# ---- block 1 ----
Fig. 1: block 1, zoomed window
Region (24, 24) to (49, 49) um. Cells in grey, sequential cells in the stronger grey; small squares are vias.
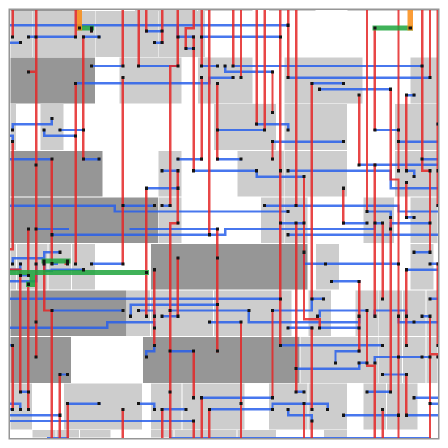

$ cat config.mk
export PLATFORM = sky130hd
export DESIGN_NAME = current_calc_scheduler
export DESIGN_NICKNAME = d
export VERILOG_FILES = /design/src/rtl/current_calc_scheduler.sv
export SDC_FILE = /design/constraint.sdc
export NUM_CORES = 1
export LEC_CHECK = 0
export ABC_CLOCK_PERIOD_IN_PS = 3900
export CAP_MARGIN = 20
export CORE_MARGIN = 2
export CORE_UTILIZATION = 40
export DETAILED_ROUTE_END_ITERATION = 6
export GPL_TIMING_DRIVEN = 0
export PLACE_DENSITY = 0.83
export SLEW_MARGIN = 25
export SYNTH_ARGS = -nofsm -noshare
export SYNTH_HDL_FRONTEND = slang
export SYNTH_SLANG_ARGS = --single-unit
$ cat constraint.sdc
create_clock -name clk -period 3.9 [get_ports clk]
set_input_delay 0.975 -clock clk [delete_from_list [all_inputs] [get_ports clk]]
set_output_delay 0.975 -clock clk [all_outputs]
set_load 0.1 [all_outputs]
$ cat src/rtl/current_calc_scheduler.sv
// Time-multiplexes one registered input-current calculator across N neurons.
// Issues one neuron per cycle and captures each result one cycle after its issue.
module current_calc_scheduler #(
    parameter int N     = 4,
    parameter int M     = 4,
    parameter int Nbits = 4,
    parameter int IDXW  = 2
) (
    input  logic                   clk,
    input  logic                   reset_n,
    input  logic                   start,
    input  logic [M-1:0]           input_spikes,
    input  logic [N*M*Nbits-1:0]   weights_all,
    output logic [M-1:0]           calc_spikes,
    output logic [M*Nbits-1:0]     calc_weights,
    output logic                   calc_enable,
    input  logic [Nbits-1:0]       calc_current,
    output logic [N*Nbits-1:0]     currents,
    output logic [IDXW-1:0]        neuron_idx,
    output logic                   busy,
    output logic                   done,
    output logic                   overrun
);

    typedef enum logic [1:0] {IDLE, ISSUE, DRAIN, DONE} state_t;

    localparam logic [IDXW-1:0] LAST_IDX = IDXW'(N - 1);

    state_t          state_reg;
    logic [M-1:0]    spk_reg;
    logic [IDXW-1:0] idx_reg;
    logic            en_reg;
    logic            busy_reg;
    logic            done_reg;
    logic            overrun_reg;
    logic            zero_start;

    // An all-zero spike vector yields zero current everywhere, so skip the calculator.
    assign zero_start = start && (state_reg == IDLE) && (input_spikes == '0);

    always_ff @(posedge clk or negedge reset_n) begin
        if (!reset_n) begin
            state_reg   <= IDLE;
            spk_reg     <= '0;
            idx_reg     <= '0;
            en_reg      <= 1'b0;
            busy_reg    <= 1'b0;
            done_reg    <= 1'b0;
            overrun_reg <= 1'b0;
        end else begin
            done_reg <= 1'b0;
            if (start && state_reg != IDLE)
                overrun_reg <= 1'b1;
            case (state_reg)
                IDLE: begin
                    if (start) begin
                        spk_reg <= input_spikes;
                        if (input_spikes == '0) begin
                            state_reg <= DONE;
                            done_reg  <= 1'b1;
                        end else begin
                            state_reg <= ISSUE;
                            idx_reg   <= '0;
                            en_reg    <= 1'b1;
                            busy_reg  <= 1'b1;
                        end
                    end
                end
                ISSUE: begin
                    if (idx_reg == LAST_IDX) begin
                        state_reg <= DRAIN;
                        idx_reg   <= '0;
                        en_reg    <= 1'b0;
                    end else begin
                        idx_reg <= idx_reg + 1'b1;
                    end
                end
                DRAIN: begin
                    state_reg <= DONE;
                    busy_reg  <= 1'b0;
                    done_reg  <= 1'b1;
                end
                DONE:    state_reg <= IDLE;
                default: state_reg <= IDLE;
            endcase
        end
    end

    // Neuron gi's result arrives while idx gi+1 is being issued, or in DRAIN for the last one.
    generate
        for (genvar gi = 0; gi < N; gi++) begin : g_cur
            logic [Nbits-1:0] cur_reg;
            logic             cap;

            assign cap = ((state_reg == ISSUE) && ({1'b0, idx_reg} == (IDXW+1)'(gi + 1)))
                       || ((state_reg == DRAIN) && (gi == N - 1));

            always_ff @(posedge clk or negedge reset_n) begin
                if (!reset_n)
                    cur_reg <= '0;
                else if (zero_start)
                    cur_reg <= '0;
                else if (cap)
                    cur_reg <= calc_current;
            end

            assign currents[gi*Nbits +: Nbits] = cur_reg;
        end
    endgenerate

    always_comb begin
        calc_weights = '0;
        for (int k = 0; k < N; k++) begin
            if (state_reg == ISSUE && idx_reg == IDXW'(k))
                calc_weights = weights_all[k*M*Nbits +: M*Nbits];
        end
    end

    assign calc_spikes = spk_reg;
    assign calc_enable = en_reg;
    assign neuron_idx  = idx_reg;
    assign busy        = busy_reg;
    assign done        = done_reg;
    assign overrun     = overrun_reg;

endmodule

# ---- block 2 ----
## config.mk

```make
export PLATFORM = sky130hd
export DESIGN_NAME = uart_bus_master
export DESIGN_NICKNAME = d
export VERILOG_FILES = /design/src/rtl/uart_bus_pkg.sv /design/src/rtl/uart_bus_wdog.sv /design/src/rtl/uart_bus_master.sv
export SDC_FILE = /design/constraint.sdc
export NUM_CORES = 1
export LEC_CHECK = 0
export CORE_ASPECT_RATIO = 1.4
export CORE_MARGIN = 5
export CORE_UTILIZATION = 43
export DETAILED_ROUTE_END_ITERATION = 6
export PLACE_DENSITY = 0.88
export SYNTH_ARGS = -nofsm -noshare
export SYNTH_HDL_FRONTEND = slang
export SYNTH_SLANG_ARGS = --single-unit
```

## constraint.sdc

```tcl
create_clock -name clk -period 3.4 [get_ports clk]
set_clock_uncertainty 0.2 [all_clocks]
set_input_delay 0.51 -clock clk [delete_from_list [all_inputs] [get_ports clk]]
set_output_delay 0.51 -clock clk [all_outputs]
set_load 0.03 [all_outputs]
```

## src/rtl/uart_bus_pkg.sv

```systemverilog
// Shared types and constants for the UART register bus initiator.
package uart_bus_pkg;
  typedef enum logic [1:0] {IDLE, SETUP, ACCESS, RESP} state_t;

  localparam logic [9:0] REG_TR   = 10'h000;
  localparam logic [9:0] REG_CTRL = 10'h001;
  localparam logic [9:0] REG_BAUD = 10'h002;

  localparam int DEFAULT_TIMEOUT = 255;
  localparam int WDOG_W          = 10;
endpackage

```

## src/rtl/uart_bus_wdog.sv

```systemverilog
// Access-phase watchdog: counts not-ready cycles and flags the cycle whose count reaches TIMEOUT.
// expired is combinational on en so the abort happens in that same cycle.
module uart_bus_wdog
  import uart_bus_pkg::*;
#(
  parameter int TIMEOUT = DEFAULT_TIMEOUT
) (
  input  logic clk,
  input  logic rst,
  input  logic clr,
  input  logic en,
  output logic expired
);
  logic [WDOG_W-1:0] cnt;

  always_ff @(posedge clk or posedge rst) begin
    if (rst)      cnt <= '0;
    else if (clr) cnt <= '0;
    else if (en)  cnt <= cnt + WDOG_W'(1);
  end

  // This cycle's increment is the one that makes the count equal TIMEOUT.
  assign expired = en && (({1'b0, cnt} + (WDOG_W+1)'(1)) == (WDOG_W+1)'(TIMEOUT));
endmodule

```

## src/rtl/uart_bus_master.sv

```systemverilog
// Single-outstanding setup/access bus initiator; command-to-response 3 cycles minimum.
// Response held until rsp_ready; req_ready only in IDLE; all outputs registered.
module uart_bus_master
  import uart_bus_pkg::*;
#(
  parameter int TIMEOUT = DEFAULT_TIMEOUT,
  parameter int AW      = 10
) (
  input  logic          clk,
  input  logic          rst,
  input  logic          req_valid,
  output logic          req_ready,
  input  logic          req_write,
  input  logic [AW-1:0] req_addr,
  input  logic [31:0]   req_wdata,
  output logic          rsp_valid,
  input  logic          rsp_ready,
  output logic [31:0]   rsp_rdata,
  output logic          rsp_err,
  output logic          sel,
  output logic          enable,
  output logic          write,
  output logic [AW-1:0] addr,
  output logic [31:0]   wdata,
  input  logic [31:0]   rdata,
  input  logic          ready
);
  state_t        state_q, state_d;
  logic          req_ready_d, sel_d, enable_d, write_d, rsp_valid_d, rsp_err_d;
  logic [AW-1:0] addr_d;
  logic [31:0]   wdata_d, rsp_rdata_d;
  logic          busy_d;
  logic          wd_clr, wd_en, wd_expired;

  assign wd_clr = (state_q == SETUP);
  assign wd_en  = (state_q == ACCESS) && !ready;

  uart_bus_wdog #(.TIMEOUT(TIMEOUT)) u_wdog (
    .clk     (clk),
    .rst     (rst),
    .clr     (wd_clr),
    .en      (wd_en),
    .expired (wd_expired)
  );

  always_comb begin
    state_d     = state_q;
    rsp_rdata_d = rsp_rdata;
    rsp_err_d   = rsp_err;
    case (state_q)
      IDLE:   if (req_valid && req_ready) state_d = SETUP;
      SETUP:  state_d = ACCESS;
      ACCESS: begin
        // ready takes priority over a watchdog expiry in the same cycle
        if (ready) begin
          state_d     = RESP;
          rsp_rdata_d = write ? 32'h0 : rdata;
          rsp_err_d   = 1'b0;
        end else if (wd_expired) begin
          state_d     = RESP;
          rsp_rdata_d = 32'h0;
          rsp_err_d   = 1'b1;
        end
      end
      RESP: begin
        if (rsp_ready) begin
          state_d     = IDLE;
          rsp_rdata_d = 32'h0;
          rsp_err_d   = 1'b0;
        end
      end
      default: state_d = IDLE;
    endcase

    busy_d      = (state_d == SETUP) || (state_d == ACCESS);
    req_ready_d = (state_d == IDLE);
    sel_d       = busy_d;
    enable_d    = (state_d == ACCESS);
    rsp_valid_d = (state_d == RESP);

    write_d = 1'b0;
    addr_d  = '0;
    wdata_d = 32'h0;
    if (busy_d) begin
      if (state_q == IDLE) begin
        write_d = req_write;
        addr_d  = req_addr;
        wdata_d = req_wdata;
      end else begin
        write_d = write;
        addr_d  = addr;
        wdata_d = wdata;
      end
    end
  end

  always_ff @(posedge clk or posedge rst) begin
    if (rst) begin
      state_q   <= IDLE;
      req_ready <= 1'b0;
      sel       <= 1'b0;
      enable    <= 1'b0;
      write     <= 1'b0;
      addr      <= '0;
      wdata     <= 32'h0;
      rsp_valid <= 1'b0;
      rsp_rdata <= 32'h0;
      rsp_err   <= 1'b0;
    end else begin
      state_q   <= state_d;
      req_ready <= req_ready_d;
      sel       <= sel_d;
      enable    <= enable_d;
      write     <= write_d;
      addr      <= addr_d;
      wdata     <= wdata_d;
      rsp_valid <= rsp_valid_d;
      rsp_rdata <= rsp_rdata_d;
      rsp_err   <= rsp_err_d;
    end
  end
endmodule

```

Fig. 2: block 1, local utilization
Drawn at 4 px/um. 7 x 7 tiles, from black (low) to pale yellow (high), 0 to 100% covered.
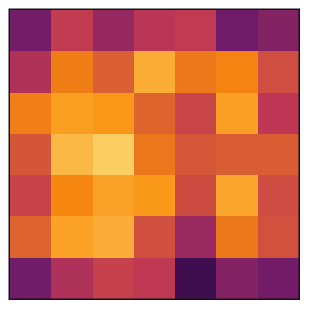
The mean over all tiles is 59%. The fullest tile reaches 89%. 22% of the tiles are over 75% full.

Fig. 3: block 1, placement by cell class
Drawn at 4 px/um. Fill, decap, tap and diode cells in grey.
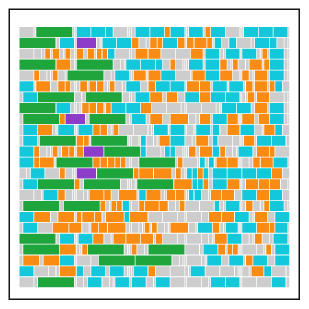
Key: green = flip-flops [cells 28, share of their area 23%]; orange = all other logic [cells 172, share of their area 37%]; purple = clock drivers and dummy loads [cells 4, share of their area 1.8%]; cyan = other buffers and delay cells [cells 136, share of their area 39%]
fin util: 71.12%
Seq/total area: 22.32%
final instance area: 3139 sq um
row count: 24

## Picture notes: Fig. 1
Key: orange = met4; green = met3; red = met2; blue = met1
Netlist names of flops here include `g_cur.cur_reg` (4), `neuron_idx` (2). 52 logic cells have their middle in the window. Most frequent: clkbuf_1 (10), nand2_1 (7), clkdlybuf4s50_1 (7). Sequential cells in the window: 6.

==> out/metrics.cfg, block 1 <==
[floorplanning]
fp.dieH_um = 72.13
fp_util_pct = 42.06
core_area_sq_um = 4414
die-area_sq_um = 5203

[finish]
comb_area_sq_um = 1102
comb_share_pct = 35.11
lay_top_count = clkdlybuf4s50_1
area_growth_syn_to_layout_pct = 69.07
clock_area_share_pct = 1.754

[route]
routed.top_layer = met4
viasPerCell = 5.500
first_pass_iters = 4
route.met3.wl_um = 465

[final_timing]
timing.final.crit_share_pct = 95.84
min_period_ns = 3.738

[global_route]
grtUsageMet1_pct = 31.63
grt_use_met3_pct = 3.472
grtUsageMet2_pct = 41.79

[critical_path]
regToRegSetupSlack_ns = 2.20
r2r-start = state_reg[1]
worstPathArrival_ns = 2.76
worst_path_max_delay_cell = dlygate4sd2_1
worstSetupPathType = flip-flop to output port
worst-path-max-fanout = 10
reg2reg_to = state_reg[1]

[synthesis]
logic_family = AND-OR/OR-AND gates
syn_area_per_cell_sq_um = 8.440
synth_stat.cells = 220
async_flop_share_pct = 100.0
synth.yosys.seq_area_share_pct = 37.74

[outcome]
status = completed

[place]
io_buffers = 116
place_congestion = 0.7775

[hold_path]
hold_end = overrun

[job]
drv_cap = 0

[clock_network]
cts_hold_buf = 0

Fig. 4: block 2, zoomed window
Region (33, 49) to (58, 74) um. Cells in grey, sequential cells in the stronger grey; small squares are vias.
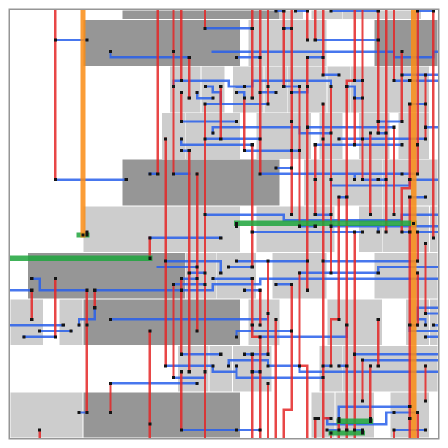
Key: blue = met1; green = met3; orange = met4; red = met2
Netlist names of flops here include `u_wdog.cnt` (4), `write` (1). 42 logic cells have their middle in the window. Most frequent: nand2_1 (7), o21ai_0 (6), dfrtp_1 (5). Sequential cells in the window: 5.

==> out/metrics.cfg, block 2 <==
[critical_path]
worst_path_max_delay_cell = dfrtp_1
crit_buf_inv = 1
cp_cell_sequence = ha_1, nand4_2, xor2_1, o31ai_4, nand2_1, a21o_1, ha_1, buf_4, a21boi_0
cp_top_family = AND-OR/OR-AND gates

[clock_network]
cts_tree = done
cts-root-buf = clkbuf_16
cts.sinks = 92
cts.clk_slew.worst_paths_ns = 0.06
cts_made_buffers = 9
worstSkewPairLatency_ns = 0.33
htreeDepth = 3

[finish]
seqCellArea_sq_um = 2302
post-route-util_pct = 65.66
nets = 599
clock_area_share_pct = 5.116
n_all_buffers = 165
antenna_cells_inserted = 0
mostFrequentLayoutCells = 159 x clkdlybuf4s50_1, 100 x nand2_1, 92 x dfrtp_1
nClkBuffers = 10
largest_registers = rsp_rdata (32), wdata (32)
comb.multi_input.count = 239

[synthesis]
ys_sh_mux_pct = 0
syn_inst = 360
xor_area_share_pct = 0.6724
ys_ff = 92
synth_stat.cells = 360
ys_sh_simple_pct = 14.09
adder_share_pct = 1.601

[final_timing]
report.final.setup_viol = 0
hold_viol_final = 0
finalSetupTns_ns = 0
slew_viol_final = 0
rsz0062_at_grt = false
timing.final.crit_share_pct = 83.92
hold_ws_ns = 0.3013
min_period_ns = 2.853

[global_route]
grtUsageMet2_pct = 31.73
grtUsageMet1_pct = 23.70
grt_use_met3_pct = 3.985
grt_pass1_wl_mm = 16.91
grt-busiest-layer = met2
track_usage_pct = 18.86

[floorplanning]
core_area_sq_um = 8977
die_width_um = 90.57

[outcome]
status = completed

[route]
routed.top_layer = met4
routedWlPerCell_um = 16.44
dr_total_vias = 3268
drt-total-wl_mm = 10.29

[place]
dpl.hpwl_mm = 7.418

[job]
log.warning_count = 28


# ---- block 3 ----
## config.mk

```make
export PLATFORM = sky130hd
export DESIGN_NAME = data_sync
export DESIGN_NICKNAME = d
export VERILOG_FILES = /design/src/rtl/data_sync.sv
export SDC_FILE = /design/constraint.sdc
export NUM_CORES = 1
export LEC_CHECK = 0
export ABC_AREA = 0
export CAP_MARGIN = 20
export CORE_ASPECT_RATIO = 1.1
export CORE_UTILIZATION = 25
export CTS_BUF_LIST = sky130_fd_sc_hd__clkbuf_8
export CTS_CLUSTER_SIZE = 8
export DETAILED_ROUTE_END_ITERATION = 7
export DONT_BUFFER_PORTS = 1
export SYNTH_ARGS = -nofsm -noshare
export SYNTH_HDL_FRONTEND = slang
export SYNTH_SLANG_ARGS = --single-unit
```

## constraint.sdc

```tcl
create_clock -name Clk -period 0.8 [get_ports Clk]
set_input_delay 0.16 -clock Clk [delete_from_list [all_inputs] [get_ports Clk]]
set_output_delay 0.16 -clock Clk [all_outputs]
set_load 0.005 [all_outputs]
```

## src/rtl/data_sync.sv

```systemverilog
// data_sync: multi-bit clock-domain crossing into the Clk domain.
// A level enable from a foreign domain passes through a NUM_STAGES-deep flop chain.
// Each rising edge of the synchronized enable produces a one-cycle EnablePulse and
// captures the quasi-static UnsyncBus into SyncBus. A valid/ready holding stage with
// a sticky overrun flag lets the consumer take the word at its own pace.
//
// Ports:
//   Clk         destination clock; all flops use its rising edge
//   Reset_n     synchronous active-low reset
//   UnsyncBus   foreign-domain data; it must be stable while a transfer is in flight
//   BusEnable   asynchronous level; a 0->1 transition announces new data
//   SyncBus     registered captured data
//   EnablePulse registered one-cycle strobe, high in the cycle SyncBus updates
//   SyncValid   a captured word is held and has not been consumed yet
//   SyncReady   consumer accepts the held word when SyncValid && SyncReady
//   Overrun     sticky; set when a capture overwrote an unconsumed word
//   ClrOverrun  clears Overrun; a set in the same cycle wins
module data_sync #(
  parameter int unsigned NUM_STAGES = 2,
  parameter int unsigned BUS_WIDTH  = 8
) (
  input  logic                 Clk,
  input  logic                 Reset_n,
  input  logic [BUS_WIDTH-1:0] UnsyncBus,
  input  logic                 BusEnable,
  output logic [BUS_WIDTH-1:0] SyncBus,
  output logic                 EnablePulse,
  output logic                 SyncValid,
  input  logic                 SyncReady,
  output logic                 Overrun,
  input  logic                 ClrOverrun
);

  logic [NUM_STAGES-1:0] chain_q, chain_d;
  logic                  sync_q, sync_d;
  logic [BUS_WIDTH-1:0]  sync_bus_q, sync_bus_d;
  logic                  pulse_q, pulse_d;
  logic                  valid_q, valid_d;
  logic                  overrun_q, overrun_d;
  logic                  cap;
  logic                  consume;

  // Rising edge of the synchronized enable; falling edges are ignored.
  assign cap     = chain_q[NUM_STAGES-1] && !sync_q;
  assign consume = valid_q && SyncReady;

  always_comb begin
    chain_d    = {chain_q[NUM_STAGES-2:0], BusEnable};
    sync_d     = chain_q[NUM_STAGES-1];
    sync_bus_d = sync_bus_q;
    pulse_d    = 1'b0;
    valid_d    = valid_q;
    overrun_d  = overrun_q && !ClrOverrun;

    if (cap) begin
      sync_bus_d = UnsyncBus;
      pulse_d    = 1'b1;
      valid_d    = 1'b1;
      // A capture that coincides with a consume replaces the old word cleanly.
      if (valid_q && !SyncReady) begin
        overrun_d = 1'b1;
      end
    end else if (consume) begin
      valid_d = 1'b0;
    end
  end

  always_ff @(posedge Clk) begin
    if (!Reset_n) begin
      chain_q    <= '0;
      sync_q     <= 1'b0;
      sync_bus_q <= '0;
      pulse_q    <= 1'b0;
      valid_q    <= 1'b0;
      overrun_q  <= 1'b0;
    end else begin
      chain_q    <= chain_d;
      sync_q     <= sync_d;
      sync_bus_q <= sync_bus_d;
      pulse_q    <= pulse_d;
      valid_q    <= valid_d;
      overrun_q  <= overrun_d;
    end
  end

  assign SyncBus     = sync_bus_q;
  assign EnablePulse = pulse_q;
  assign SyncValid   = valid_q;
  assign Overrun     = overrun_q;

endmodule

```

# ---- block 4 ----
<file path="src/rtl/fifo_pkg.sv">
// fifo_pkg: types and defaults shared by the FIFO and its read-side consumers.
//   FIFO_WIDTH      default data word width
//   FIFO_BURST_LEN  default beats per burst
//   state_t         reader FSM state (IDLE, RUN, DRAIN)
//   ptr_width()     pointer width for a buffer of a given depth
package fifo_pkg;

    localparam int FIFO_WIDTH     = 32;
    localparam int FIFO_BURST_LEN = 16;

    typedef enum logic [1:0] {IDLE, RUN, DRAIN} state_t;

    function automatic int ptr_width(input int depth);
        return (depth > 1) ? $clog2(depth) : 1;
    endfunction

endpackage

</file>
<file path="src/rtl/stream_buf.sv">
// stream_buf: DEPTH-entry circular buffer with occupancy count and head output.
//   r_clk      clock
//   r_rst_n    asynchronous active-low reset
//   push       write push_data at tail
//   push_data  word to store
//   pop        advance head (caller guarantees occ != 0)
//   occ        number of stored words
//   head_data  word at head
module stream_buf
    import fifo_pkg::*;
#(
    parameter  int WIDTH = FIFO_WIDTH,
    parameter  int DEPTH = 4,
    localparam int PW    = ptr_width(DEPTH),
    localparam int OW    = $clog2(DEPTH + 1)
) (
    input  logic             r_clk,
    input  logic             r_rst_n,
    input  logic             push,
    input  logic [WIDTH-1:0] push_data,
    input  logic             pop,
    output logic [OW-1:0]    occ,
    output logic [WIDTH-1:0] head_data
);

    localparam logic [PW-1:0] LAST = PW'(DEPTH - 1);

    logic [WIDTH-1:0] mem [DEPTH];
    logic [PW-1:0]    head;
    logic [PW-1:0]    tail;

    // explicit compare-and-reset so non-power-of-2 depths wrap correctly
    always_ff @(posedge r_clk or negedge r_rst_n) begin
        if (!r_rst_n) begin
            head <= '0;
            tail <= '0;
            occ  <= '0;
            for (int i = 0; i < DEPTH; i++) mem[i] <= '0;
        end else begin
            if (push) begin
                mem[tail] <= push_data;
                tail      <= (tail == LAST) ? '0 : tail + 1'b1;
            end
            if (pop) head <= (head == LAST) ? '0 : head + 1'b1;
            occ <= occ + OW'(push) - OW'(pop);
        end
    end

    assign head_data = mem[head];

endmodule

</file>
<file path="src/rtl/fifo_stream_reader.sv">
// fifo_stream_reader: drains a FIFO read port into a valid/ready stream with burst framing.
//   r_clk     read-domain clock
//   r_rst_n   asynchronous active-low reset
//   enable    permits new FIFO reads; buffered/in-flight words still drain
//   empty     FIFO empty flag
//   data_out  FIFO read data, valid the cycle after an accepted RD_EN
//   RD_EN     FIFO read request (combinational, independent of m_ready)
//   m_valid   stream word available
//   m_data    stream data (buffer head)
//   m_last    final beat of the current burst
//   m_ready   downstream accept
//   busy      high unless in IDLE
//   beat_cnt  beat index within the current burst
module fifo_stream_reader
    import fifo_pkg::*;
#(
    parameter  int WIDTH     = FIFO_WIDTH,
    parameter  int BUF_DEPTH = 4,
    parameter  int BURST_LEN = FIFO_BURST_LEN,
    localparam int OW        = $clog2(BUF_DEPTH + 1),
    localparam int BW        = $clog2(BURST_LEN + 1)
) (
    input  logic             r_clk,
    input  logic             r_rst_n,
    input  logic             enable,
    input  logic             empty,
    input  logic [WIDTH-1:0] data_out,
    output logic             RD_EN,
    output logic             m_valid,
    output logic [WIDTH-1:0] m_data,
    output logic             m_last,
    input  logic             m_ready,
    output logic             busy,
    output logic [BW-1:0]    beat_cnt
);

    localparam logic [BW-1:0] BEAT_LAST = BW'(BURST_LEN - 1);

    state_t        state;
    logic          inflight;
    logic          pop;
    logic          drained;
    logic [OW-1:0] occ;

    // credit check counts the word still in flight from the FIFO so the
    // buffer can never overflow, without looking at m_ready
    assign RD_EN   = r_rst_n && enable && !empty && ((32'(occ) + 32'(inflight)) < 32'(BUF_DEPTH));
    assign m_valid = (occ != '0);
    assign pop     = m_valid && m_ready;
    assign m_last  = m_valid && (beat_cnt == BEAT_LAST);
    assign busy    = (state != IDLE);
    assign drained = (occ == '0) && !inflight;

    stream_buf #(
        .WIDTH (WIDTH),
        .DEPTH (BUF_DEPTH)
    ) u_buf (
        .r_clk     (r_clk),
        .r_rst_n   (r_rst_n),
        .push      (inflight),
        .push_data (data_out),
        .pop       (pop),
        .occ       (occ),
        .head_data (m_data)
    );

    always_ff @(posedge r_clk or negedge r_rst_n) begin
        if (!r_rst_n) begin
            state    <= IDLE;
            inflight <= 1'b0;
            beat_cnt <= '0;
        end else begin
            inflight <= RD_EN;
            if (pop) beat_cnt <= (beat_cnt == BEAT_LAST) ? '0 : beat_cnt + 1'b1;
            case (state)
                IDLE:    if (enable && !empty) state <= RUN;
                RUN:     state <= !enable ? DRAIN : (empty && drained) ? IDLE : RUN;
                DRAIN:   state <= enable ? RUN : drained ? IDLE : DRAIN;
                default: state <= IDLE;
            endcase
        end
    end

endmodule

</file>
<file path="config.mk">
export PLATFORM = sky130hd
export DESIGN_NAME = fifo_stream_reader
export DESIGN_NICKNAME = d
export VERILOG_FILES = /design/src/rtl/fifo_pkg.sv /design/src/rtl/stream_buf.sv /design/src/rtl/fifo_stream_reader.sv
export SDC_FILE = /design/constraint.sdc
export NUM_CORES = 1
export LEC_CHECK = 0
export ABC_AREA = 1
export CAP_MARGIN = 20
export CORE_MARGIN = 2
export CORE_UTILIZATION = 52
export CTS_CLUSTER_DIAMETER = 100
export DETAILED_ROUTE_END_ITERATION = 8
export HOLD_SLACK_MARGIN = 0.06
export PLACE_DENSITY_LB_ADDON = 0.1
export SKIP_CTS_REPAIR_TIMING = 1
export SYNTH_ARGS = -nofsm -noshare
export SYNTH_HDL_FRONTEND = slang
export SYNTH_HIERARCHICAL = 1
export SYNTH_SLANG_ARGS = --single-unit
</file>
<file path="constraint.sdc">
create_clock -name r_clk -period 2 [get_ports r_clk]
set_input_delay 0.4 -clock r_clk [delete_from_list [all_inputs] [get_ports r_clk]]
set_output_delay 0.4 -clock r_clk [all_outputs]
set_load 0.01 [all_outputs]
</file>
# ---- block 5 ----
`src/rtl/codec_sample_capture_pkg.sv`:
```
// Shared definitions for the codec capture path: FSM states and overflow saturation value.
package codec_sample_capture_pkg;

  typedef enum logic [0:0] {
    CapIdle = 1'b0,
    CapRun  = 1'b1
  } cap_state_e;

  localparam logic [7:0] OvfSat = 8'd255;

endpackage

```
`src/rtl/codec_sample_capture_sync_fifo.sv`:
```
// First-word fall-through FIFO; a push into a full FIFO is accepted only alongside a pop.
module codec_sample_capture_sync_fifo #(
  parameter int unsigned WIDTH = 16,
  parameter int unsigned DEPTH = 16
) (
  input  logic                   clk_i,
  input  logic                   reset_i,
  input  logic                   push_i,
  input  logic [WIDTH-1:0]       wdata_i,
  input  logic                   pop_i,
  output logic [WIDTH-1:0]       rdata_o,
  output logic                   full_o,
  output logic                   empty_o,
  output logic [$clog2(DEPTH):0] count_o
);

  localparam int unsigned AW = $clog2(DEPTH);
  localparam int unsigned CW = AW + 1;

  logic [WIDTH-1:0] mem_q [DEPTH];
  logic [AW-1:0]    wr_ptr_q, wr_ptr_d;
  logic [AW-1:0]    rd_ptr_q, rd_ptr_d;
  logic [CW-1:0]    count_q, count_d;
  logic             push_ok, pop_ok;

  assign empty_o = (count_q == '0);
  assign full_o  = (count_q == CW'(DEPTH));
  assign count_o = count_q;

  assign pop_ok  = pop_i & ~empty_o;
  // Full is fine when the head leaves in the same cycle: the write lands in the freed slot.
  assign push_ok = push_i & (~full_o | pop_ok);

  assign rdata_o = empty_o ? '0 : mem_q[rd_ptr_q];

  always_comb begin
    wr_ptr_d = push_ok ? wr_ptr_q + AW'(1) : wr_ptr_q;
    rd_ptr_d = pop_ok ? rd_ptr_q + AW'(1) : rd_ptr_q;
    count_d  = count_q + CW'(push_ok) - CW'(pop_ok);
  end

  always_ff @(posedge clk_i) begin
    if (reset_i) begin
      wr_ptr_q <= '0;
      rd_ptr_q <= '0;
      count_q  <= '0;
    end else begin
      wr_ptr_q <= wr_ptr_d;
      rd_ptr_q <= rd_ptr_d;
      count_q  <= count_d;
    end
  end

  always_ff @(posedge clk_i) begin
    if (push_ok) begin
      mem_q[wr_ptr_q] <= wdata_i;
    end
  end

endmodule

```
`src/rtl/codec_sample_capture.sv`:
```
// Pulls one ADC sample per (decimated) codec frame into a FIFO and offers it downstream
// through a valid/ready handshake while the MCU-controlled capture FSM is running.
module codec_sample_capture
  import codec_sample_capture_pkg::*;
#(
  parameter int unsigned DEPTH = 16,
  parameter int unsigned DECIM = 1
) (
  input  logic                   clk,
  input  logic                   reset,
  input  logic                   new_frame,
  input  logic [15:0]            sample_in,
  input  logic                   start,
  input  logic                   stop,
  input  logic                   sample_ready,
  output logic [15:0]            sample_out,
  output logic                   sample_valid,
  output logic [$clog2(DEPTH):0] fifo_count,
  output logic                   capturing,
  output logic [7:0]             overflow_count
);

  localparam logic [7:0] DecimReload = 8'(DECIM - 1);

  cap_state_e state_q, state_d;
  logic       new_frame_q;
  logic [7:0] decim_q, decim_d;
  logic [7:0] ovf_q, ovf_d;
  logic       frame_edge, running, qualified, pop, drop;
  logic       fifo_full, fifo_empty;

  assign frame_edge = new_frame & ~new_frame_q;
  assign running    = (state_q == CapRun);
  // Qualification looks at the pre-edge state, so a stop coinciding with a frame still pushes.
  assign qualified  = running & frame_edge & (decim_q == 8'd0);
  assign pop        = sample_valid & sample_ready;
  assign drop       = qualified & fifo_full & ~pop;

  always_comb begin
    state_d = state_q;
    unique case (state_q)
      CapIdle: if (start && !stop) state_d = CapRun;
      CapRun:  if (stop) state_d = CapIdle;
      default: state_d = CapIdle;
    endcase
  end

  always_comb begin
    decim_d = decim_q;
    if (state_q == CapIdle && state_d == CapRun) begin
      decim_d = 8'd0;
    end else if (running && frame_edge) begin
      decim_d = (decim_q == 8'd0) ? DecimReload : decim_q - 8'd1;
    end
  end

  always_comb begin
    ovf_d = ovf_q;
    if (drop && ovf_q != OvfSat) begin
      ovf_d = ovf_q + 8'd1;
    end
  end

  always_ff @(posedge clk) begin
    if (reset) begin
      state_q     <= CapIdle;
      new_frame_q <= 1'b0;
      decim_q     <= 8'd0;
      ovf_q       <= 8'd0;
    end else begin
      state_q     <= state_d;
      new_frame_q <= new_frame;
      decim_q     <= decim_d;
      ovf_q       <= ovf_d;
    end
  end

  codec_sample_capture_sync_fifo #(
    .WIDTH (16),
    .DEPTH (DEPTH)
  ) u_fifo (
    .clk_i   (clk),
    .reset_i (reset),
    .push_i  (qualified),
    .wdata_i (sample_in),
    .pop_i   (pop),
    .rdata_o (sample_out),
    .full_o  (fifo_full),
    .empty_o (fifo_empty),
    .count_o (fifo_count)
  );

  assign sample_valid   = ~fifo_empty;
  assign capturing      = running;
  assign overflow_count = ovf_q;

endmodule

```
`config.mk`:
```
export PLATFORM = sky130hd
export DESIGN_NAME = codec_sample_capture
export DESIGN_NICKNAME = d
export VERILOG_FILES = /design/src/rtl/codec_sample_capture_pkg.sv /design/src/rtl/codec_sample_capture_sync_fifo.sv /design/src/rtl/codec_sample_capture.sv
export SDC_FILE = /design/constraint.sdc
export NUM_CORES = 1
export LEC_CHECK = 0
export CAP_MARGIN = 20
export CORE_MARGIN = 5
export CORE_UTILIZATION = 60
export DETAILED_ROUTE_END_ITERATION = 8
export PLACE_DENSITY = 0.78
export SYNTH_ARGS = -nofsm -noshare
export SYNTH_HDL_FRONTEND = slang
export SYNTH_SLANG_ARGS = --single-unit
```
`constraint.sdc`:
```
create_clock -name clk -period 3.82 [get_ports clk]
set_input_delay 0.382 -clock clk [delete_from_list [all_inputs] [get_ports clk]]
set_output_delay 0.382 -clock clk [all_outputs]
set_load 0.05 [all_outputs]
```
Fig. 5: block 4, zoomed window
Region (49, 49) to (74, 74) um. Cells in grey, sequential cells in the stronger grey; small squares are vias.
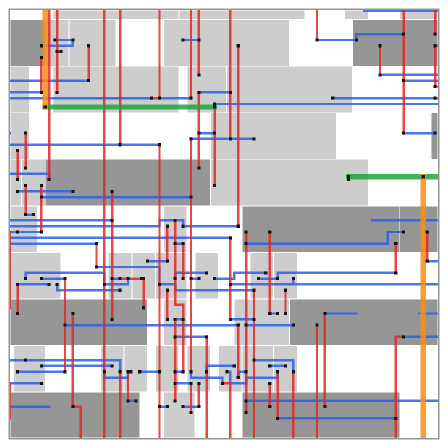
Key: blue = met1; red = met2; green = met3; orange = met4
Most frequent: nand2_1 (10), dfrtp_1 (6), inv_1 (5). Netlist names of flops here include `u_buf/mem` (6), `u_buf/head` (1). 36 logic cells have their middle in the window. Sequential cells in the window: 7.

==> out/metrics.cfg, block 4 <==
[outcome]
status = finished with violations
violations = setup timing

[floorplanning]
die-area_sq_um = 15050
core_area_sq_um = 13830
n_tap_cell = 180
rows = 43
fp.dieH_um = 122.7
die_width_um = 122.7

[global_route]
grt_max_degree = 144
antenna_found_initial = 0
track_usage_pct = 21.60

[finish]
area_growth_syn_to_layout_pct = 20.83
comb_area_sq_um = 2670
mostFrequentLayoutCells = 309 x nand2_1, 175 x inv_1, 142 x dfrtp_1
largest_reg_flops = 128
nClkBuffers = 22
seqCellArea_sq_um = 3580
post-route-util_pct = 63.99
lay_top_count = nand2_1
inv_count = 177

[pwr]
clkPwrFrac_pct = 21.9
switching_share_pct = 36.61
p_int_mw = 9.171
p_leak_nw = 5.146
pwr-share-seq_pct = 34.2
total_power_mw = 14.47
power.switching_mw = 5.297

[critical_path]
regToRegSetupSlack_ns = 0.18
ff2ff_path_depth = 11
worstSetupPathType = flip-flop to output port
slowest_delay_ns = 0.52
cp_cell_sequence = inv_4, clkbuf_16, nand2_1, nand3_1, nand2_1, clkdlybuf4s50_1
crit_top_cell = nand2_1

[synthesis]
synth_nets = 954
logic_family = simple AND/OR/NAND/NOR gates
ys_ff = 143
edf_count = 0
ys_top_cells_by_area = dfrtp_1 49%, nand2_1 16%, inv_1 9.0%
synth_cell_types = 27

[clock_network]
htreeDepth = 4
cts_tree = done
worstSkewPairLatency_ns = 0.41

[final_timing]
slew_headroom_pct = 49.41
fin_skew_ns = 0.005063
hold_ws_ns = 0.1453
worst_slack_ns = -0.2548
min_period_ns = 2.255
report.final.setup_viol = 4
timing.final.crit_share_pct = 112.7
worst_pin_slew_ns = 0.7589

[route]
dr_total_vias = 5626
drt-initial-drc-count = 388

[place]
dpl.hpwl_mm = 8.622

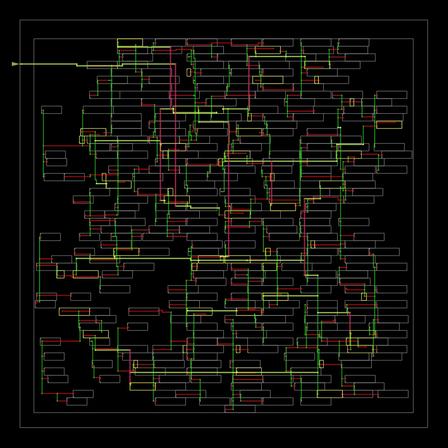
Fig. 6. Clock nets (block 5).
Layout Skew: 0.01682 ns
CTS Buf Count: 29
clkbuf count: 39
sequential cells: 291
total clock sinks: 291

Fig. 7: block 5, clock distribution
Drawn at 4 px/um.
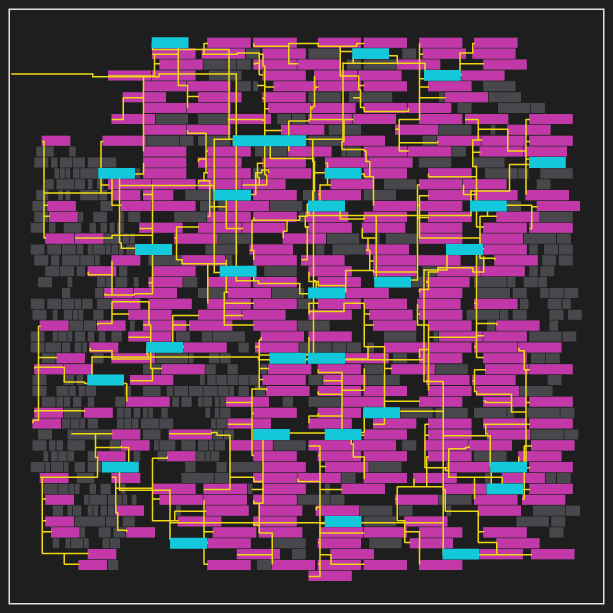
Key: cyan = cells driving clock nets [count 29]; magenta = flip-flops [count 291]; yellow = clock wires [length 3060 um]
There are 30 routed clock nets. Position of the flops: spread over the die.
clk latency of the worst-skew pair: 0.54 ns
clock power share: 32.0%

==> out/metrics.cfg, block 5 <==
[finish]
sh_seq_area_pct = 62.98
clock_area_share_pct = 6.647
area_growth_syn_to_layout_pct = 16.17
n_fill_cell = 1127
drive_above_1_share_pct = 20.73
largest_reg_flops = 256

[critical_path]
r2r-start = u_fifo.count_o[3]
cp_top_family = simple AND/OR/NAND/NOR gates
critPathCapture = sample_out[3]

[outcome]
status = completed

[final_timing]
hold_ws_ns = 0.4221
min_period_ns = 3.642

[hold_path]
hold_start = stop

[job]
drv_cap = 0
log.warning_count = 31

[synthesis]
ys_ff = 291
syn_inst = 607
synth.yosys.seq_area_share_pct = 73.12
syn_area_per_cell_sq_um = 18.90

[clock_network]
cts_tree = done
cts-resized-gates = 0
cts-root-buf = clkbuf_16
htreeDepth = 1

[place]
dpl.hpwl_mm = 14.09
place_inst = 891

[pwr]
power.switching_mw = 2.352

[route]
drt-total-wl_mm = 24.18
dr_total_vias = 6069

[floorplanning]
core_area_sq_um = 18770

[global_route]
grt_pass1_wl_mm = 37.21

Fig. 8: block 3, clock nets
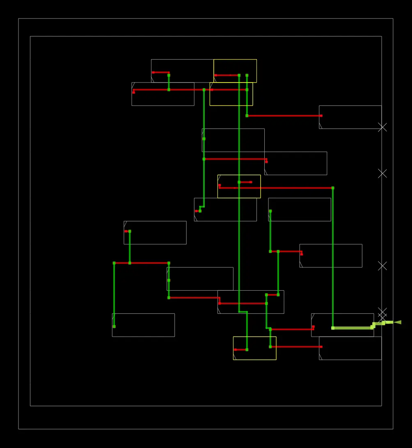
total clock sinks: 14
clkbuf count: 4
Power Clock: 679 uW

Fig. 9: block 3, zoomed window
Region (10, 12) to (35, 37) um. Cells in grey, sequential cells in the stronger grey; small squares are vias.
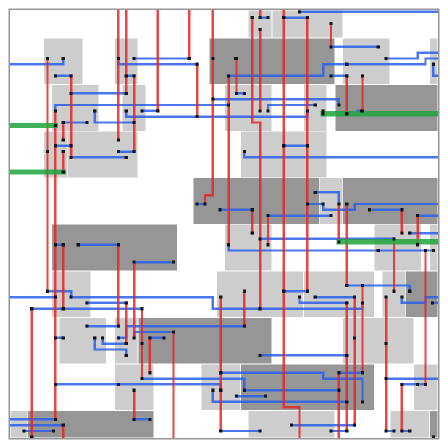
Key: green = met3; blue = met1; red = met2
Most frequent: nand2_1 (8), a21boi_1 (7), dfxtp_1 (6). Sequential cells in the window: 8. 35 logic cells have their middle in the window. Netlist names of flops here include `SyncBus` (4), `chain_q` (2).

==> out/metrics.cfg, block 3 <==
[outcome]
status = finished with violations
violations = DRC, setup timing

[route]
wl_met1_um = 412
drcViolationCount = 5
first_pass_iters = 6

[final_timing]
hold_viol_final = 0
slew_viol_final = 0
timing.final.crit_share_pct = 114.8
report.final.setup_viol = 11
slew_headroom_pct = 91.45
worst_slack_ns = -0.1183

[critical_path]
worst_path_max_delay_cell = dfxtp_2
cp_cell_sequence = nor2b_4, buf_6, nand2_1, a21boi_1
cp_top_family = flip-flops
regToRegSetupSlack_ns = -0.12

[place]
io_buffers = 0

[global_route]
grt-busiest-layer = met2
track_usage_pct = 9.858
grt_overflow_total = 0

[clock_network]
cts_made_buffers = 3
cts-resized-gates = 2
post_cts_buffers = 0

[finish]
n_all_buffers = 3
mostFrequentLayoutCells = 14 x nand2_1, 12 x dfxtp_1, 8 x a21boi_1
post-route-util_pct = 33.61
nets = 70

[hold_path]
hold_start = Reset_n

[synthesis]
yosysTopAreaCell = dfxtp_1
ys_warn_count = 0
adder_share_pct = 0
ys_area_sq_um = 488.0

[pwr]
comb_power_share_pct = 4.3


# ---- block 6 ----
Fig. 10: block 6, zoomed window
Region (40, 40) to (65, 65) um. Cells in grey, sequential cells in the stronger grey; small squares are vias.
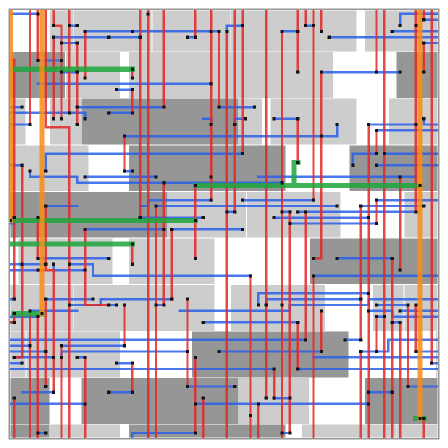

File: src/rtl/count_snapshot_fifo.sv
// Watches an upstream free-running 8-bit counter for step errors and wraps, and
// captures {epoch, count} snapshots on a match into a small first-word-fall-through FIFO.
module count_snapshot_fifo #(
    parameter int DEPTH  = 4,
    parameter int WRAP_W = 8
) (
    input  logic                         clk,
    input  logic                         reset,
    input  logic [7:0]                   count,
    input  logic [7:0]                   match_val,
    input  logic                         match_en,
    output logic [WRAP_W+7:0]            out_data,
    output logic                         out_valid,
    input  logic                         out_ready,
    output logic [$clog2(DEPTH+1)-1:0]   level,
    output logic [WRAP_W-1:0]            wrap_cnt,
    output logic                         seq_err,
    output logic                         overflow
);
    localparam int PW = $clog2(DEPTH);
    localparam int LW = $clog2(DEPTH+1);
    localparam int DW = WRAP_W + 8;
    localparam logic [PW-1:0]     PTR_ONE  = PW'(1);
    localparam logic [LW-1:0]     LVL_ONE  = LW'(1);
    localparam logic [LW-1:0]     LVL_FULL = LW'(DEPTH);
    localparam logic [WRAP_W-1:0] EPOCH_ONE = WRAP_W'(1);

    logic [DW-1:0]     mem [DEPTH];
    logic [PW-1:0]     wr_ptr;
    logic [PW-1:0]     rd_ptr;
    logic [7:0]        prev_count;
    logic              primed;

    logic              wrap_now;
    logic              step_err;
    logic              push;
    logic              pop;
    logic              full;
    logic              do_push;
    logic [WRAP_W-1:0] epoch_next;

    always_comb begin
        wrap_now   = primed && (prev_count == 8'hFF) && (count == 8'h00);
        step_err   = primed && (count != prev_count + 8'd1);
        epoch_next = wrap_now ? wrap_cnt + EPOCH_ONE : wrap_cnt;
        push       = match_en && (count == match_val);
        full       = (level == LVL_FULL);
        pop        = out_valid && out_ready;
        // A pop frees the slot in the same edge, so a full FIFO still accepts the push.
        do_push    = push && (!full || pop);
    end

    assign out_valid = (level != '0);
    assign out_data  = mem[rd_ptr];

    always_ff @(posedge clk or negedge reset) begin
        if (!reset) begin
            for (int i = 0; i < DEPTH; i++) begin
                mem[i] <= '0;
            end
            wr_ptr     <= '0;
            rd_ptr     <= '0;
            level      <= '0;
            prev_count <= '0;
            primed     <= 1'b0;
            wrap_cnt   <= '0;
            seq_err    <= 1'b0;
            overflow   <= 1'b0;
        end else begin
            prev_count <= count;
            primed     <= 1'b1;
            wrap_cnt   <= epoch_next;
            if (step_err) begin
                seq_err <= 1'b1;
            end
            if (push && full && !pop) begin
                overflow <= 1'b1;
            end
            if (do_push) begin
                mem[wr_ptr] <= {epoch_next, count};
                wr_ptr      <= wr_ptr + PTR_ONE;
            end
            if (pop) begin
                rd_ptr <= rd_ptr + PTR_ONE;
            end
            case ({do_push, pop})
                2'b10:   level <= level + LVL_ONE;
                2'b01:   level <= level - LVL_ONE;
                default: level <= level;
            endcase
        end
    end
endmodule

File: config.mk
export PLATFORM = sky130hd
export DESIGN_NAME = count_snapshot_fifo
export DESIGN_NICKNAME = d
export VERILOG_FILES = /design/src/rtl/count_snapshot_fifo.sv
export SDC_FILE = /design/constraint.sdc
export NUM_CORES = 1
export LEC_CHECK = 0
export ABC_CLOCK_PERIOD_IN_PS = 2100
export CAP_MARGIN = 5
export CORE_MARGIN = 5
export CORE_UTILIZATION = 50
export DETAILED_ROUTE_END_ITERATION = 10
export HOLD_SLACK_MARGIN = 0.03
export PLACE_DENSITY = 0.75
export SLEW_MARGIN = 25
export SYNTH_ARGS = -nofsm -noshare
export SYNTH_HDL_FRONTEND = slang
export SYNTH_SLANG_ARGS = --single-unit
File: constraint.sdc
create_clock -name clk -period 2.1 [get_ports clk]
set_input_delay 0.42 -clock clk [delete_from_list [all_inputs] [get_ports clk]]
set_output_delay 0.42 -clock clk [all_outputs]
set_load 0.1 [all_outputs]
# ---- block 7 ----
$ cat src/rtl/t_ff_mod_counter.sv
// ============================================================================
// Module   : t_ff_mod_counter
// Purpose  : WIDTH-bit toggle-cell register; independent T bank or
//            modulo-(MAX+1) up/down counter with load, tc and wrap pulse.
// Revision : 1.0 - initial release
// ============================================================================
`default_nettype none

module t_ff_mod_counter #(
  parameter int WIDTH = 4,
  parameter int MAX   = 15
) (
  input  logic             clk,
  input  logic             rst,
  input  logic             en,
  input  logic             mode,
  input  logic             up_dn,
  input  logic             load,
  input  logic [WIDTH-1:0] d,
  input  logic [WIDTH-1:0] t,
  output logic [WIDTH-1:0] q,
  output logic [WIDTH-1:0] qn,
  output logic             tc,
  output logic             wrap
);

  localparam logic [WIDTH-1:0] C_MAX = WIDTH'(MAX);

  logic [WIDTH-1:0] r_q;
  logic             r_wrap;

  logic             w_at_max;
  logic             w_at_zero;
  logic             w_above_max;
  logic [WIDTH-1:0] w_cnt_next;
  logic             w_cnt_wrap;
  logic [WIDTH-1:0] w_tv;
  logic [WIDTH-1:0] w_load_val;

  assign w_at_max    = (r_q == C_MAX);
  assign w_at_zero   = (r_q == '0);
  assign w_above_max = (r_q > C_MAX);

  // Out-of-range states recover toward the legal range in the count direction.
  always_comb begin
    w_cnt_next = r_q;
    w_cnt_wrap = 1'b0;
    if (up_dn) begin
      if (w_at_max || w_above_max) begin
        w_cnt_next = '0;
        w_cnt_wrap = 1'b1;
      end else begin
        w_cnt_next = r_q + WIDTH'(1);
      end
    end else begin
      if (w_above_max) begin
        w_cnt_next = C_MAX;
      end else if (w_at_zero) begin
        w_cnt_next = C_MAX;
        w_cnt_wrap = 1'b1;
      end else begin
        w_cnt_next = r_q - WIDTH'(1);
      end
    end
  end

  // Counting is folded into a toggle vector so both modes share one T path.
  assign w_tv       = mode ? t : (r_q ^ w_cnt_next);
  assign w_load_val = (mode || (d <= C_MAX)) ? d : C_MAX;

  always_ff @(posedge clk or posedge rst) begin
    if (rst) begin
      r_q    <= '0;
      r_wrap <= 1'b0;
    end else if (load) begin
      r_q    <= w_load_val;
      r_wrap <= 1'b0;
    end else if (en) begin
      r_q    <= r_q ^ w_tv;
      r_wrap <= ~mode & w_cnt_wrap;
    end else begin
      r_wrap <= 1'b0;
    end
  end

  assign q    = r_q;
  assign qn   = ~r_q;
  assign tc   = ~mode & (up_dn ? w_at_max : w_at_zero);
  assign wrap = r_wrap;

endmodule

`default_nettype wire

$ cat config.mk
export PLATFORM = sky130hd
export DESIGN_NAME = t_ff_mod_counter
export DESIGN_NICKNAME = d
export VERILOG_FILES = /design/src/rtl/t_ff_mod_counter.sv
export SDC_FILE = /design/constraint.sdc
export NUM_CORES = 1
export LEC_CHECK = 0
export CAP_MARGIN = 20
export CORE_AREA = 3 3 40 42
export CTS_CLUSTER_DIAMETER = 50
export DETAILED_ROUTE_END_ITERATION = 16
export DIE_AREA = 0 0 43 45
export PLACE_DENSITY = 0.69
export SLEW_MARGIN = 10
export SYNTH_ARGS = -nofsm -noshare
export SYNTH_HDL_FRONTEND = slang
export SYNTH_SLANG_ARGS = --single-unit
$ cat constraint.sdc
create_clock -name clk -period 4.6 [get_ports clk]
set_clock_uncertainty 0.05 [all_clocks]
set_input_delay 0.92 -clock clk [delete_from_list [all_inputs] [get_ports clk]]
set_output_delay 0.92 -clock clk [all_outputs]
set_load 0.05 [all_outputs]
Fig. 11: block 6, local utilization
Drawn at 3 px/um. 10 x 10 tiles, from black (low) to pale yellow (high), 0 to 100% covered.
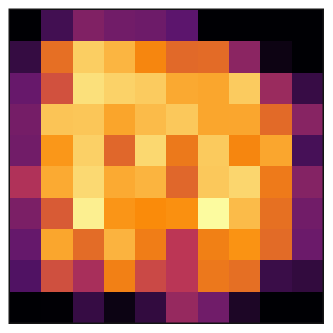
The mean over all tiles is 53%. 10% of the tiles are nearly empty. 34% of the tiles are over 75% full. The emptiest ninth of the die: upper right.
fin util: 68.34%
FP Util: 51.11%

Fig. 12: block 6, placement by cell class
Drawn at 4 px/um. Fill, decap, tap and diode cells in grey.
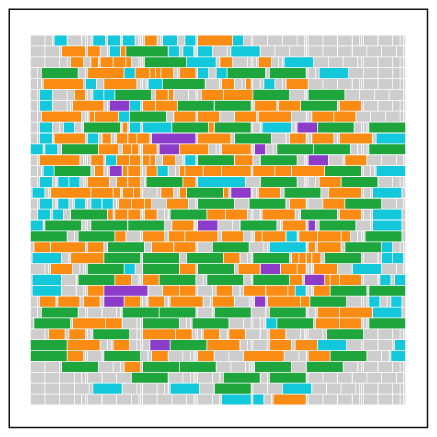
Key: purple = clock drivers and dummy loads [cells 16, share of their area 3.9%]; orange = all other logic [cells 188, share of their area 41%]; green = flip-flops [cells 90, share of their area 39%]; cyan = other buffers and delay cells [cells 83, share of their area 17%]

## Picture notes: Fig. 10
Key: green = met3; blue = met1; red = met2; orange = met4
29 logic cells have their middle in the window. Most frequent: mux2_4 (7), dfrtp_1 (7), ha_1 (3). Netlist names of flops here include `mem` (6), `wr_ptr` (1). Sequential cells in the window: 7.

==> out/metrics.cfg, block 6 <==
[critical_path]
endpoint_kind = output port
crit_start = rd_ptr[0]
critPathCapture = out_data[5]
slowest_delay_ns = 0.57
reg2reg_to = level[2]
crit_top_cell = buf_12

[clock_network]
cts_hold_buf = 1
cts-resized-gates = 32
worstSkewPairLatency_ns = 0.36
cts_made_buffers = 9
cts.sinks = 90

[route]
wl_met1_mm = 4.381
first_pass_iters = 4
drt-total-wl_mm = 9.595
final_antenna_net_count = 0

[floorplanning]
die-area_sq_um = 10850
n_tap_cell = 108
die_width_um = 104.2

[hold_path]
hold_end = overflow
hold_start = overflow
min_path_cells = 1
holdCritPathClass = flip-flop to flip-flop

[outcome]
violations = setup timing
status = finished with violations

[finish]
lay_top_count = dfrtp_1
n_all_buffers = 83
largest_cell_class = combinational gates
largest_registers = mem (64), prev_count (8), wrap_cnt (8)
sh_seq_area_pct = 38.19
final_cell_area_sq_um = 5931
comb_area_sq_um = 2321
seq_cell_count = 90
area_growth_syn_to_layout_pct = 33.71

[global_route]
grt_pass1_vias = 2972
grt_overflow_total = 0
grtUsageMet2_pct = 28.51

[pwr]
p_comb_mw = 1.49
pwr-share-seq_pct = 40.4
comb_power_share_pct = 31.3
powerDensity_nw_per_um2 = 804.6
clkPwrFrac_pct = 28.3
maxPowerGroup = sequential cells
p_seq_mw = 1.93

[synthesis]
yosysTopAreaCell = dfrtp_1
synth.yosys.seq_area_share_pct = 50.78
ys_sh_mux_pct = 27.05
logic_family = multiplexers
edf_count = 0
synth_area_sq_um = 4436

[place]
io_buffers = 49
pre_cts_slack_ns = -0.6501
placed_area_sq_um = 5419

[final_timing]
report.final.setup_viol = 16
worst_slack_ns = -0.05379

Fig. 13: block 7, placement by cell class
Drawn at 8 px/um. Fill, decap, tap and diode cells in grey.
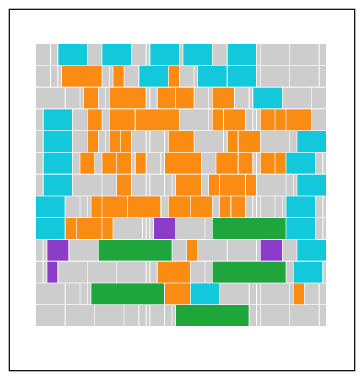
Key: cyan = other buffers and delay cells [cells 23, share of their area 33%]; green = flip-flops [cells 5, share of their area 18%]; orange = all other logic [cells 50, share of their area 46%]; purple = clock drivers and dummy loads [cells 4, share of their area 3.7%]

==> out/metrics.cfg, block 7 <==
[outcome]
status = completed

[synthesis]
synth_cell_types = 27
edf_count = 0

[pwr]
p_leak_nw = 0.3074
powerDensity_nw_per_um2 = 304.1
pwr-share-seq_pct = 27.0
powerClk_uw = 50.5

[route]
drt-total-wl_mm = 1.233
routed.top_layer = met3
final_antenna_net_count = 0
viasPerCell = 5.196

[critical_path]
slowest_delay_ns = 0.81
crit_start = up_dn
worstPathArrival_ns = 2.76

[floorplanning]
fp.dieH_um = 45
pin_count = 24

[finish]
final_cell_area_sq_um = 721.9
n_all_buffers = 23
post-route-util_pct = 56.18
seq_cell_count = 5

[global_route]
grtUsageMet1_pct = 17.76

[hold_path]
hold_start = q[3]

[place]
place_inst = 93


==> gallery <==
Clock distribution.
Plate I
Drawn at 6 px/um.
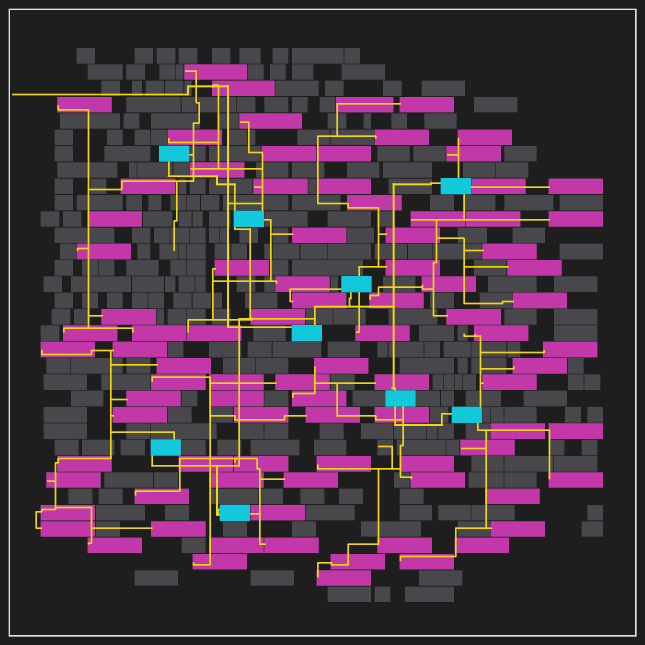
Plate II
Drawn at 12 px/um.
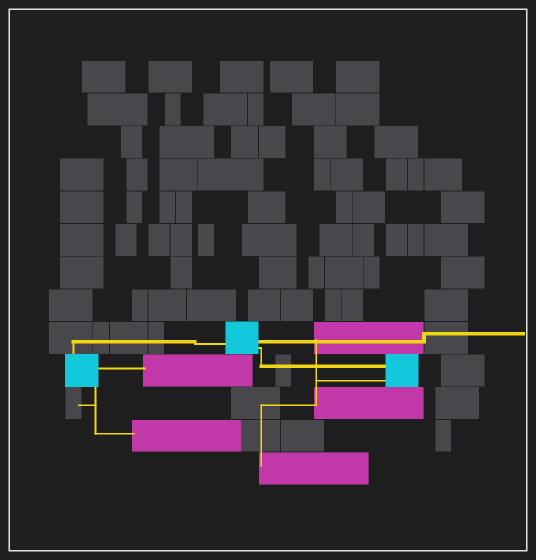
- block 6 = Plate I
- block 7 = Plate II
Of these, most sequential cells: Plate I
Of these, largest die: Plate I


# ---- block 8 ----
Fig. 14: block 8, local utilization
Drawn at 1 px/um. 21 x 21 tiles, from black (low) to pale yellow (high), 0 to 100% covered.
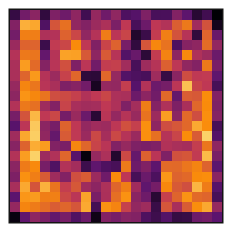

===== src/rtl/mem_port_pkg.sv =====
// mem_port_pkg: shared constants, size encodings and FSM states for mem_port_initiator.
package mem_port_pkg;
  localparam int BYTE = 8;
  localparam logic [1:0] SIZE_BYTE = 2'd0;
  localparam logic [1:0] SIZE_HALF = 2'd1;
  localparam logic [1:0] SIZE_WORD = 2'd2;
  localparam logic [1:0] SIZE_DOUBLE = 2'd3;
  typedef enum logic [2:0] {
    IDLE,
    READ,
    WRITE,
`ifdef MEM_PORT_READBACK_EN
    VERIFY,
`endif
    RESP
  } state_e;
  function automatic logic [3:0] size_bytes(input logic [1:0] s);
    return s == SIZE_DOUBLE ? 4'd8 : s == SIZE_WORD ? 4'd4 : s == SIZE_HALF ? 4'd2 : 4'd1;
  endfunction
endpackage


===== src/rtl/mem_port_if.sv =====
// mem_port_if: core request/response handshake plus RAM port signals of mem_port_initiator.
interface mem_port_if #(
  parameter int ADDRESS_SIZE = 11,
  parameter int MEM_WORD_SIZE = 64
);
  logic reqValid;
  logic reqReady;
  logic reqWrite;
  logic [1:0] reqSize;
  logic reqSigned;
  logic [ADDRESS_SIZE-1:0] reqAddress;
  logic [MEM_WORD_SIZE-1:0] reqData;
  logic respValid;
  logic respReady;
  logic [MEM_WORD_SIZE-1:0] respData;
  logic respError;
  logic [ADDRESS_SIZE-1:0] ramAddress;
  logic ramIsReading;
  logic [MEM_WORD_SIZE-1:0] ramDataIn;
  logic [MEM_WORD_SIZE-1:0] ramDataOut;
  modport master (
    input reqValid, reqWrite, reqSize, reqSigned, reqAddress, reqData, respReady, ramDataOut,
    output reqReady, respValid, respData, respError, ramAddress, ramIsReading, ramDataIn
  );
  modport slave (
    output reqValid, reqWrite, reqSize, reqSigned, reqAddress, reqData, respReady, ramDataOut,
    input reqReady, respValid, respData, respError, ramAddress, ramIsReading, ramDataIn
  );
endinterface


===== src/rtl/mem_lane_merge.sv =====
// mem_lane_merge: big-endian byte-lane extract/sign-extend and store merge over one RAM window.
module mem_lane_merge #(
  parameter int W = 64,
  parameter int B = 8
) (
  input  logic [W-1:0] win,
  input  logic [2:0]   off,
  input  logic [3:0]   n,
  input  logic [W-1:0] wdata,
  input  logic         sgn,
  output logic [W-1:0] merged,
  output logic [W-1:0] load
);
  localparam int S = $clog2(W) + 1;
  logic [S-1:0] sh_hi, sh_off;
  logic [W-1:0] mask, top_al, wal;
  logic signed [W-1:0] ext;
  assign sh_hi = S'(W - B * int'(n));
  assign sh_off = S'(B * int'(off));
  // Accessed bytes shifted to the top, then down again: arithmetic shift gives sign extension.
  assign top_al = win << sh_off;
  assign ext = $signed(top_al) >>> sh_hi;
  assign load = sgn ? ext : top_al >> sh_hi;
  assign mask = ({W{1'b1}} << sh_hi) >> sh_off;
  assign wal = (wdata << sh_hi) >> sh_off;
  assign merged = (win & ~mask) | (wal & mask);
endmodule


===== src/rtl/mem_port_initiator.sv =====
// mem_port_initiator: sized load/store initiator for a big-endian 64-bit RAM port (read, then read-modify-write).
// Defining MEM_PORT_READBACK_EN adds a VERIFY read after each store write.
module mem_port_initiator import mem_port_pkg::*; #(
  parameter int ADDRESS_SIZE = 11,
  parameter int MEM_WORD_SIZE = 64,
  parameter int BYTE = 8
) (
  input logic clk,
  input logic reset,
  mem_port_if.master bus
);
  localparam logic [ADDRESS_SIZE:0] DEPTH = {1'b1, {ADDRESS_SIZE{1'b0}}};
  localparam logic [ADDRESS_SIZE-1:0] TOP_BASE = ~ADDRESS_SIZE'(MEM_WORD_SIZE / BYTE - 1);
  state_e state_q, state_d;
  logic write_q, write_d, signed_q, signed_d, err_q, err_d, rd_q, rd_d, oob;
  logic [3:0] n_q, n_d, req_n;
  logic [2:0] off_q, off_d;
  logic [ADDRESS_SIZE-1:0] addr_q, addr_d, base;
  logic [MEM_WORD_SIZE-1:0] data_q, data_d, rdata_q, rdata_d, din_q, din_d, merged, load_val;
  assign req_n = size_bytes(bus.reqSize);
  assign oob = {1'b0, bus.reqAddress} + (ADDRESS_SIZE + 1)'(req_n) > DEPTH;
  assign base = bus.reqAddress > TOP_BASE ? TOP_BASE : bus.reqAddress;
  mem_lane_merge #(.W(MEM_WORD_SIZE), .B(BYTE)) u_merge (
    .win(bus.ramDataOut),
    .off(off_q),
    .n(n_q),
    .wdata(data_q),
    .sgn(signed_q),
    .merged(merged),
    .load(load_val)
  );
  always_comb begin
    state_d = state_q;
    write_d = write_q;
    signed_d = signed_q;
    n_d = n_q;
    off_d = off_q;
    data_d = data_q;
    addr_d = addr_q;
    rdata_d = rdata_q;
    err_d = err_q;
    din_d = din_q;
    rd_d = 1'b1;
    case (state_q)
      IDLE: if (bus.reqValid) begin
        write_d = bus.reqWrite;
        signed_d = bus.reqSigned;
        n_d = req_n;
        off_d = 3'(bus.reqAddress - base);
        data_d = bus.reqData;
        addr_d = base;
        rdata_d = '0;
        err_d = oob;
        state_d = oob ? RESP : READ;
      end
      READ: begin
        din_d = write_q ? merged : din_q;
        rdata_d = write_q ? '0 : load_val;
        rd_d = !write_q;
        state_d = write_q ? WRITE : RESP;
      end
`ifdef MEM_PORT_READBACK_EN
      WRITE: state_d = VERIFY;
      VERIFY: begin
        err_d = bus.ramDataOut != din_q;
        state_d = RESP;
      end
`else
      WRITE: state_d = RESP;
`endif
      RESP: state_d = bus.respReady ? IDLE : RESP;
      default: state_d = IDLE;
    endcase
  end
  always_ff @(posedge clk) begin
    if (reset) begin
      state_q <= IDLE;
      write_q <= 1'b0;
      signed_q <= 1'b0;
      n_q <= '0;
      off_q <= '0;
      data_q <= '0;
      addr_q <= '0;
      rdata_q <= '0;
      err_q <= 1'b0;
      din_q <= '0;
      rd_q <= 1'b1;
    end else begin
      state_q <= state_d;
      write_q <= write_d;
      signed_q <= signed_d;
      n_q <= n_d;
      off_q <= off_d;
      data_q <= data_d;
      addr_q <= addr_d;
      rdata_q <= rdata_d;
      err_q <= err_d;
      din_q <= din_d;
      rd_q <= rd_d;
    end
  end
  assign bus.reqReady = state_q == IDLE;
  assign bus.respValid = state_q == RESP;
  assign bus.respData = rdata_q;
  assign bus.respError = err_q;
  assign bus.ramAddress = addr_q;
  assign bus.ramIsReading = rd_q;
  assign bus.ramDataIn = din_q;
endmodule


===== src/flat_wrapper.sv =====
// flat-port wrapper written by rule: the top's interface ports become plain ports
module mem_port_initiator_flat import mem_port_pkg::*;
#(
  parameter int ADDRESS_SIZE = 11,
  parameter int MEM_WORD_SIZE = 64,
  parameter int BYTE = 8
)
  (clk, reset, bus_reqValid, bus_reqWrite, bus_reqSize, bus_reqSigned, bus_reqAddress, bus_reqData, bus_respReady, bus_ramDataOut, bus_reqReady, bus_respValid, bus_respData, bus_respError, bus_ramAddress, bus_ramIsReading, bus_ramDataIn);
  mem_port_if #(.ADDRESS_SIZE(ADDRESS_SIZE), .MEM_WORD_SIZE(MEM_WORD_SIZE)) bus_i ();
  input logic clk;
  input logic reset;
  input wire logic [$bits(bus_i.reqValid)-1:0] bus_reqValid;
  input wire logic [$bits(bus_i.reqWrite)-1:0] bus_reqWrite;
  input wire logic [$bits(bus_i.reqSize)-1:0] bus_reqSize;
  input wire logic [$bits(bus_i.reqSigned)-1:0] bus_reqSigned;
  input wire logic [$bits(bus_i.reqAddress)-1:0] bus_reqAddress;
  input wire logic [$bits(bus_i.reqData)-1:0] bus_reqData;
  input wire logic [$bits(bus_i.respReady)-1:0] bus_respReady;
  input wire logic [$bits(bus_i.ramDataOut)-1:0] bus_ramDataOut;
  output wire logic [$bits(bus_i.reqReady)-1:0] bus_reqReady;
  output wire logic [$bits(bus_i.respValid)-1:0] bus_respValid;
  output wire logic [$bits(bus_i.respData)-1:0] bus_respData;
  output wire logic [$bits(bus_i.respError)-1:0] bus_respError;
  output wire logic [$bits(bus_i.ramAddress)-1:0] bus_ramAddress;
  output wire logic [$bits(bus_i.ramIsReading)-1:0] bus_ramIsReading;
  output wire logic [$bits(bus_i.ramDataIn)-1:0] bus_ramDataIn;
  assign bus_i.reqValid = bus_reqValid;
  assign bus_i.reqWrite = bus_reqWrite;
  assign bus_i.reqSize = bus_reqSize;
  assign bus_i.reqSigned = bus_reqSigned;
  assign bus_i.reqAddress = bus_reqAddress;
  assign bus_i.reqData = bus_reqData;
  assign bus_i.respReady = bus_respReady;
  assign bus_i.ramDataOut = bus_ramDataOut;
  assign bus_reqReady = bus_i.reqReady;
  assign bus_respValid = bus_i.respValid;
  assign bus_respData = bus_i.respData;
  assign bus_respError = bus_i.respError;
  assign bus_ramAddress = bus_i.ramAddress;
  assign bus_ramIsReading = bus_i.ramIsReading;
  assign bus_ramDataIn = bus_i.ramDataIn;
  mem_port_initiator #(.ADDRESS_SIZE(ADDRESS_SIZE), .MEM_WORD_SIZE(MEM_WORD_SIZE), .BYTE(BYTE)) u_core (.clk(clk), .reset(reset), .bus(bus_i));
endmodule

===== config.mk =====
export PLATFORM = sky130hd
export DESIGN_NAME = mem_port_initiator_flat
export DESIGN_NICKNAME = d
export VERILOG_FILES = /design/src/rtl/mem_port_pkg.sv /design/src/rtl/mem_port_if.sv /design/src/rtl/mem_lane_merge.sv /design/src/rtl/mem_port_initiator.sv /design/src/flat_wrapper.sv
export SDC_FILE = /design/constraint.sdc
export NUM_CORES = 1
export LEC_CHECK = 0
export ABC_CLOCK_PERIOD_IN_PS = 4350
export CAP_MARGIN = 20
export CORE_MARGIN = 4
export CORE_UTILIZATION = 40
export CTS_CLUSTER_DIAMETER = 40
export DETAILED_ROUTE_END_ITERATION = 8
export PLACE_DENSITY = 0.67
export SLEW_MARGIN = 10
export SYNTH_ARGS = -nofsm -noshare
export SYNTH_HDL_FRONTEND = slang
export SYNTH_SLANG_ARGS = --single-unit
export TNS_END_PERCENT = 10

===== constraint.sdc =====
create_clock -name clk -period 4.35 [get_ports clk]
set_input_delay 1.0875 -clock clk [delete_from_list [all_inputs] [get_ports clk]]
set_output_delay 1.0875 -clock clk [all_outputs]
set_load 0.02 [all_outputs]

# ---- block 9 ----
$ cat src/rtl/boot_pkg.sv
// rtl/boot_pkg.sv - boot phase codes and loader state codes
package boot_pkg;

    typedef enum logic [1:0] {
        BS_OFF    = 2'b00,
        BS_FIRST  = 2'b01,
        BS_SECOND = 2'b10,
        BS_NORMAL = 2'b11
    } boot_state_e;

    typedef enum logic [2:0] {
        L_IDLE  = 3'd0,
        L_READ  = 3'd1,
        L_CAPT  = 3'd2,
        L_WRITE = 3'd3,
        L_DONE  = 3'd4
    } loader_state_e;

endpackage

$ cat src/rtl/boot_loader.sv
// rtl/boot_loader.sv - copies boot ROM into IMEM and stalls the core until done
module boot_loader #(
    parameter int ADDR_W    = 8,
    parameter int DATA_W    = 32,
    parameter int NUM_WORDS = 64
) (
    input  logic              clk,
    input  logic              rst,
    input  logic [1:0]        boot_state,
    output logic              rom_rd,
    output logic [ADDR_W-1:0] rom_addr,
    input  logic [DATA_W-1:0] rom_data,
    output logic              imem_we,
    output logic [ADDR_W-1:0] imem_addr,
    output logic [DATA_W-1:0] imem_wdata,
    input  logic              imem_ack,
    output logic              cpu_stall,
    output logic              boot_done,
    output logic [DATA_W-1:0] checksum
);
    import boot_pkg::*;

    localparam logic [ADDR_W-1:0] LAST_IDX = ADDR_W'(NUM_WORDS - 1);

    loader_state_e     state_q, state_d;
    logic [ADDR_W-1:0] idx_q;
    logic [DATA_W-1:0] checksum_q;
    logic [ADDR_W-1:0] imem_addr_q;
    logic [DATA_W-1:0] imem_wdata_q;
    logic              capture;
    logic              accept;
    logic              abort;

    // Next-state and strobe decode; OFF outside idle overrides every transition
    always_comb begin
        state_d = state_q;
        rom_rd  = 1'b0;
        imem_we = 1'b0;
        capture = 1'b0;
        accept  = 1'b0;
        abort   = 1'b0;
        case (state_q)
            L_IDLE: begin
                if (boot_state == BS_FIRST) state_d = L_READ;
            end
            L_READ: begin
                rom_rd  = 1'b1;
                state_d = L_CAPT;
            end
            L_CAPT: begin
                capture = 1'b1;
                state_d = L_WRITE;
            end
            L_WRITE: begin
                imem_we = 1'b1;
                if (imem_ack) begin
                    accept  = 1'b1;
                    state_d = (idx_q == LAST_IDX) ? L_DONE : L_READ;
                end
            end
            L_DONE: begin
                state_d = L_DONE;
            end
            default: state_d = L_IDLE;
        endcase
        if (state_q != L_IDLE && boot_state == BS_OFF) begin
            abort   = 1'b1;
            capture = 1'b0;
            accept  = 1'b0;
            state_d = L_IDLE;
        end
    end

    // State, word index, checksum and the held IMEM write beat
    always_ff @(posedge clk) begin
        if (rst) begin
            state_q      <= L_IDLE;
            idx_q        <= '0;
            checksum_q   <= '0;
            imem_addr_q  <= '0;
            imem_wdata_q <= '0;
        end else begin
            state_q <= state_d;
            if (abort) begin
                idx_q      <= '0;
                checksum_q <= '0;
            end else begin
                if (capture) begin
                    imem_addr_q  <= idx_q;
                    imem_wdata_q <= rom_data;
                end
                if (accept) begin
                    checksum_q <= checksum_q + imem_wdata_q;
                    if (idx_q != LAST_IDX) idx_q <= idx_q + 1'b1;
                end
            end
        end
    end

    assign rom_addr   = idx_q;
    assign imem_addr  = imem_addr_q;
    assign imem_wdata = imem_wdata_q;
    assign checksum   = checksum_q;
    assign boot_done  = (state_q == L_DONE);
    assign cpu_stall  = !((state_q == L_DONE) && (boot_state == BS_NORMAL));

endmodule

$ cat config.mk
export PLATFORM = sky130hd
export DESIGN_NAME = boot_loader
export DESIGN_NICKNAME = d
export VERILOG_FILES = /design/src/rtl/boot_pkg.sv /design/src/rtl/boot_loader.sv
export SDC_FILE = /design/constraint.sdc
export NUM_CORES = 1
export LEC_CHECK = 0
export CORE_ASPECT_RATIO = 0.5
export CORE_MARGIN = 4
export CORE_UTILIZATION = 45
export DETAILED_ROUTE_END_ITERATION = 7
export PLACE_DENSITY = 0.82
export SETUP_SLACK_MARGIN = 0.15
export SLEW_MARGIN = 10
export SYNTH_ARGS = -nofsm -noshare
export SYNTH_HDL_FRONTEND = slang
export SYNTH_SLANG_ARGS = --single-unit
$ cat constraint.sdc
create_clock -name clk -period 6 [get_ports clk]
set_input_delay 1.2 -clock clk [delete_from_list [all_inputs] [get_ports clk]]
set_output_delay 1.2 -clock clk [all_outputs]
set_load 0.03 [all_outputs]
# ---- block 10 ----
`src/rtl/fetch_pkg.sv`:
```
// Shared constants, slot layout and pointer sizing for the fetch queue.
package fetch_pkg;

   localparam int INSTR_W = 32;
   localparam int PC_W    = 32;
   localparam logic [INSTR_W-1:0] NOP_INSTR = 32'h0000_0013;

   typedef struct packed {
      logic [PC_W-1:0]    pc;
      logic [PC_W-1:0]    pc_save;
      logic [INSTR_W-1:0] instr;
      logic               filled;
   } slot_t;

   // One extra bit over the index so full and empty are distinguishable.
   function automatic int ptr_width(input int depth);
      return $clog2(depth) + 1;
   endfunction

endpackage

```
`src/rtl/fetch_slot_array.sv`:
```
// DEPTH-entry fetch slot storage: one allocate write port, one fill write
// port and one asynchronous read port. Only the filled bits are reset.
module fetch_slot_array
   import fetch_pkg::*;
#(
   parameter int DEPTH = 4,
   localparam int IW   = $clog2(DEPTH)
) (
   input  logic               clk,
   input  logic               reset,
   input  logic               clear,
   input  logic               alloc_en,
   input  logic [IW-1:0]      alloc_idx,
   input  logic [PC_W-1:0]    alloc_pc,
   input  logic [PC_W-1:0]    alloc_pc_save,
   input  logic               fill_en,
   input  logic [IW-1:0]      fill_idx,
   input  logic [INSTR_W-1:0] fill_instr,
   input  logic [IW-1:0]      rd_idx,
   output slot_t              rd_slot
);

   logic [PC_W-1:0]    pc_mem    [DEPTH];
   logic [PC_W-1:0]    save_mem  [DEPTH];
   logic [INSTR_W-1:0] instr_mem [DEPTH];
   logic               filled    [DEPTH];

   // Allocate and fill never target the same slot: fill only hits allocated ones.
   always_ff @(posedge clk) begin
      if (!reset || clear) begin
         for (int i = 0; i < DEPTH; i++) filled[i] <= 1'b0;
      end else begin
         if (alloc_en) filled[alloc_idx] <= 1'b0;
         if (fill_en)  filled[fill_idx]  <= 1'b1;
      end
   end

   always_ff @(posedge clk) begin
      if (alloc_en) begin
         pc_mem[alloc_idx]   <= alloc_pc;
         save_mem[alloc_idx] <= alloc_pc_save;
      end
      if (fill_en) instr_mem[fill_idx] <= fill_instr;
   end

   always_comb begin
      rd_slot         = '0;
      rd_slot.pc      = pc_mem[rd_idx];
      rd_slot.pc_save = save_mem[rd_idx];
      rd_slot.instr   = instr_mem[rd_idx];
      rd_slot.filled  = filled[rd_idx];
   end

endmodule

```
`src/rtl/if_fetch_queue.sv`:
```
// Fetch stage: issues in-order imem requests within a DEPTH credit limit,
// buffers responses in order and discards wrong-path responses after a flush.
module if_fetch_queue
   import fetch_pkg::*;
#(
   parameter int size  = 32,
   parameter int DEPTH = 4
) (
   input  logic               clk,
   input  logic               reset,
   input  logic [size-1:0]    pc_addr,
   input  logic [size-1:0]    pc_save,
   output logic               pc_stall,
   input  logic               flush,
   output logic               imem_req,
   output logic [size-1:0]    imem_addr,
   input  logic               imem_gnt,
   input  logic               imem_rvalid,
   input  logic [INSTR_W-1:0] imem_rdata,
   output logic               id_valid,
   input  logic               id_ready,
   output logic [INSTR_W-1:0] id_instr,
   output logic [size-1:0]    id_pc,
   output logic [size-1:0]    id_pc_save
);

   localparam int PW = ptr_width(DEPTH);
   localparam int IW = PW - 1;
   localparam logic [PW-1:0] ONE     = PW'(1);
   localparam logic [PW:0]   DEPTH_C = (PW + 1)'(DEPTH);

   logic [PW-1:0]   alloc_ptr, fill_ptr, pop_ptr, drop_cnt;
   logic [PW-1:0]   used, inflight;
   logic [PW:0]     credit_use;
   logic            grant, fill_take, pop, draining, flush_hit;
   logic [PC_W-1:0] alloc_pc, alloc_pc_save;
   slot_t           rd_slot;

   assign used       = alloc_ptr - pop_ptr;
   assign inflight   = alloc_ptr - fill_ptr;
   assign credit_use = {1'b0, used} + {1'b0, drop_cnt};
   assign draining   = (drop_cnt != '0);

   assign imem_req  = reset & ~flush & (credit_use < DEPTH_C);
   assign imem_addr = pc_addr;
   assign grant     = imem_req & imem_gnt;
   // During a flush the PC must move to its redirect target, so never stall it.
   assign pc_stall  = ~reset | (~flush & ~grant);

   assign fill_take = reset & ~flush & imem_rvalid & ~draining & (inflight != '0);
   // A response in the flush cycle belongs to the old stream and is counted out.
   assign flush_hit = imem_rvalid & ((drop_cnt + inflight) != '0);

   // Decode handshake: an entry transfers on a rising edge with id_valid and
   // id_ready both high; while id_valid & ~id_ready the id_* outputs hold.
   assign id_valid   = reset & ~flush & (fill_ptr != pop_ptr) & rd_slot.filled;
   assign pop        = id_valid & id_ready;
   assign id_instr   = id_valid ? rd_slot.instr : NOP_INSTR;
   assign id_pc      = rd_slot.pc[size-1:0];
   assign id_pc_save = rd_slot.pc_save[size-1:0];

   always_comb begin
      alloc_pc                   = '0;
      alloc_pc_save              = '0;
      alloc_pc[size-1:0]         = pc_addr;
      alloc_pc_save[size-1:0]    = pc_save;
   end

   always_ff @(posedge clk) begin
      if (!reset) begin
         alloc_ptr <= '0;
         fill_ptr  <= '0;
         pop_ptr   <= '0;
         drop_cnt  <= '0;
      end else if (flush) begin
         alloc_ptr <= pop_ptr;
         fill_ptr  <= pop_ptr;
         drop_cnt  <= drop_cnt + inflight - (flush_hit ? ONE : '0);
      end else begin
         if (grant)     alloc_ptr <= alloc_ptr + ONE;
         if (fill_take) fill_ptr  <= fill_ptr + ONE;
         if (pop)       pop_ptr   <= pop_ptr + ONE;
         if (imem_rvalid && draining) drop_cnt <= drop_cnt - ONE;
      end
   end

   fetch_slot_array #(.DEPTH(DEPTH)) u_slots (
      .clk           (clk),
      .reset         (reset),
      .clear         (flush),
      .alloc_en      (grant),
      .alloc_idx     (alloc_ptr[IW-1:0]),
      .alloc_pc      (alloc_pc),
      .alloc_pc_save (alloc_pc_save),
      .fill_en       (fill_take),
      .fill_idx      (fill_ptr[IW-1:0]),
      .fill_instr    (imem_rdata),
      .rd_idx        (pop_ptr[IW-1:0]),
      .rd_slot       (rd_slot)
   );

endmodule

```
`config.mk`:
```
export PLATFORM = sky130hd
export DESIGN_NAME = if_fetch_queue
export DESIGN_NICKNAME = d
export VERILOG_FILES = /design/src/rtl/fetch_pkg.sv /design/src/rtl/fetch_slot_array.sv /design/src/rtl/if_fetch_queue.sv
export SDC_FILE = /design/constraint.sdc
export NUM_CORES = 1
export LEC_CHECK = 0
export ABC_AREA = 1
export CORE_MARGIN = 10
export CORE_UTILIZATION = 40
export DETAILED_ROUTE_END_ITERATION = 7
export MAX_ROUTING_LAYER = met4
export PLACE_DENSITY = 0.65
export SLEW_MARGIN = 20
export SYNTH_ARGS = -nofsm -noshare
export SYNTH_HDL_FRONTEND = slang
export SYNTH_SLANG_ARGS = --single-unit
```
`constraint.sdc`:
```
create_clock -name clk -period 7.5 [get_ports clk]
set_clock_uncertainty 0.05 [all_clocks]
set_input_delay 1.5 -clock clk [delete_from_list [all_inputs] [get_ports clk]]
set_output_delay 1.5 -clock clk [all_outputs]
set_load 0.005 [all_outputs]
```
# ---- block 11 ----
[src/rtl/matmul_pkg.sv]
// Shared definitions for the sequential matrix multiplier: FSM state encoding,
// default geometry, index width and the flat-vector element offset helper.
package matmul_pkg;

  typedef enum logic [1:0] {
    ST_IDLE = 2'd0,
    ST_MAC  = 2'd1,
    ST_DONE = 2'd2
  } state_t;

  localparam int DEF_DW      = 8;
  localparam int DEF_MAX_DIM = 4;
  localparam int DEF_OW      = 16;

  // Loop indices share the width of the m/k/n ports so they compare directly.
  localparam int IDX_W = 8;

  // Position of element (r,c) inside a row-major flattened square matrix.
  function automatic int elem_off(input int r, input int c, input int max_dim);
    return r * max_dim + c;
  endfunction

endpackage

[src/rtl/matmul_mac.sv]
// Signed multiply-accumulate slice: one DW x DW product per step, an
// accumulator wide enough for MAX_DIM products, and the OW-bit output
// conversion. Define MATMUL_SATURATE_EN to clamp results to the signed OW
// range; otherwise the low OW bits are kept (two's-complement wrap).
module matmul_mac #(
  parameter int DW      = 8,
  parameter int MAX_DIM = 4,
  parameter int OW      = 16
) (
  input  logic                 clk,
  input  logic                 reset,
  input  logic                 step,
  input  logic                 clear,
  input  logic                 last,
  input  logic signed [DW-1:0] a,
  input  logic signed [DW-1:0] b,
  output logic signed [OW-1:0] result
);

  localparam int AW = 2 * DW + $clog2(MAX_DIM);
  localparam int SW = (AW > OW) ? AW : OW;

  logic signed [2*DW-1:0] prod;
  logic signed [AW-1:0]   acc;
  logic signed [AW-1:0]   sum;
  logic signed [SW-1:0]   sum_ext;

  assign prod    = a * b;
  assign sum     = acc + AW'(prod);
  assign sum_ext = SW'(sum);

  // Accumulator: cleared on a new job and after each finished dot product.
  always_ff @(posedge clk) begin
    if (!reset) begin
      acc <= '0;
    end else if (clear) begin
      acc <= '0;
    end else if (step) begin
      acc <= last ? '0 : sum;
    end
  end

`ifdef MATMUL_SATURATE_EN
  localparam logic signed [SW-1:0] SAT_MAX = {{(SW-OW+1){1'b0}}, {(OW-1){1'b1}}};
  localparam logic signed [SW-1:0] SAT_MIN = {{(SW-OW+1){1'b1}}, {(OW-1){1'b0}}};

  // Clamp the running sum into the signed OW range.
  always_comb begin
    result = OW'(sum_ext);
    if (sum_ext > SAT_MAX) begin
      result = OW'(SAT_MAX);
    end else if (sum_ext < SAT_MIN) begin
      result = OW'(SAT_MIN);
    end
  end
`else
  assign result = OW'(sum_ext);
`endif

endmodule

[src/rtl/matrix_mult_seq.sv]
// Sequential signed matrix multiplier C = A x B for operands up to
// MAX_DIM x MAX_DIM, one product per enabled cycle (p fastest, then j, then i).
// Optional build macro: MATMUL_SATURATE_EN (clamp C elements instead of wrap).
// Handshake: start is sampled only in IDLE with enable high; busy is high
// while multiplying; done is a one-cycle pulse (stretched while enable is low)
// and err qualifies it. C and err stay valid until the next accepted start.
module matrix_mult_seq
  import matmul_pkg::*;
#(
  parameter int DW      = DEF_DW,
  parameter int MAX_DIM = DEF_MAX_DIM,
  parameter int OW      = DEF_OW
) (
  input  logic                          clk,
  input  logic                          reset,
  input  logic                          enable,
  input  logic                          start,
  input  logic [7:0]                    m,
  input  logic [7:0]                    k,
  input  logic [7:0]                    n,
  input  logic [MAX_DIM*MAX_DIM*DW-1:0] A,
  input  logic [MAX_DIM*MAX_DIM*DW-1:0] B,
  output logic [MAX_DIM*MAX_DIM*OW-1:0] C,
  output logic                          busy,
  output logic                          done,
  output logic                          err
);

  state_t state_q, state_d;

  logic [MAX_DIM*MAX_DIM*DW-1:0] a_q, b_q;
  logic [MAX_DIM*MAX_DIM*OW-1:0] c_q;
  logic [IDX_W-1:0]              m_q, k_q, n_q;
  logic [IDX_W-1:0]              i_q, j_q, p_q;
  logic                          err_q;

  logic                 bad_dims;
  logic                 p_last, j_last, i_last;
  logic                 mac_step, mac_clear;
  logic signed [DW-1:0] a_el, b_el;
  logic signed [OW-1:0] mac_result;

  assign bad_dims = (m == 8'd0) || (int'(m) > MAX_DIM) ||
                    (k == 8'd0) || (int'(k) > MAX_DIM) ||
                    (n == 8'd0) || (int'(n) > MAX_DIM);

  assign p_last = (p_q == k_q - 8'd1);
  assign j_last = (j_q == n_q - 8'd1);
  assign i_last = (i_q == m_q - 8'd1);

  assign a_el = a_q[elem_off(int'(i_q), int'(p_q), MAX_DIM)*DW +: DW];
  assign b_el = b_q[elem_off(int'(p_q), int'(j_q), MAX_DIM)*DW +: DW];

  assign mac_step  = enable && (state_q == ST_MAC) && !err_q;
  assign mac_clear = enable && (state_q == ST_IDLE) && start;

  matmul_mac #(
    .DW      (DW),
    .MAX_DIM (MAX_DIM),
    .OW      (OW)
  ) u_mac (
    .clk    (clk),
    .reset  (reset),
    .step   (mac_step),
    .clear  (mac_clear),
    .last   (p_last),
    .a      (a_el),
    .b      (b_el),
    .result (mac_result)
  );

  // State register; frozen whenever enable is low.
  always_ff @(posedge clk) begin
    if (!reset) begin
      state_q <= ST_IDLE;
    end else if (enable) begin
      state_q <= state_d;
    end
  end

  // Next state: illegal dimensions skip straight from MAC to DONE.
  always_comb begin
    state_d = state_q;
    case (state_q)
      ST_IDLE: if (start) state_d = ST_MAC;
      ST_MAC:  if (err_q || (p_last && j_last && i_last)) state_d = ST_DONE;
      ST_DONE: state_d = ST_IDLE;
      default: state_d = ST_IDLE;
    endcase
  end

  // Status outputs decoded from the current state.
  always_comb begin
    busy = (state_q == ST_MAC);
    done = (state_q == ST_DONE);
  end

  // Operand capture, index walk and result write-back.
  always_ff @(posedge clk) begin
    if (!reset) begin
      a_q   <= '0;
      b_q   <= '0;
      c_q   <= '0;
      m_q   <= '0;
      k_q   <= '0;
      n_q   <= '0;
      i_q   <= '0;
      j_q   <= '0;
      p_q   <= '0;
      err_q <= 1'b0;
    end else if (enable) begin
      case (state_q)
        ST_IDLE: begin
          if (start) begin
            a_q   <= A;
            b_q   <= B;
            m_q   <= m;
            k_q   <= k;
            n_q   <= n;
            c_q   <= '0;
            i_q   <= '0;
            j_q   <= '0;
            p_q   <= '0;
            err_q <= bad_dims;
          end
        end
        ST_MAC: begin
          if (!err_q) begin
            if (p_last) begin
              c_q[elem_off(int'(i_q), int'(j_q), MAX_DIM)*OW +: OW] <= mac_result;
              p_q <= '0;
              if (j_last) begin
                j_q <= '0;
                i_q <= i_q + 8'd1;
              end else begin
                j_q <= j_q + 8'd1;
              end
            end else begin
              p_q <= p_q + 8'd1;
            end
          end
        end
        default: ;
      endcase
    end
  end

  assign C   = c_q;
  assign err = err_q;

endmodule

[config.mk]
export PLATFORM = sky130hd
export DESIGN_NAME = matrix_mult_seq
export DESIGN_NICKNAME = d
export VERILOG_FILES = /design/src/rtl/matmul_pkg.sv /design/src/rtl/matmul_mac.sv /design/src/rtl/matrix_mult_seq.sv
export SDC_FILE = /design/constraint.sdc
export NUM_CORES = 2
export LEC_CHECK = 0
export ABC_AREA = 0
export CAP_MARGIN = 5
export CORE_MARGIN = 1
export CORE_UTILIZATION = 30
export DETAILED_ROUTE_END_ITERATION = 10
export PLACE_DENSITY_LB_ADDON = 0.12
export SYNTH_ARGS = -nofsm -noshare
export SYNTH_HDL_FRONTEND = slang
export SYNTH_HIERARCHICAL = 1
export SYNTH_SLANG_ARGS = --single-unit
[constraint.sdc]
create_clock -name clk -period 8.2 [get_ports clk]
set_input_delay 2.46 -clock clk [delete_from_list [all_inputs] [get_ports clk]]
set_output_delay 2.46 -clock clk [all_outputs]
set_load 0.1 [all_outputs]
Fig. 15: block 8, zoomed window
Region (93, 93) to (118, 118) um. Cells in grey, sequential cells in the stronger grey; small squares are vias.
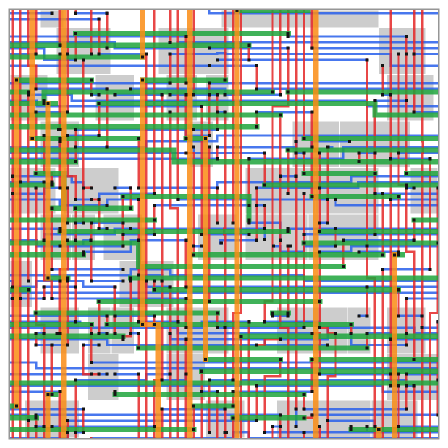
Key: green = met3; red = met2; blue = met1; orange = met4
Sequential cells in the window: 0. 39 logic cells have their middle in the window. Most frequent: mux2_2 (5), nor2b_1 (4), mux2i_1 (4).

Fig. 16: block 8, clock distribution
Drawn at 3 px/um.
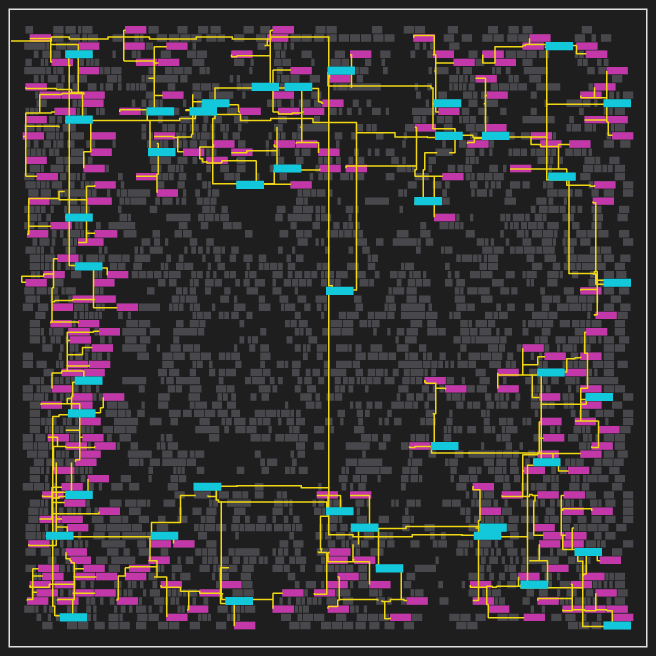
Key: cyan = cells driving clock nets [count 42]; magenta = flip-flops [count 216]; yellow = clock wires [length 3710 um]
Position of the flops: spread over the die. There are 43 routed clock nets.

Notes on Fig. 14 above:
The fullest tile reaches 90%. 9.1% of the tiles are over 75% full. 0.50% of the tiles are nearly empty. The mean over all tiles is 47%.
fin util: 53.38%
core area: 41020 sq um
FP Util: 40.57%

==> out/metrics.cfg, block 8 <==
[floorplanning]
die_width_um = 212.0
fp.dieH_um = 212.0

[pwr]
maxPowerGroup = clock
p_seq_mw = 2.18

[synthesis]
synth_cell_types = 86
synthAoiAreaFrac_pct = 30.02

[place]
place_congestion = 1.078
placed_area_sq_um = 20370

[critical_path]
startpoint_type = flip-flop

[final_timing]
timing.final.crit_share_pct = 93.20
hold_viol_final = 0

[finish]
drive_above_1_share_pct = 14.66

[hold_path]
min_path_cells = 2
holdCritPathClass = flip-flop to flip-flop

[route]
route.met3.wl_mm = 13.44
dr_total_vias = 20540

[outcome]
status = completed

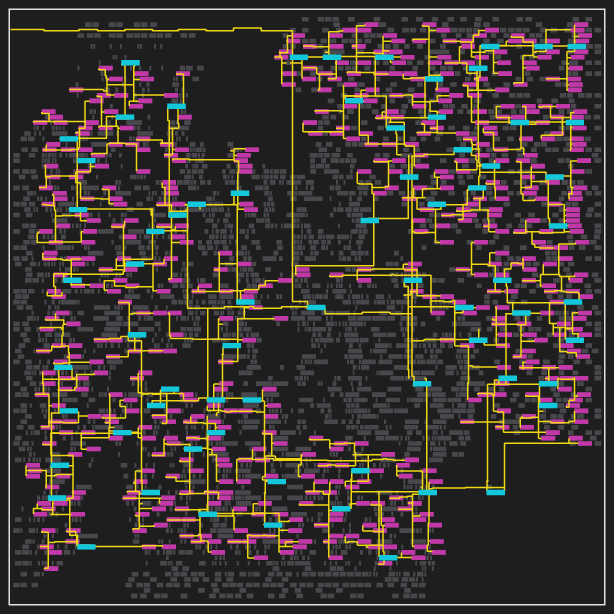
Fig. 17. Clock distribution (block 11).
Drawn at 2 px/um.
Key: magenta = flip-flops [count 579]; cyan = cells driving clock nets [count 69]; yellow = clock wires [length 8030 um]
Position of the flops: spread over the die.
clock power share: 45.1%
clk latency of the worst-skew pair: 0.62 ns
Layout Skew: 0.04639 ns
Power Clock: 3.20 mW

Fig. 18: block 11, placement by cell class
Drawn at 1 px/um. Fill, decap, tap and diode cells in grey.
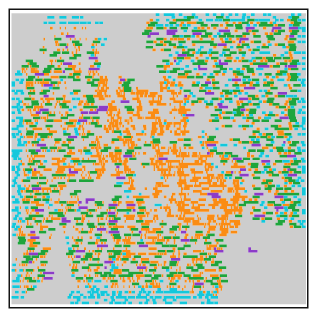
Key: cyan = other buffers and delay cells [cells 584, share of their area 17%]; purple = clock drivers and dummy loads [cells 122, share of their area 7.1%]; orange = all other logic [cells 1940, share of their area 41%]; green = flip-flops [cells 579, share of their area 35%]
core area: 85680 sq um
Seq/total area: 33.11%

==> out/metrics.cfg, block 11 <==
[outcome]
status = completed

[final_timing]
hold_viol_final = 0
hold_ws_ns = 0.4504
slew_headroom_pct = 16.19
report.final.setup_viol = 0
clock.fmax_mhz = 131.9
slew_viol_final = 0

[synthesis]
adder_share_pct = 8.406
syn_inst = 2723
ys_sh_simple_pct = 14.62
ys_warn_count = 6
ys_sh_mux_pct = 7.174
yosys.cell_count.top_type = nand2_1
common_cells = 619 x nand2_1, 579 x dfxtp_1, 317 x a21oi_1

[route]
drt-initial-drc-count = 1360
drt-total-wl_mm = 94.81
wl_met1_mm = 41.03

[floorplanning]
pin_count = 543
fp_util_pct = 30.47

[pwr]
switching_share_pct = 27.20

[finish]
seq_cell_count = 579
comb.multi_input.count = 1837

[clock_network]
cts_hold_buf = 0
cts.sinks = 579

[critical_path]
worstPathArrival_ns = 8.12
reg2reg_to = C[78]
crit_top_cell = fa_1

[global_route]
track_usage_pct = 21.15

[place]
place_congestion = 0.8732

Fig. 19: block 9, local utilization
Drawn at 2 px/um. 15 x 8 tiles, from black (low) to pale yellow (high), 0 to 100% covered.
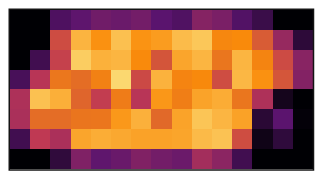
The fullest tile reaches 91%. The densest ninth of the die: centre. The emptiest ninth of the die: lower right.
core area: 9728 sq um
fin util: 63.90%
FP Util: 47.54%

Fig. 20: block 9, zoomed window
Region (63, 27) to (88, 52) um. Cells in grey, sequential cells in the stronger grey; small squares are vias.
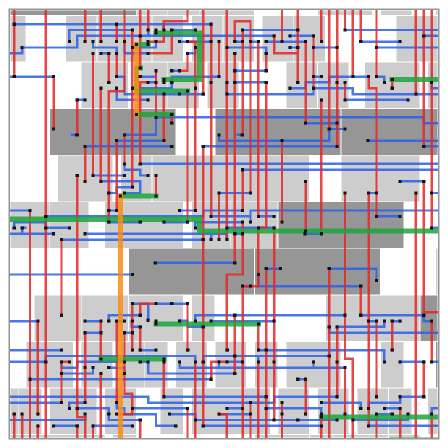
Key: blue = met1; green = met3; red = met2; orange = met4
Sequential cells in the window: 6. Netlist names of flops here include `checksum` (6). 53 logic cells have their middle in the window. Most frequent: a21oi_1 (8), nand2_1 (6), dfxtp_1 (6).

==> out/metrics.cfg, block 9 <==
[clock_network]
cts_made_buffers = 9
cts.sinks = 83
worstSkewPairLatency_ns = 0.34

[final_timing]
worst_pin_slew_ns = 1.170
report.final.setup_viol = 0

[hold_path]
holdCritPathClass = flip-flop to flip-flop
min_path_cells = 2

[pwr]
p_int_mw = 1.030
p_leak_nw = 2.349
clkPwrFrac_pct = 44.3

[place]
dpl.hpwl_mm = 9.028

[global_route]
grtUsageMet1_pct = 27.76
antenna_found_initial = 0

[synthesis]
common_cells = 119 x nand2_1, 93 x a21oi_1, 83 x dfxtp_1
ys_sh_simple_pct = 19.13
adder_share_pct = 9.091

[finish]
clock_area_share_pct = 5.294
buf_share_pct = 19.61

[outcome]
status = completed

[critical_path]
crit_buf_inv = 2
r2r-start = imem_wdata[0]
ff2ff_path_depth = 10

Fig. 21: block 10, local utilization
Drawn at 1 px/um. 22 x 22 tiles, from black (low) to pale yellow (high), 0 to 100% covered.
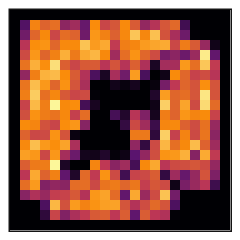
The mean over all tiles is 40%. The emptiest ninth of the die: centre. 29% of the tiles are nearly empty.

Fig. 22: block 10, clock distribution
Drawn at 2 px/um.
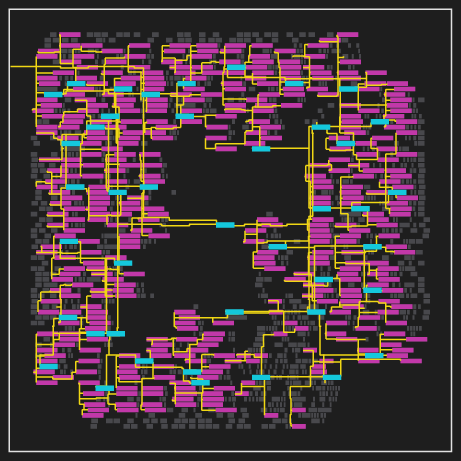
Key: cyan = cells driving clock nets [count 42]; magenta = flip-flops [count 402]; yellow = clock wires [length 4520 um]
There are 43 routed clock nets.

==> out/metrics.cfg, block 10 <==
[outcome]
status = completed

[global_route]
grt_use_met3_pct = 3.550
grt_overflow_total = 0
grt_pass1_vias = 10180
grtUsageMet2_pct = 24.56
grt_max_degree = 94

[critical_path]
endpoint_kind = output port
critPathCapture = id_instr[16]
worstPathArrival_ns = 4.05
slowest_delay_ns = 0.60
cp.depth = 7
crit_start = flush

[synthesis]
synthAoiAreaFrac_pct = 10.48
async_flop_share_pct = 0
ys_ff = 402
ys_sh_mux_pct = 0
xor_area_share_pct = 0.5452
ys_warn_count = 0
ys_area_sq_um = 16060
edf_count = 384
ys_top_cells_by_area = edfxtp_1 72%, nor2_1 6.2%, o21ai_0 6.2%
synthFlopType = edfxtp_1

[final_timing]
worst_pin_slew_ns = 1.007
min_period_ns = 5.605
finalSetupTns_ns = 0
slew_viol_final = 0

[place]
place_inst = 1901
placed_area_sq_um = 18640
pre_cts_slack_ns = 1.909
io_buffers = 232

[hold_path]
hold_end = u_slots.filled[3]
holdCritPathClass = flip-flop to flip-flop
min_path_cells = 2

[pwr]
maxPowerGroup = sequential cells
total_power_mw = 4.784
power.switching_uw = 971.5
p_int_mw = 3.812

[clock_network]
htreeDepth = 2
cts_hold_buf = 0
post_cts_buffers = 0

[finish]
seqCellArea_sq_um = 11900
n_all_buffers = 246
seq_cell_count = 402
largest_cell_class = flip-flops and latches
sh_seq_area_pct = 59.38
buf_share_pct = 12.36
comb.multi_input.count = 687
n_fill_cell = 3403
comb_share_pct = 17.23
drive_above_1_share_pct = 7.153
mostFrequentLayoutCells = 384 x edfxtp_1, 263 x nor2_1, 232 x clkdlybuf4s50_1

[route]
viasPerCell = 5.090
dr_total_vias = 10080
drt-total-wl_mm = 38.05

[floorplanning]
n_tap_cell = 525
core_area_sq_um = 39730



==> screenshots <==
Clock distribution.
(a)
Drawn at 4 px/um.
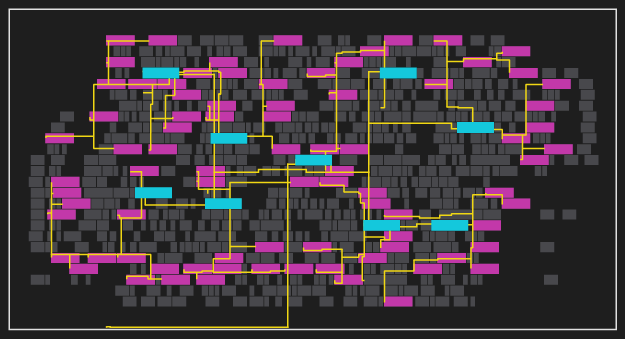
(b)
Drawn at 12 px/um.
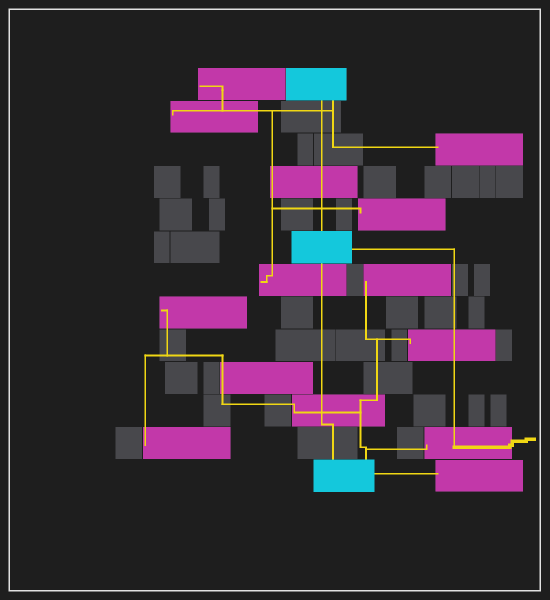
(c)
Drawn at 4 px/um.
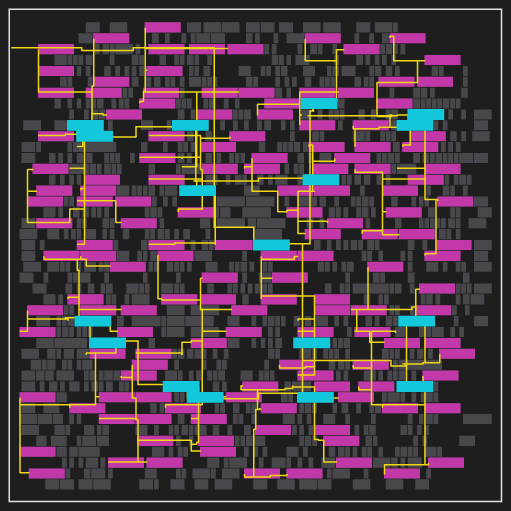
(d)
Drawn at 8 px/um.
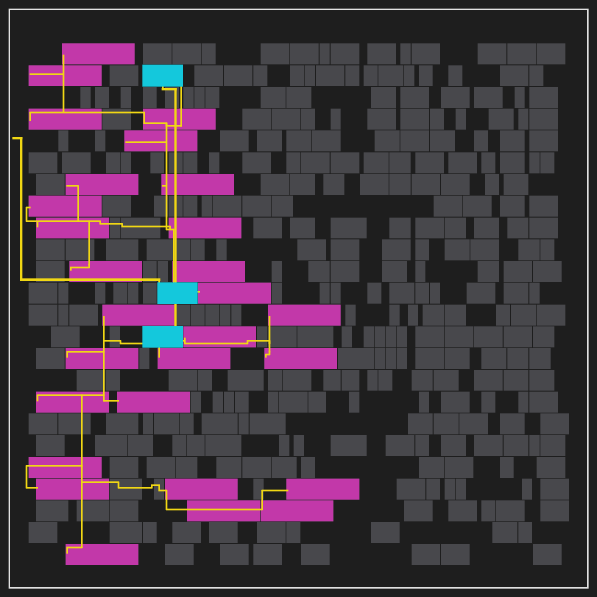
(e)
Drawn at 4 px/um.
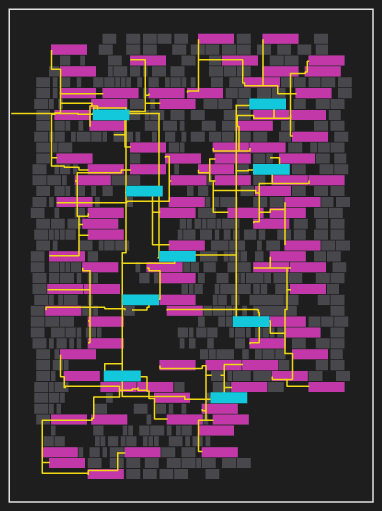
- largest die: (c)
- most sequential cells: (c)
- block 9 = (a)
- block 1 = (d)
- block 3 = (b)
- block 2 = (e)
- block 4 = (c)


## Gallery

Clock nets.
picture 1
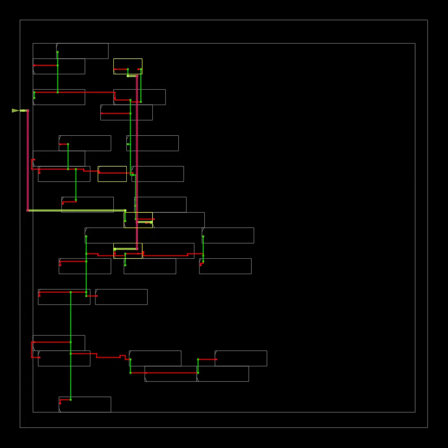
picture 2
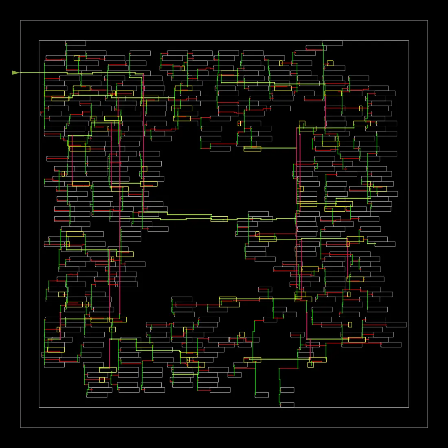
picture 3
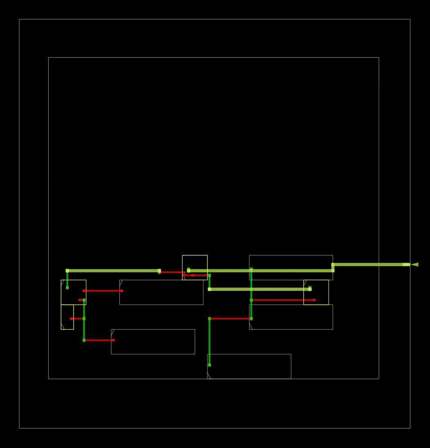
picture 4
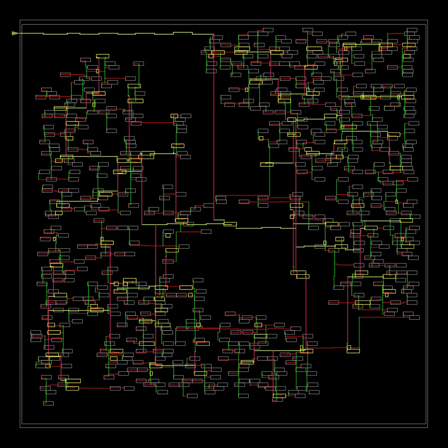
picture 5
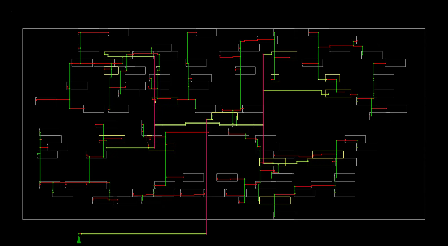
picture 6
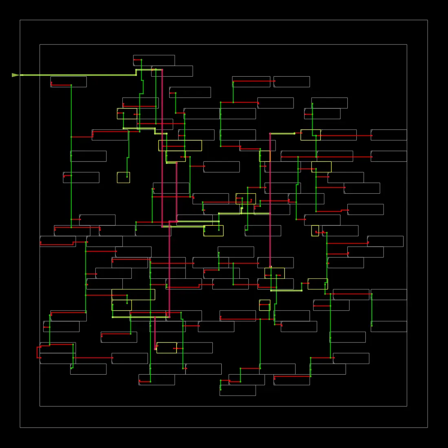
picture 1 -> block 1
picture 6 -> block 6
picture 2 -> block 10
picture 4 -> block 11
picture 3 -> block 7
picture 5 -> block 9
- most clock buffers: picture 4
- most sequential cells: picture 4

No activity file was given, so power comes from the tool's default toggle rates.
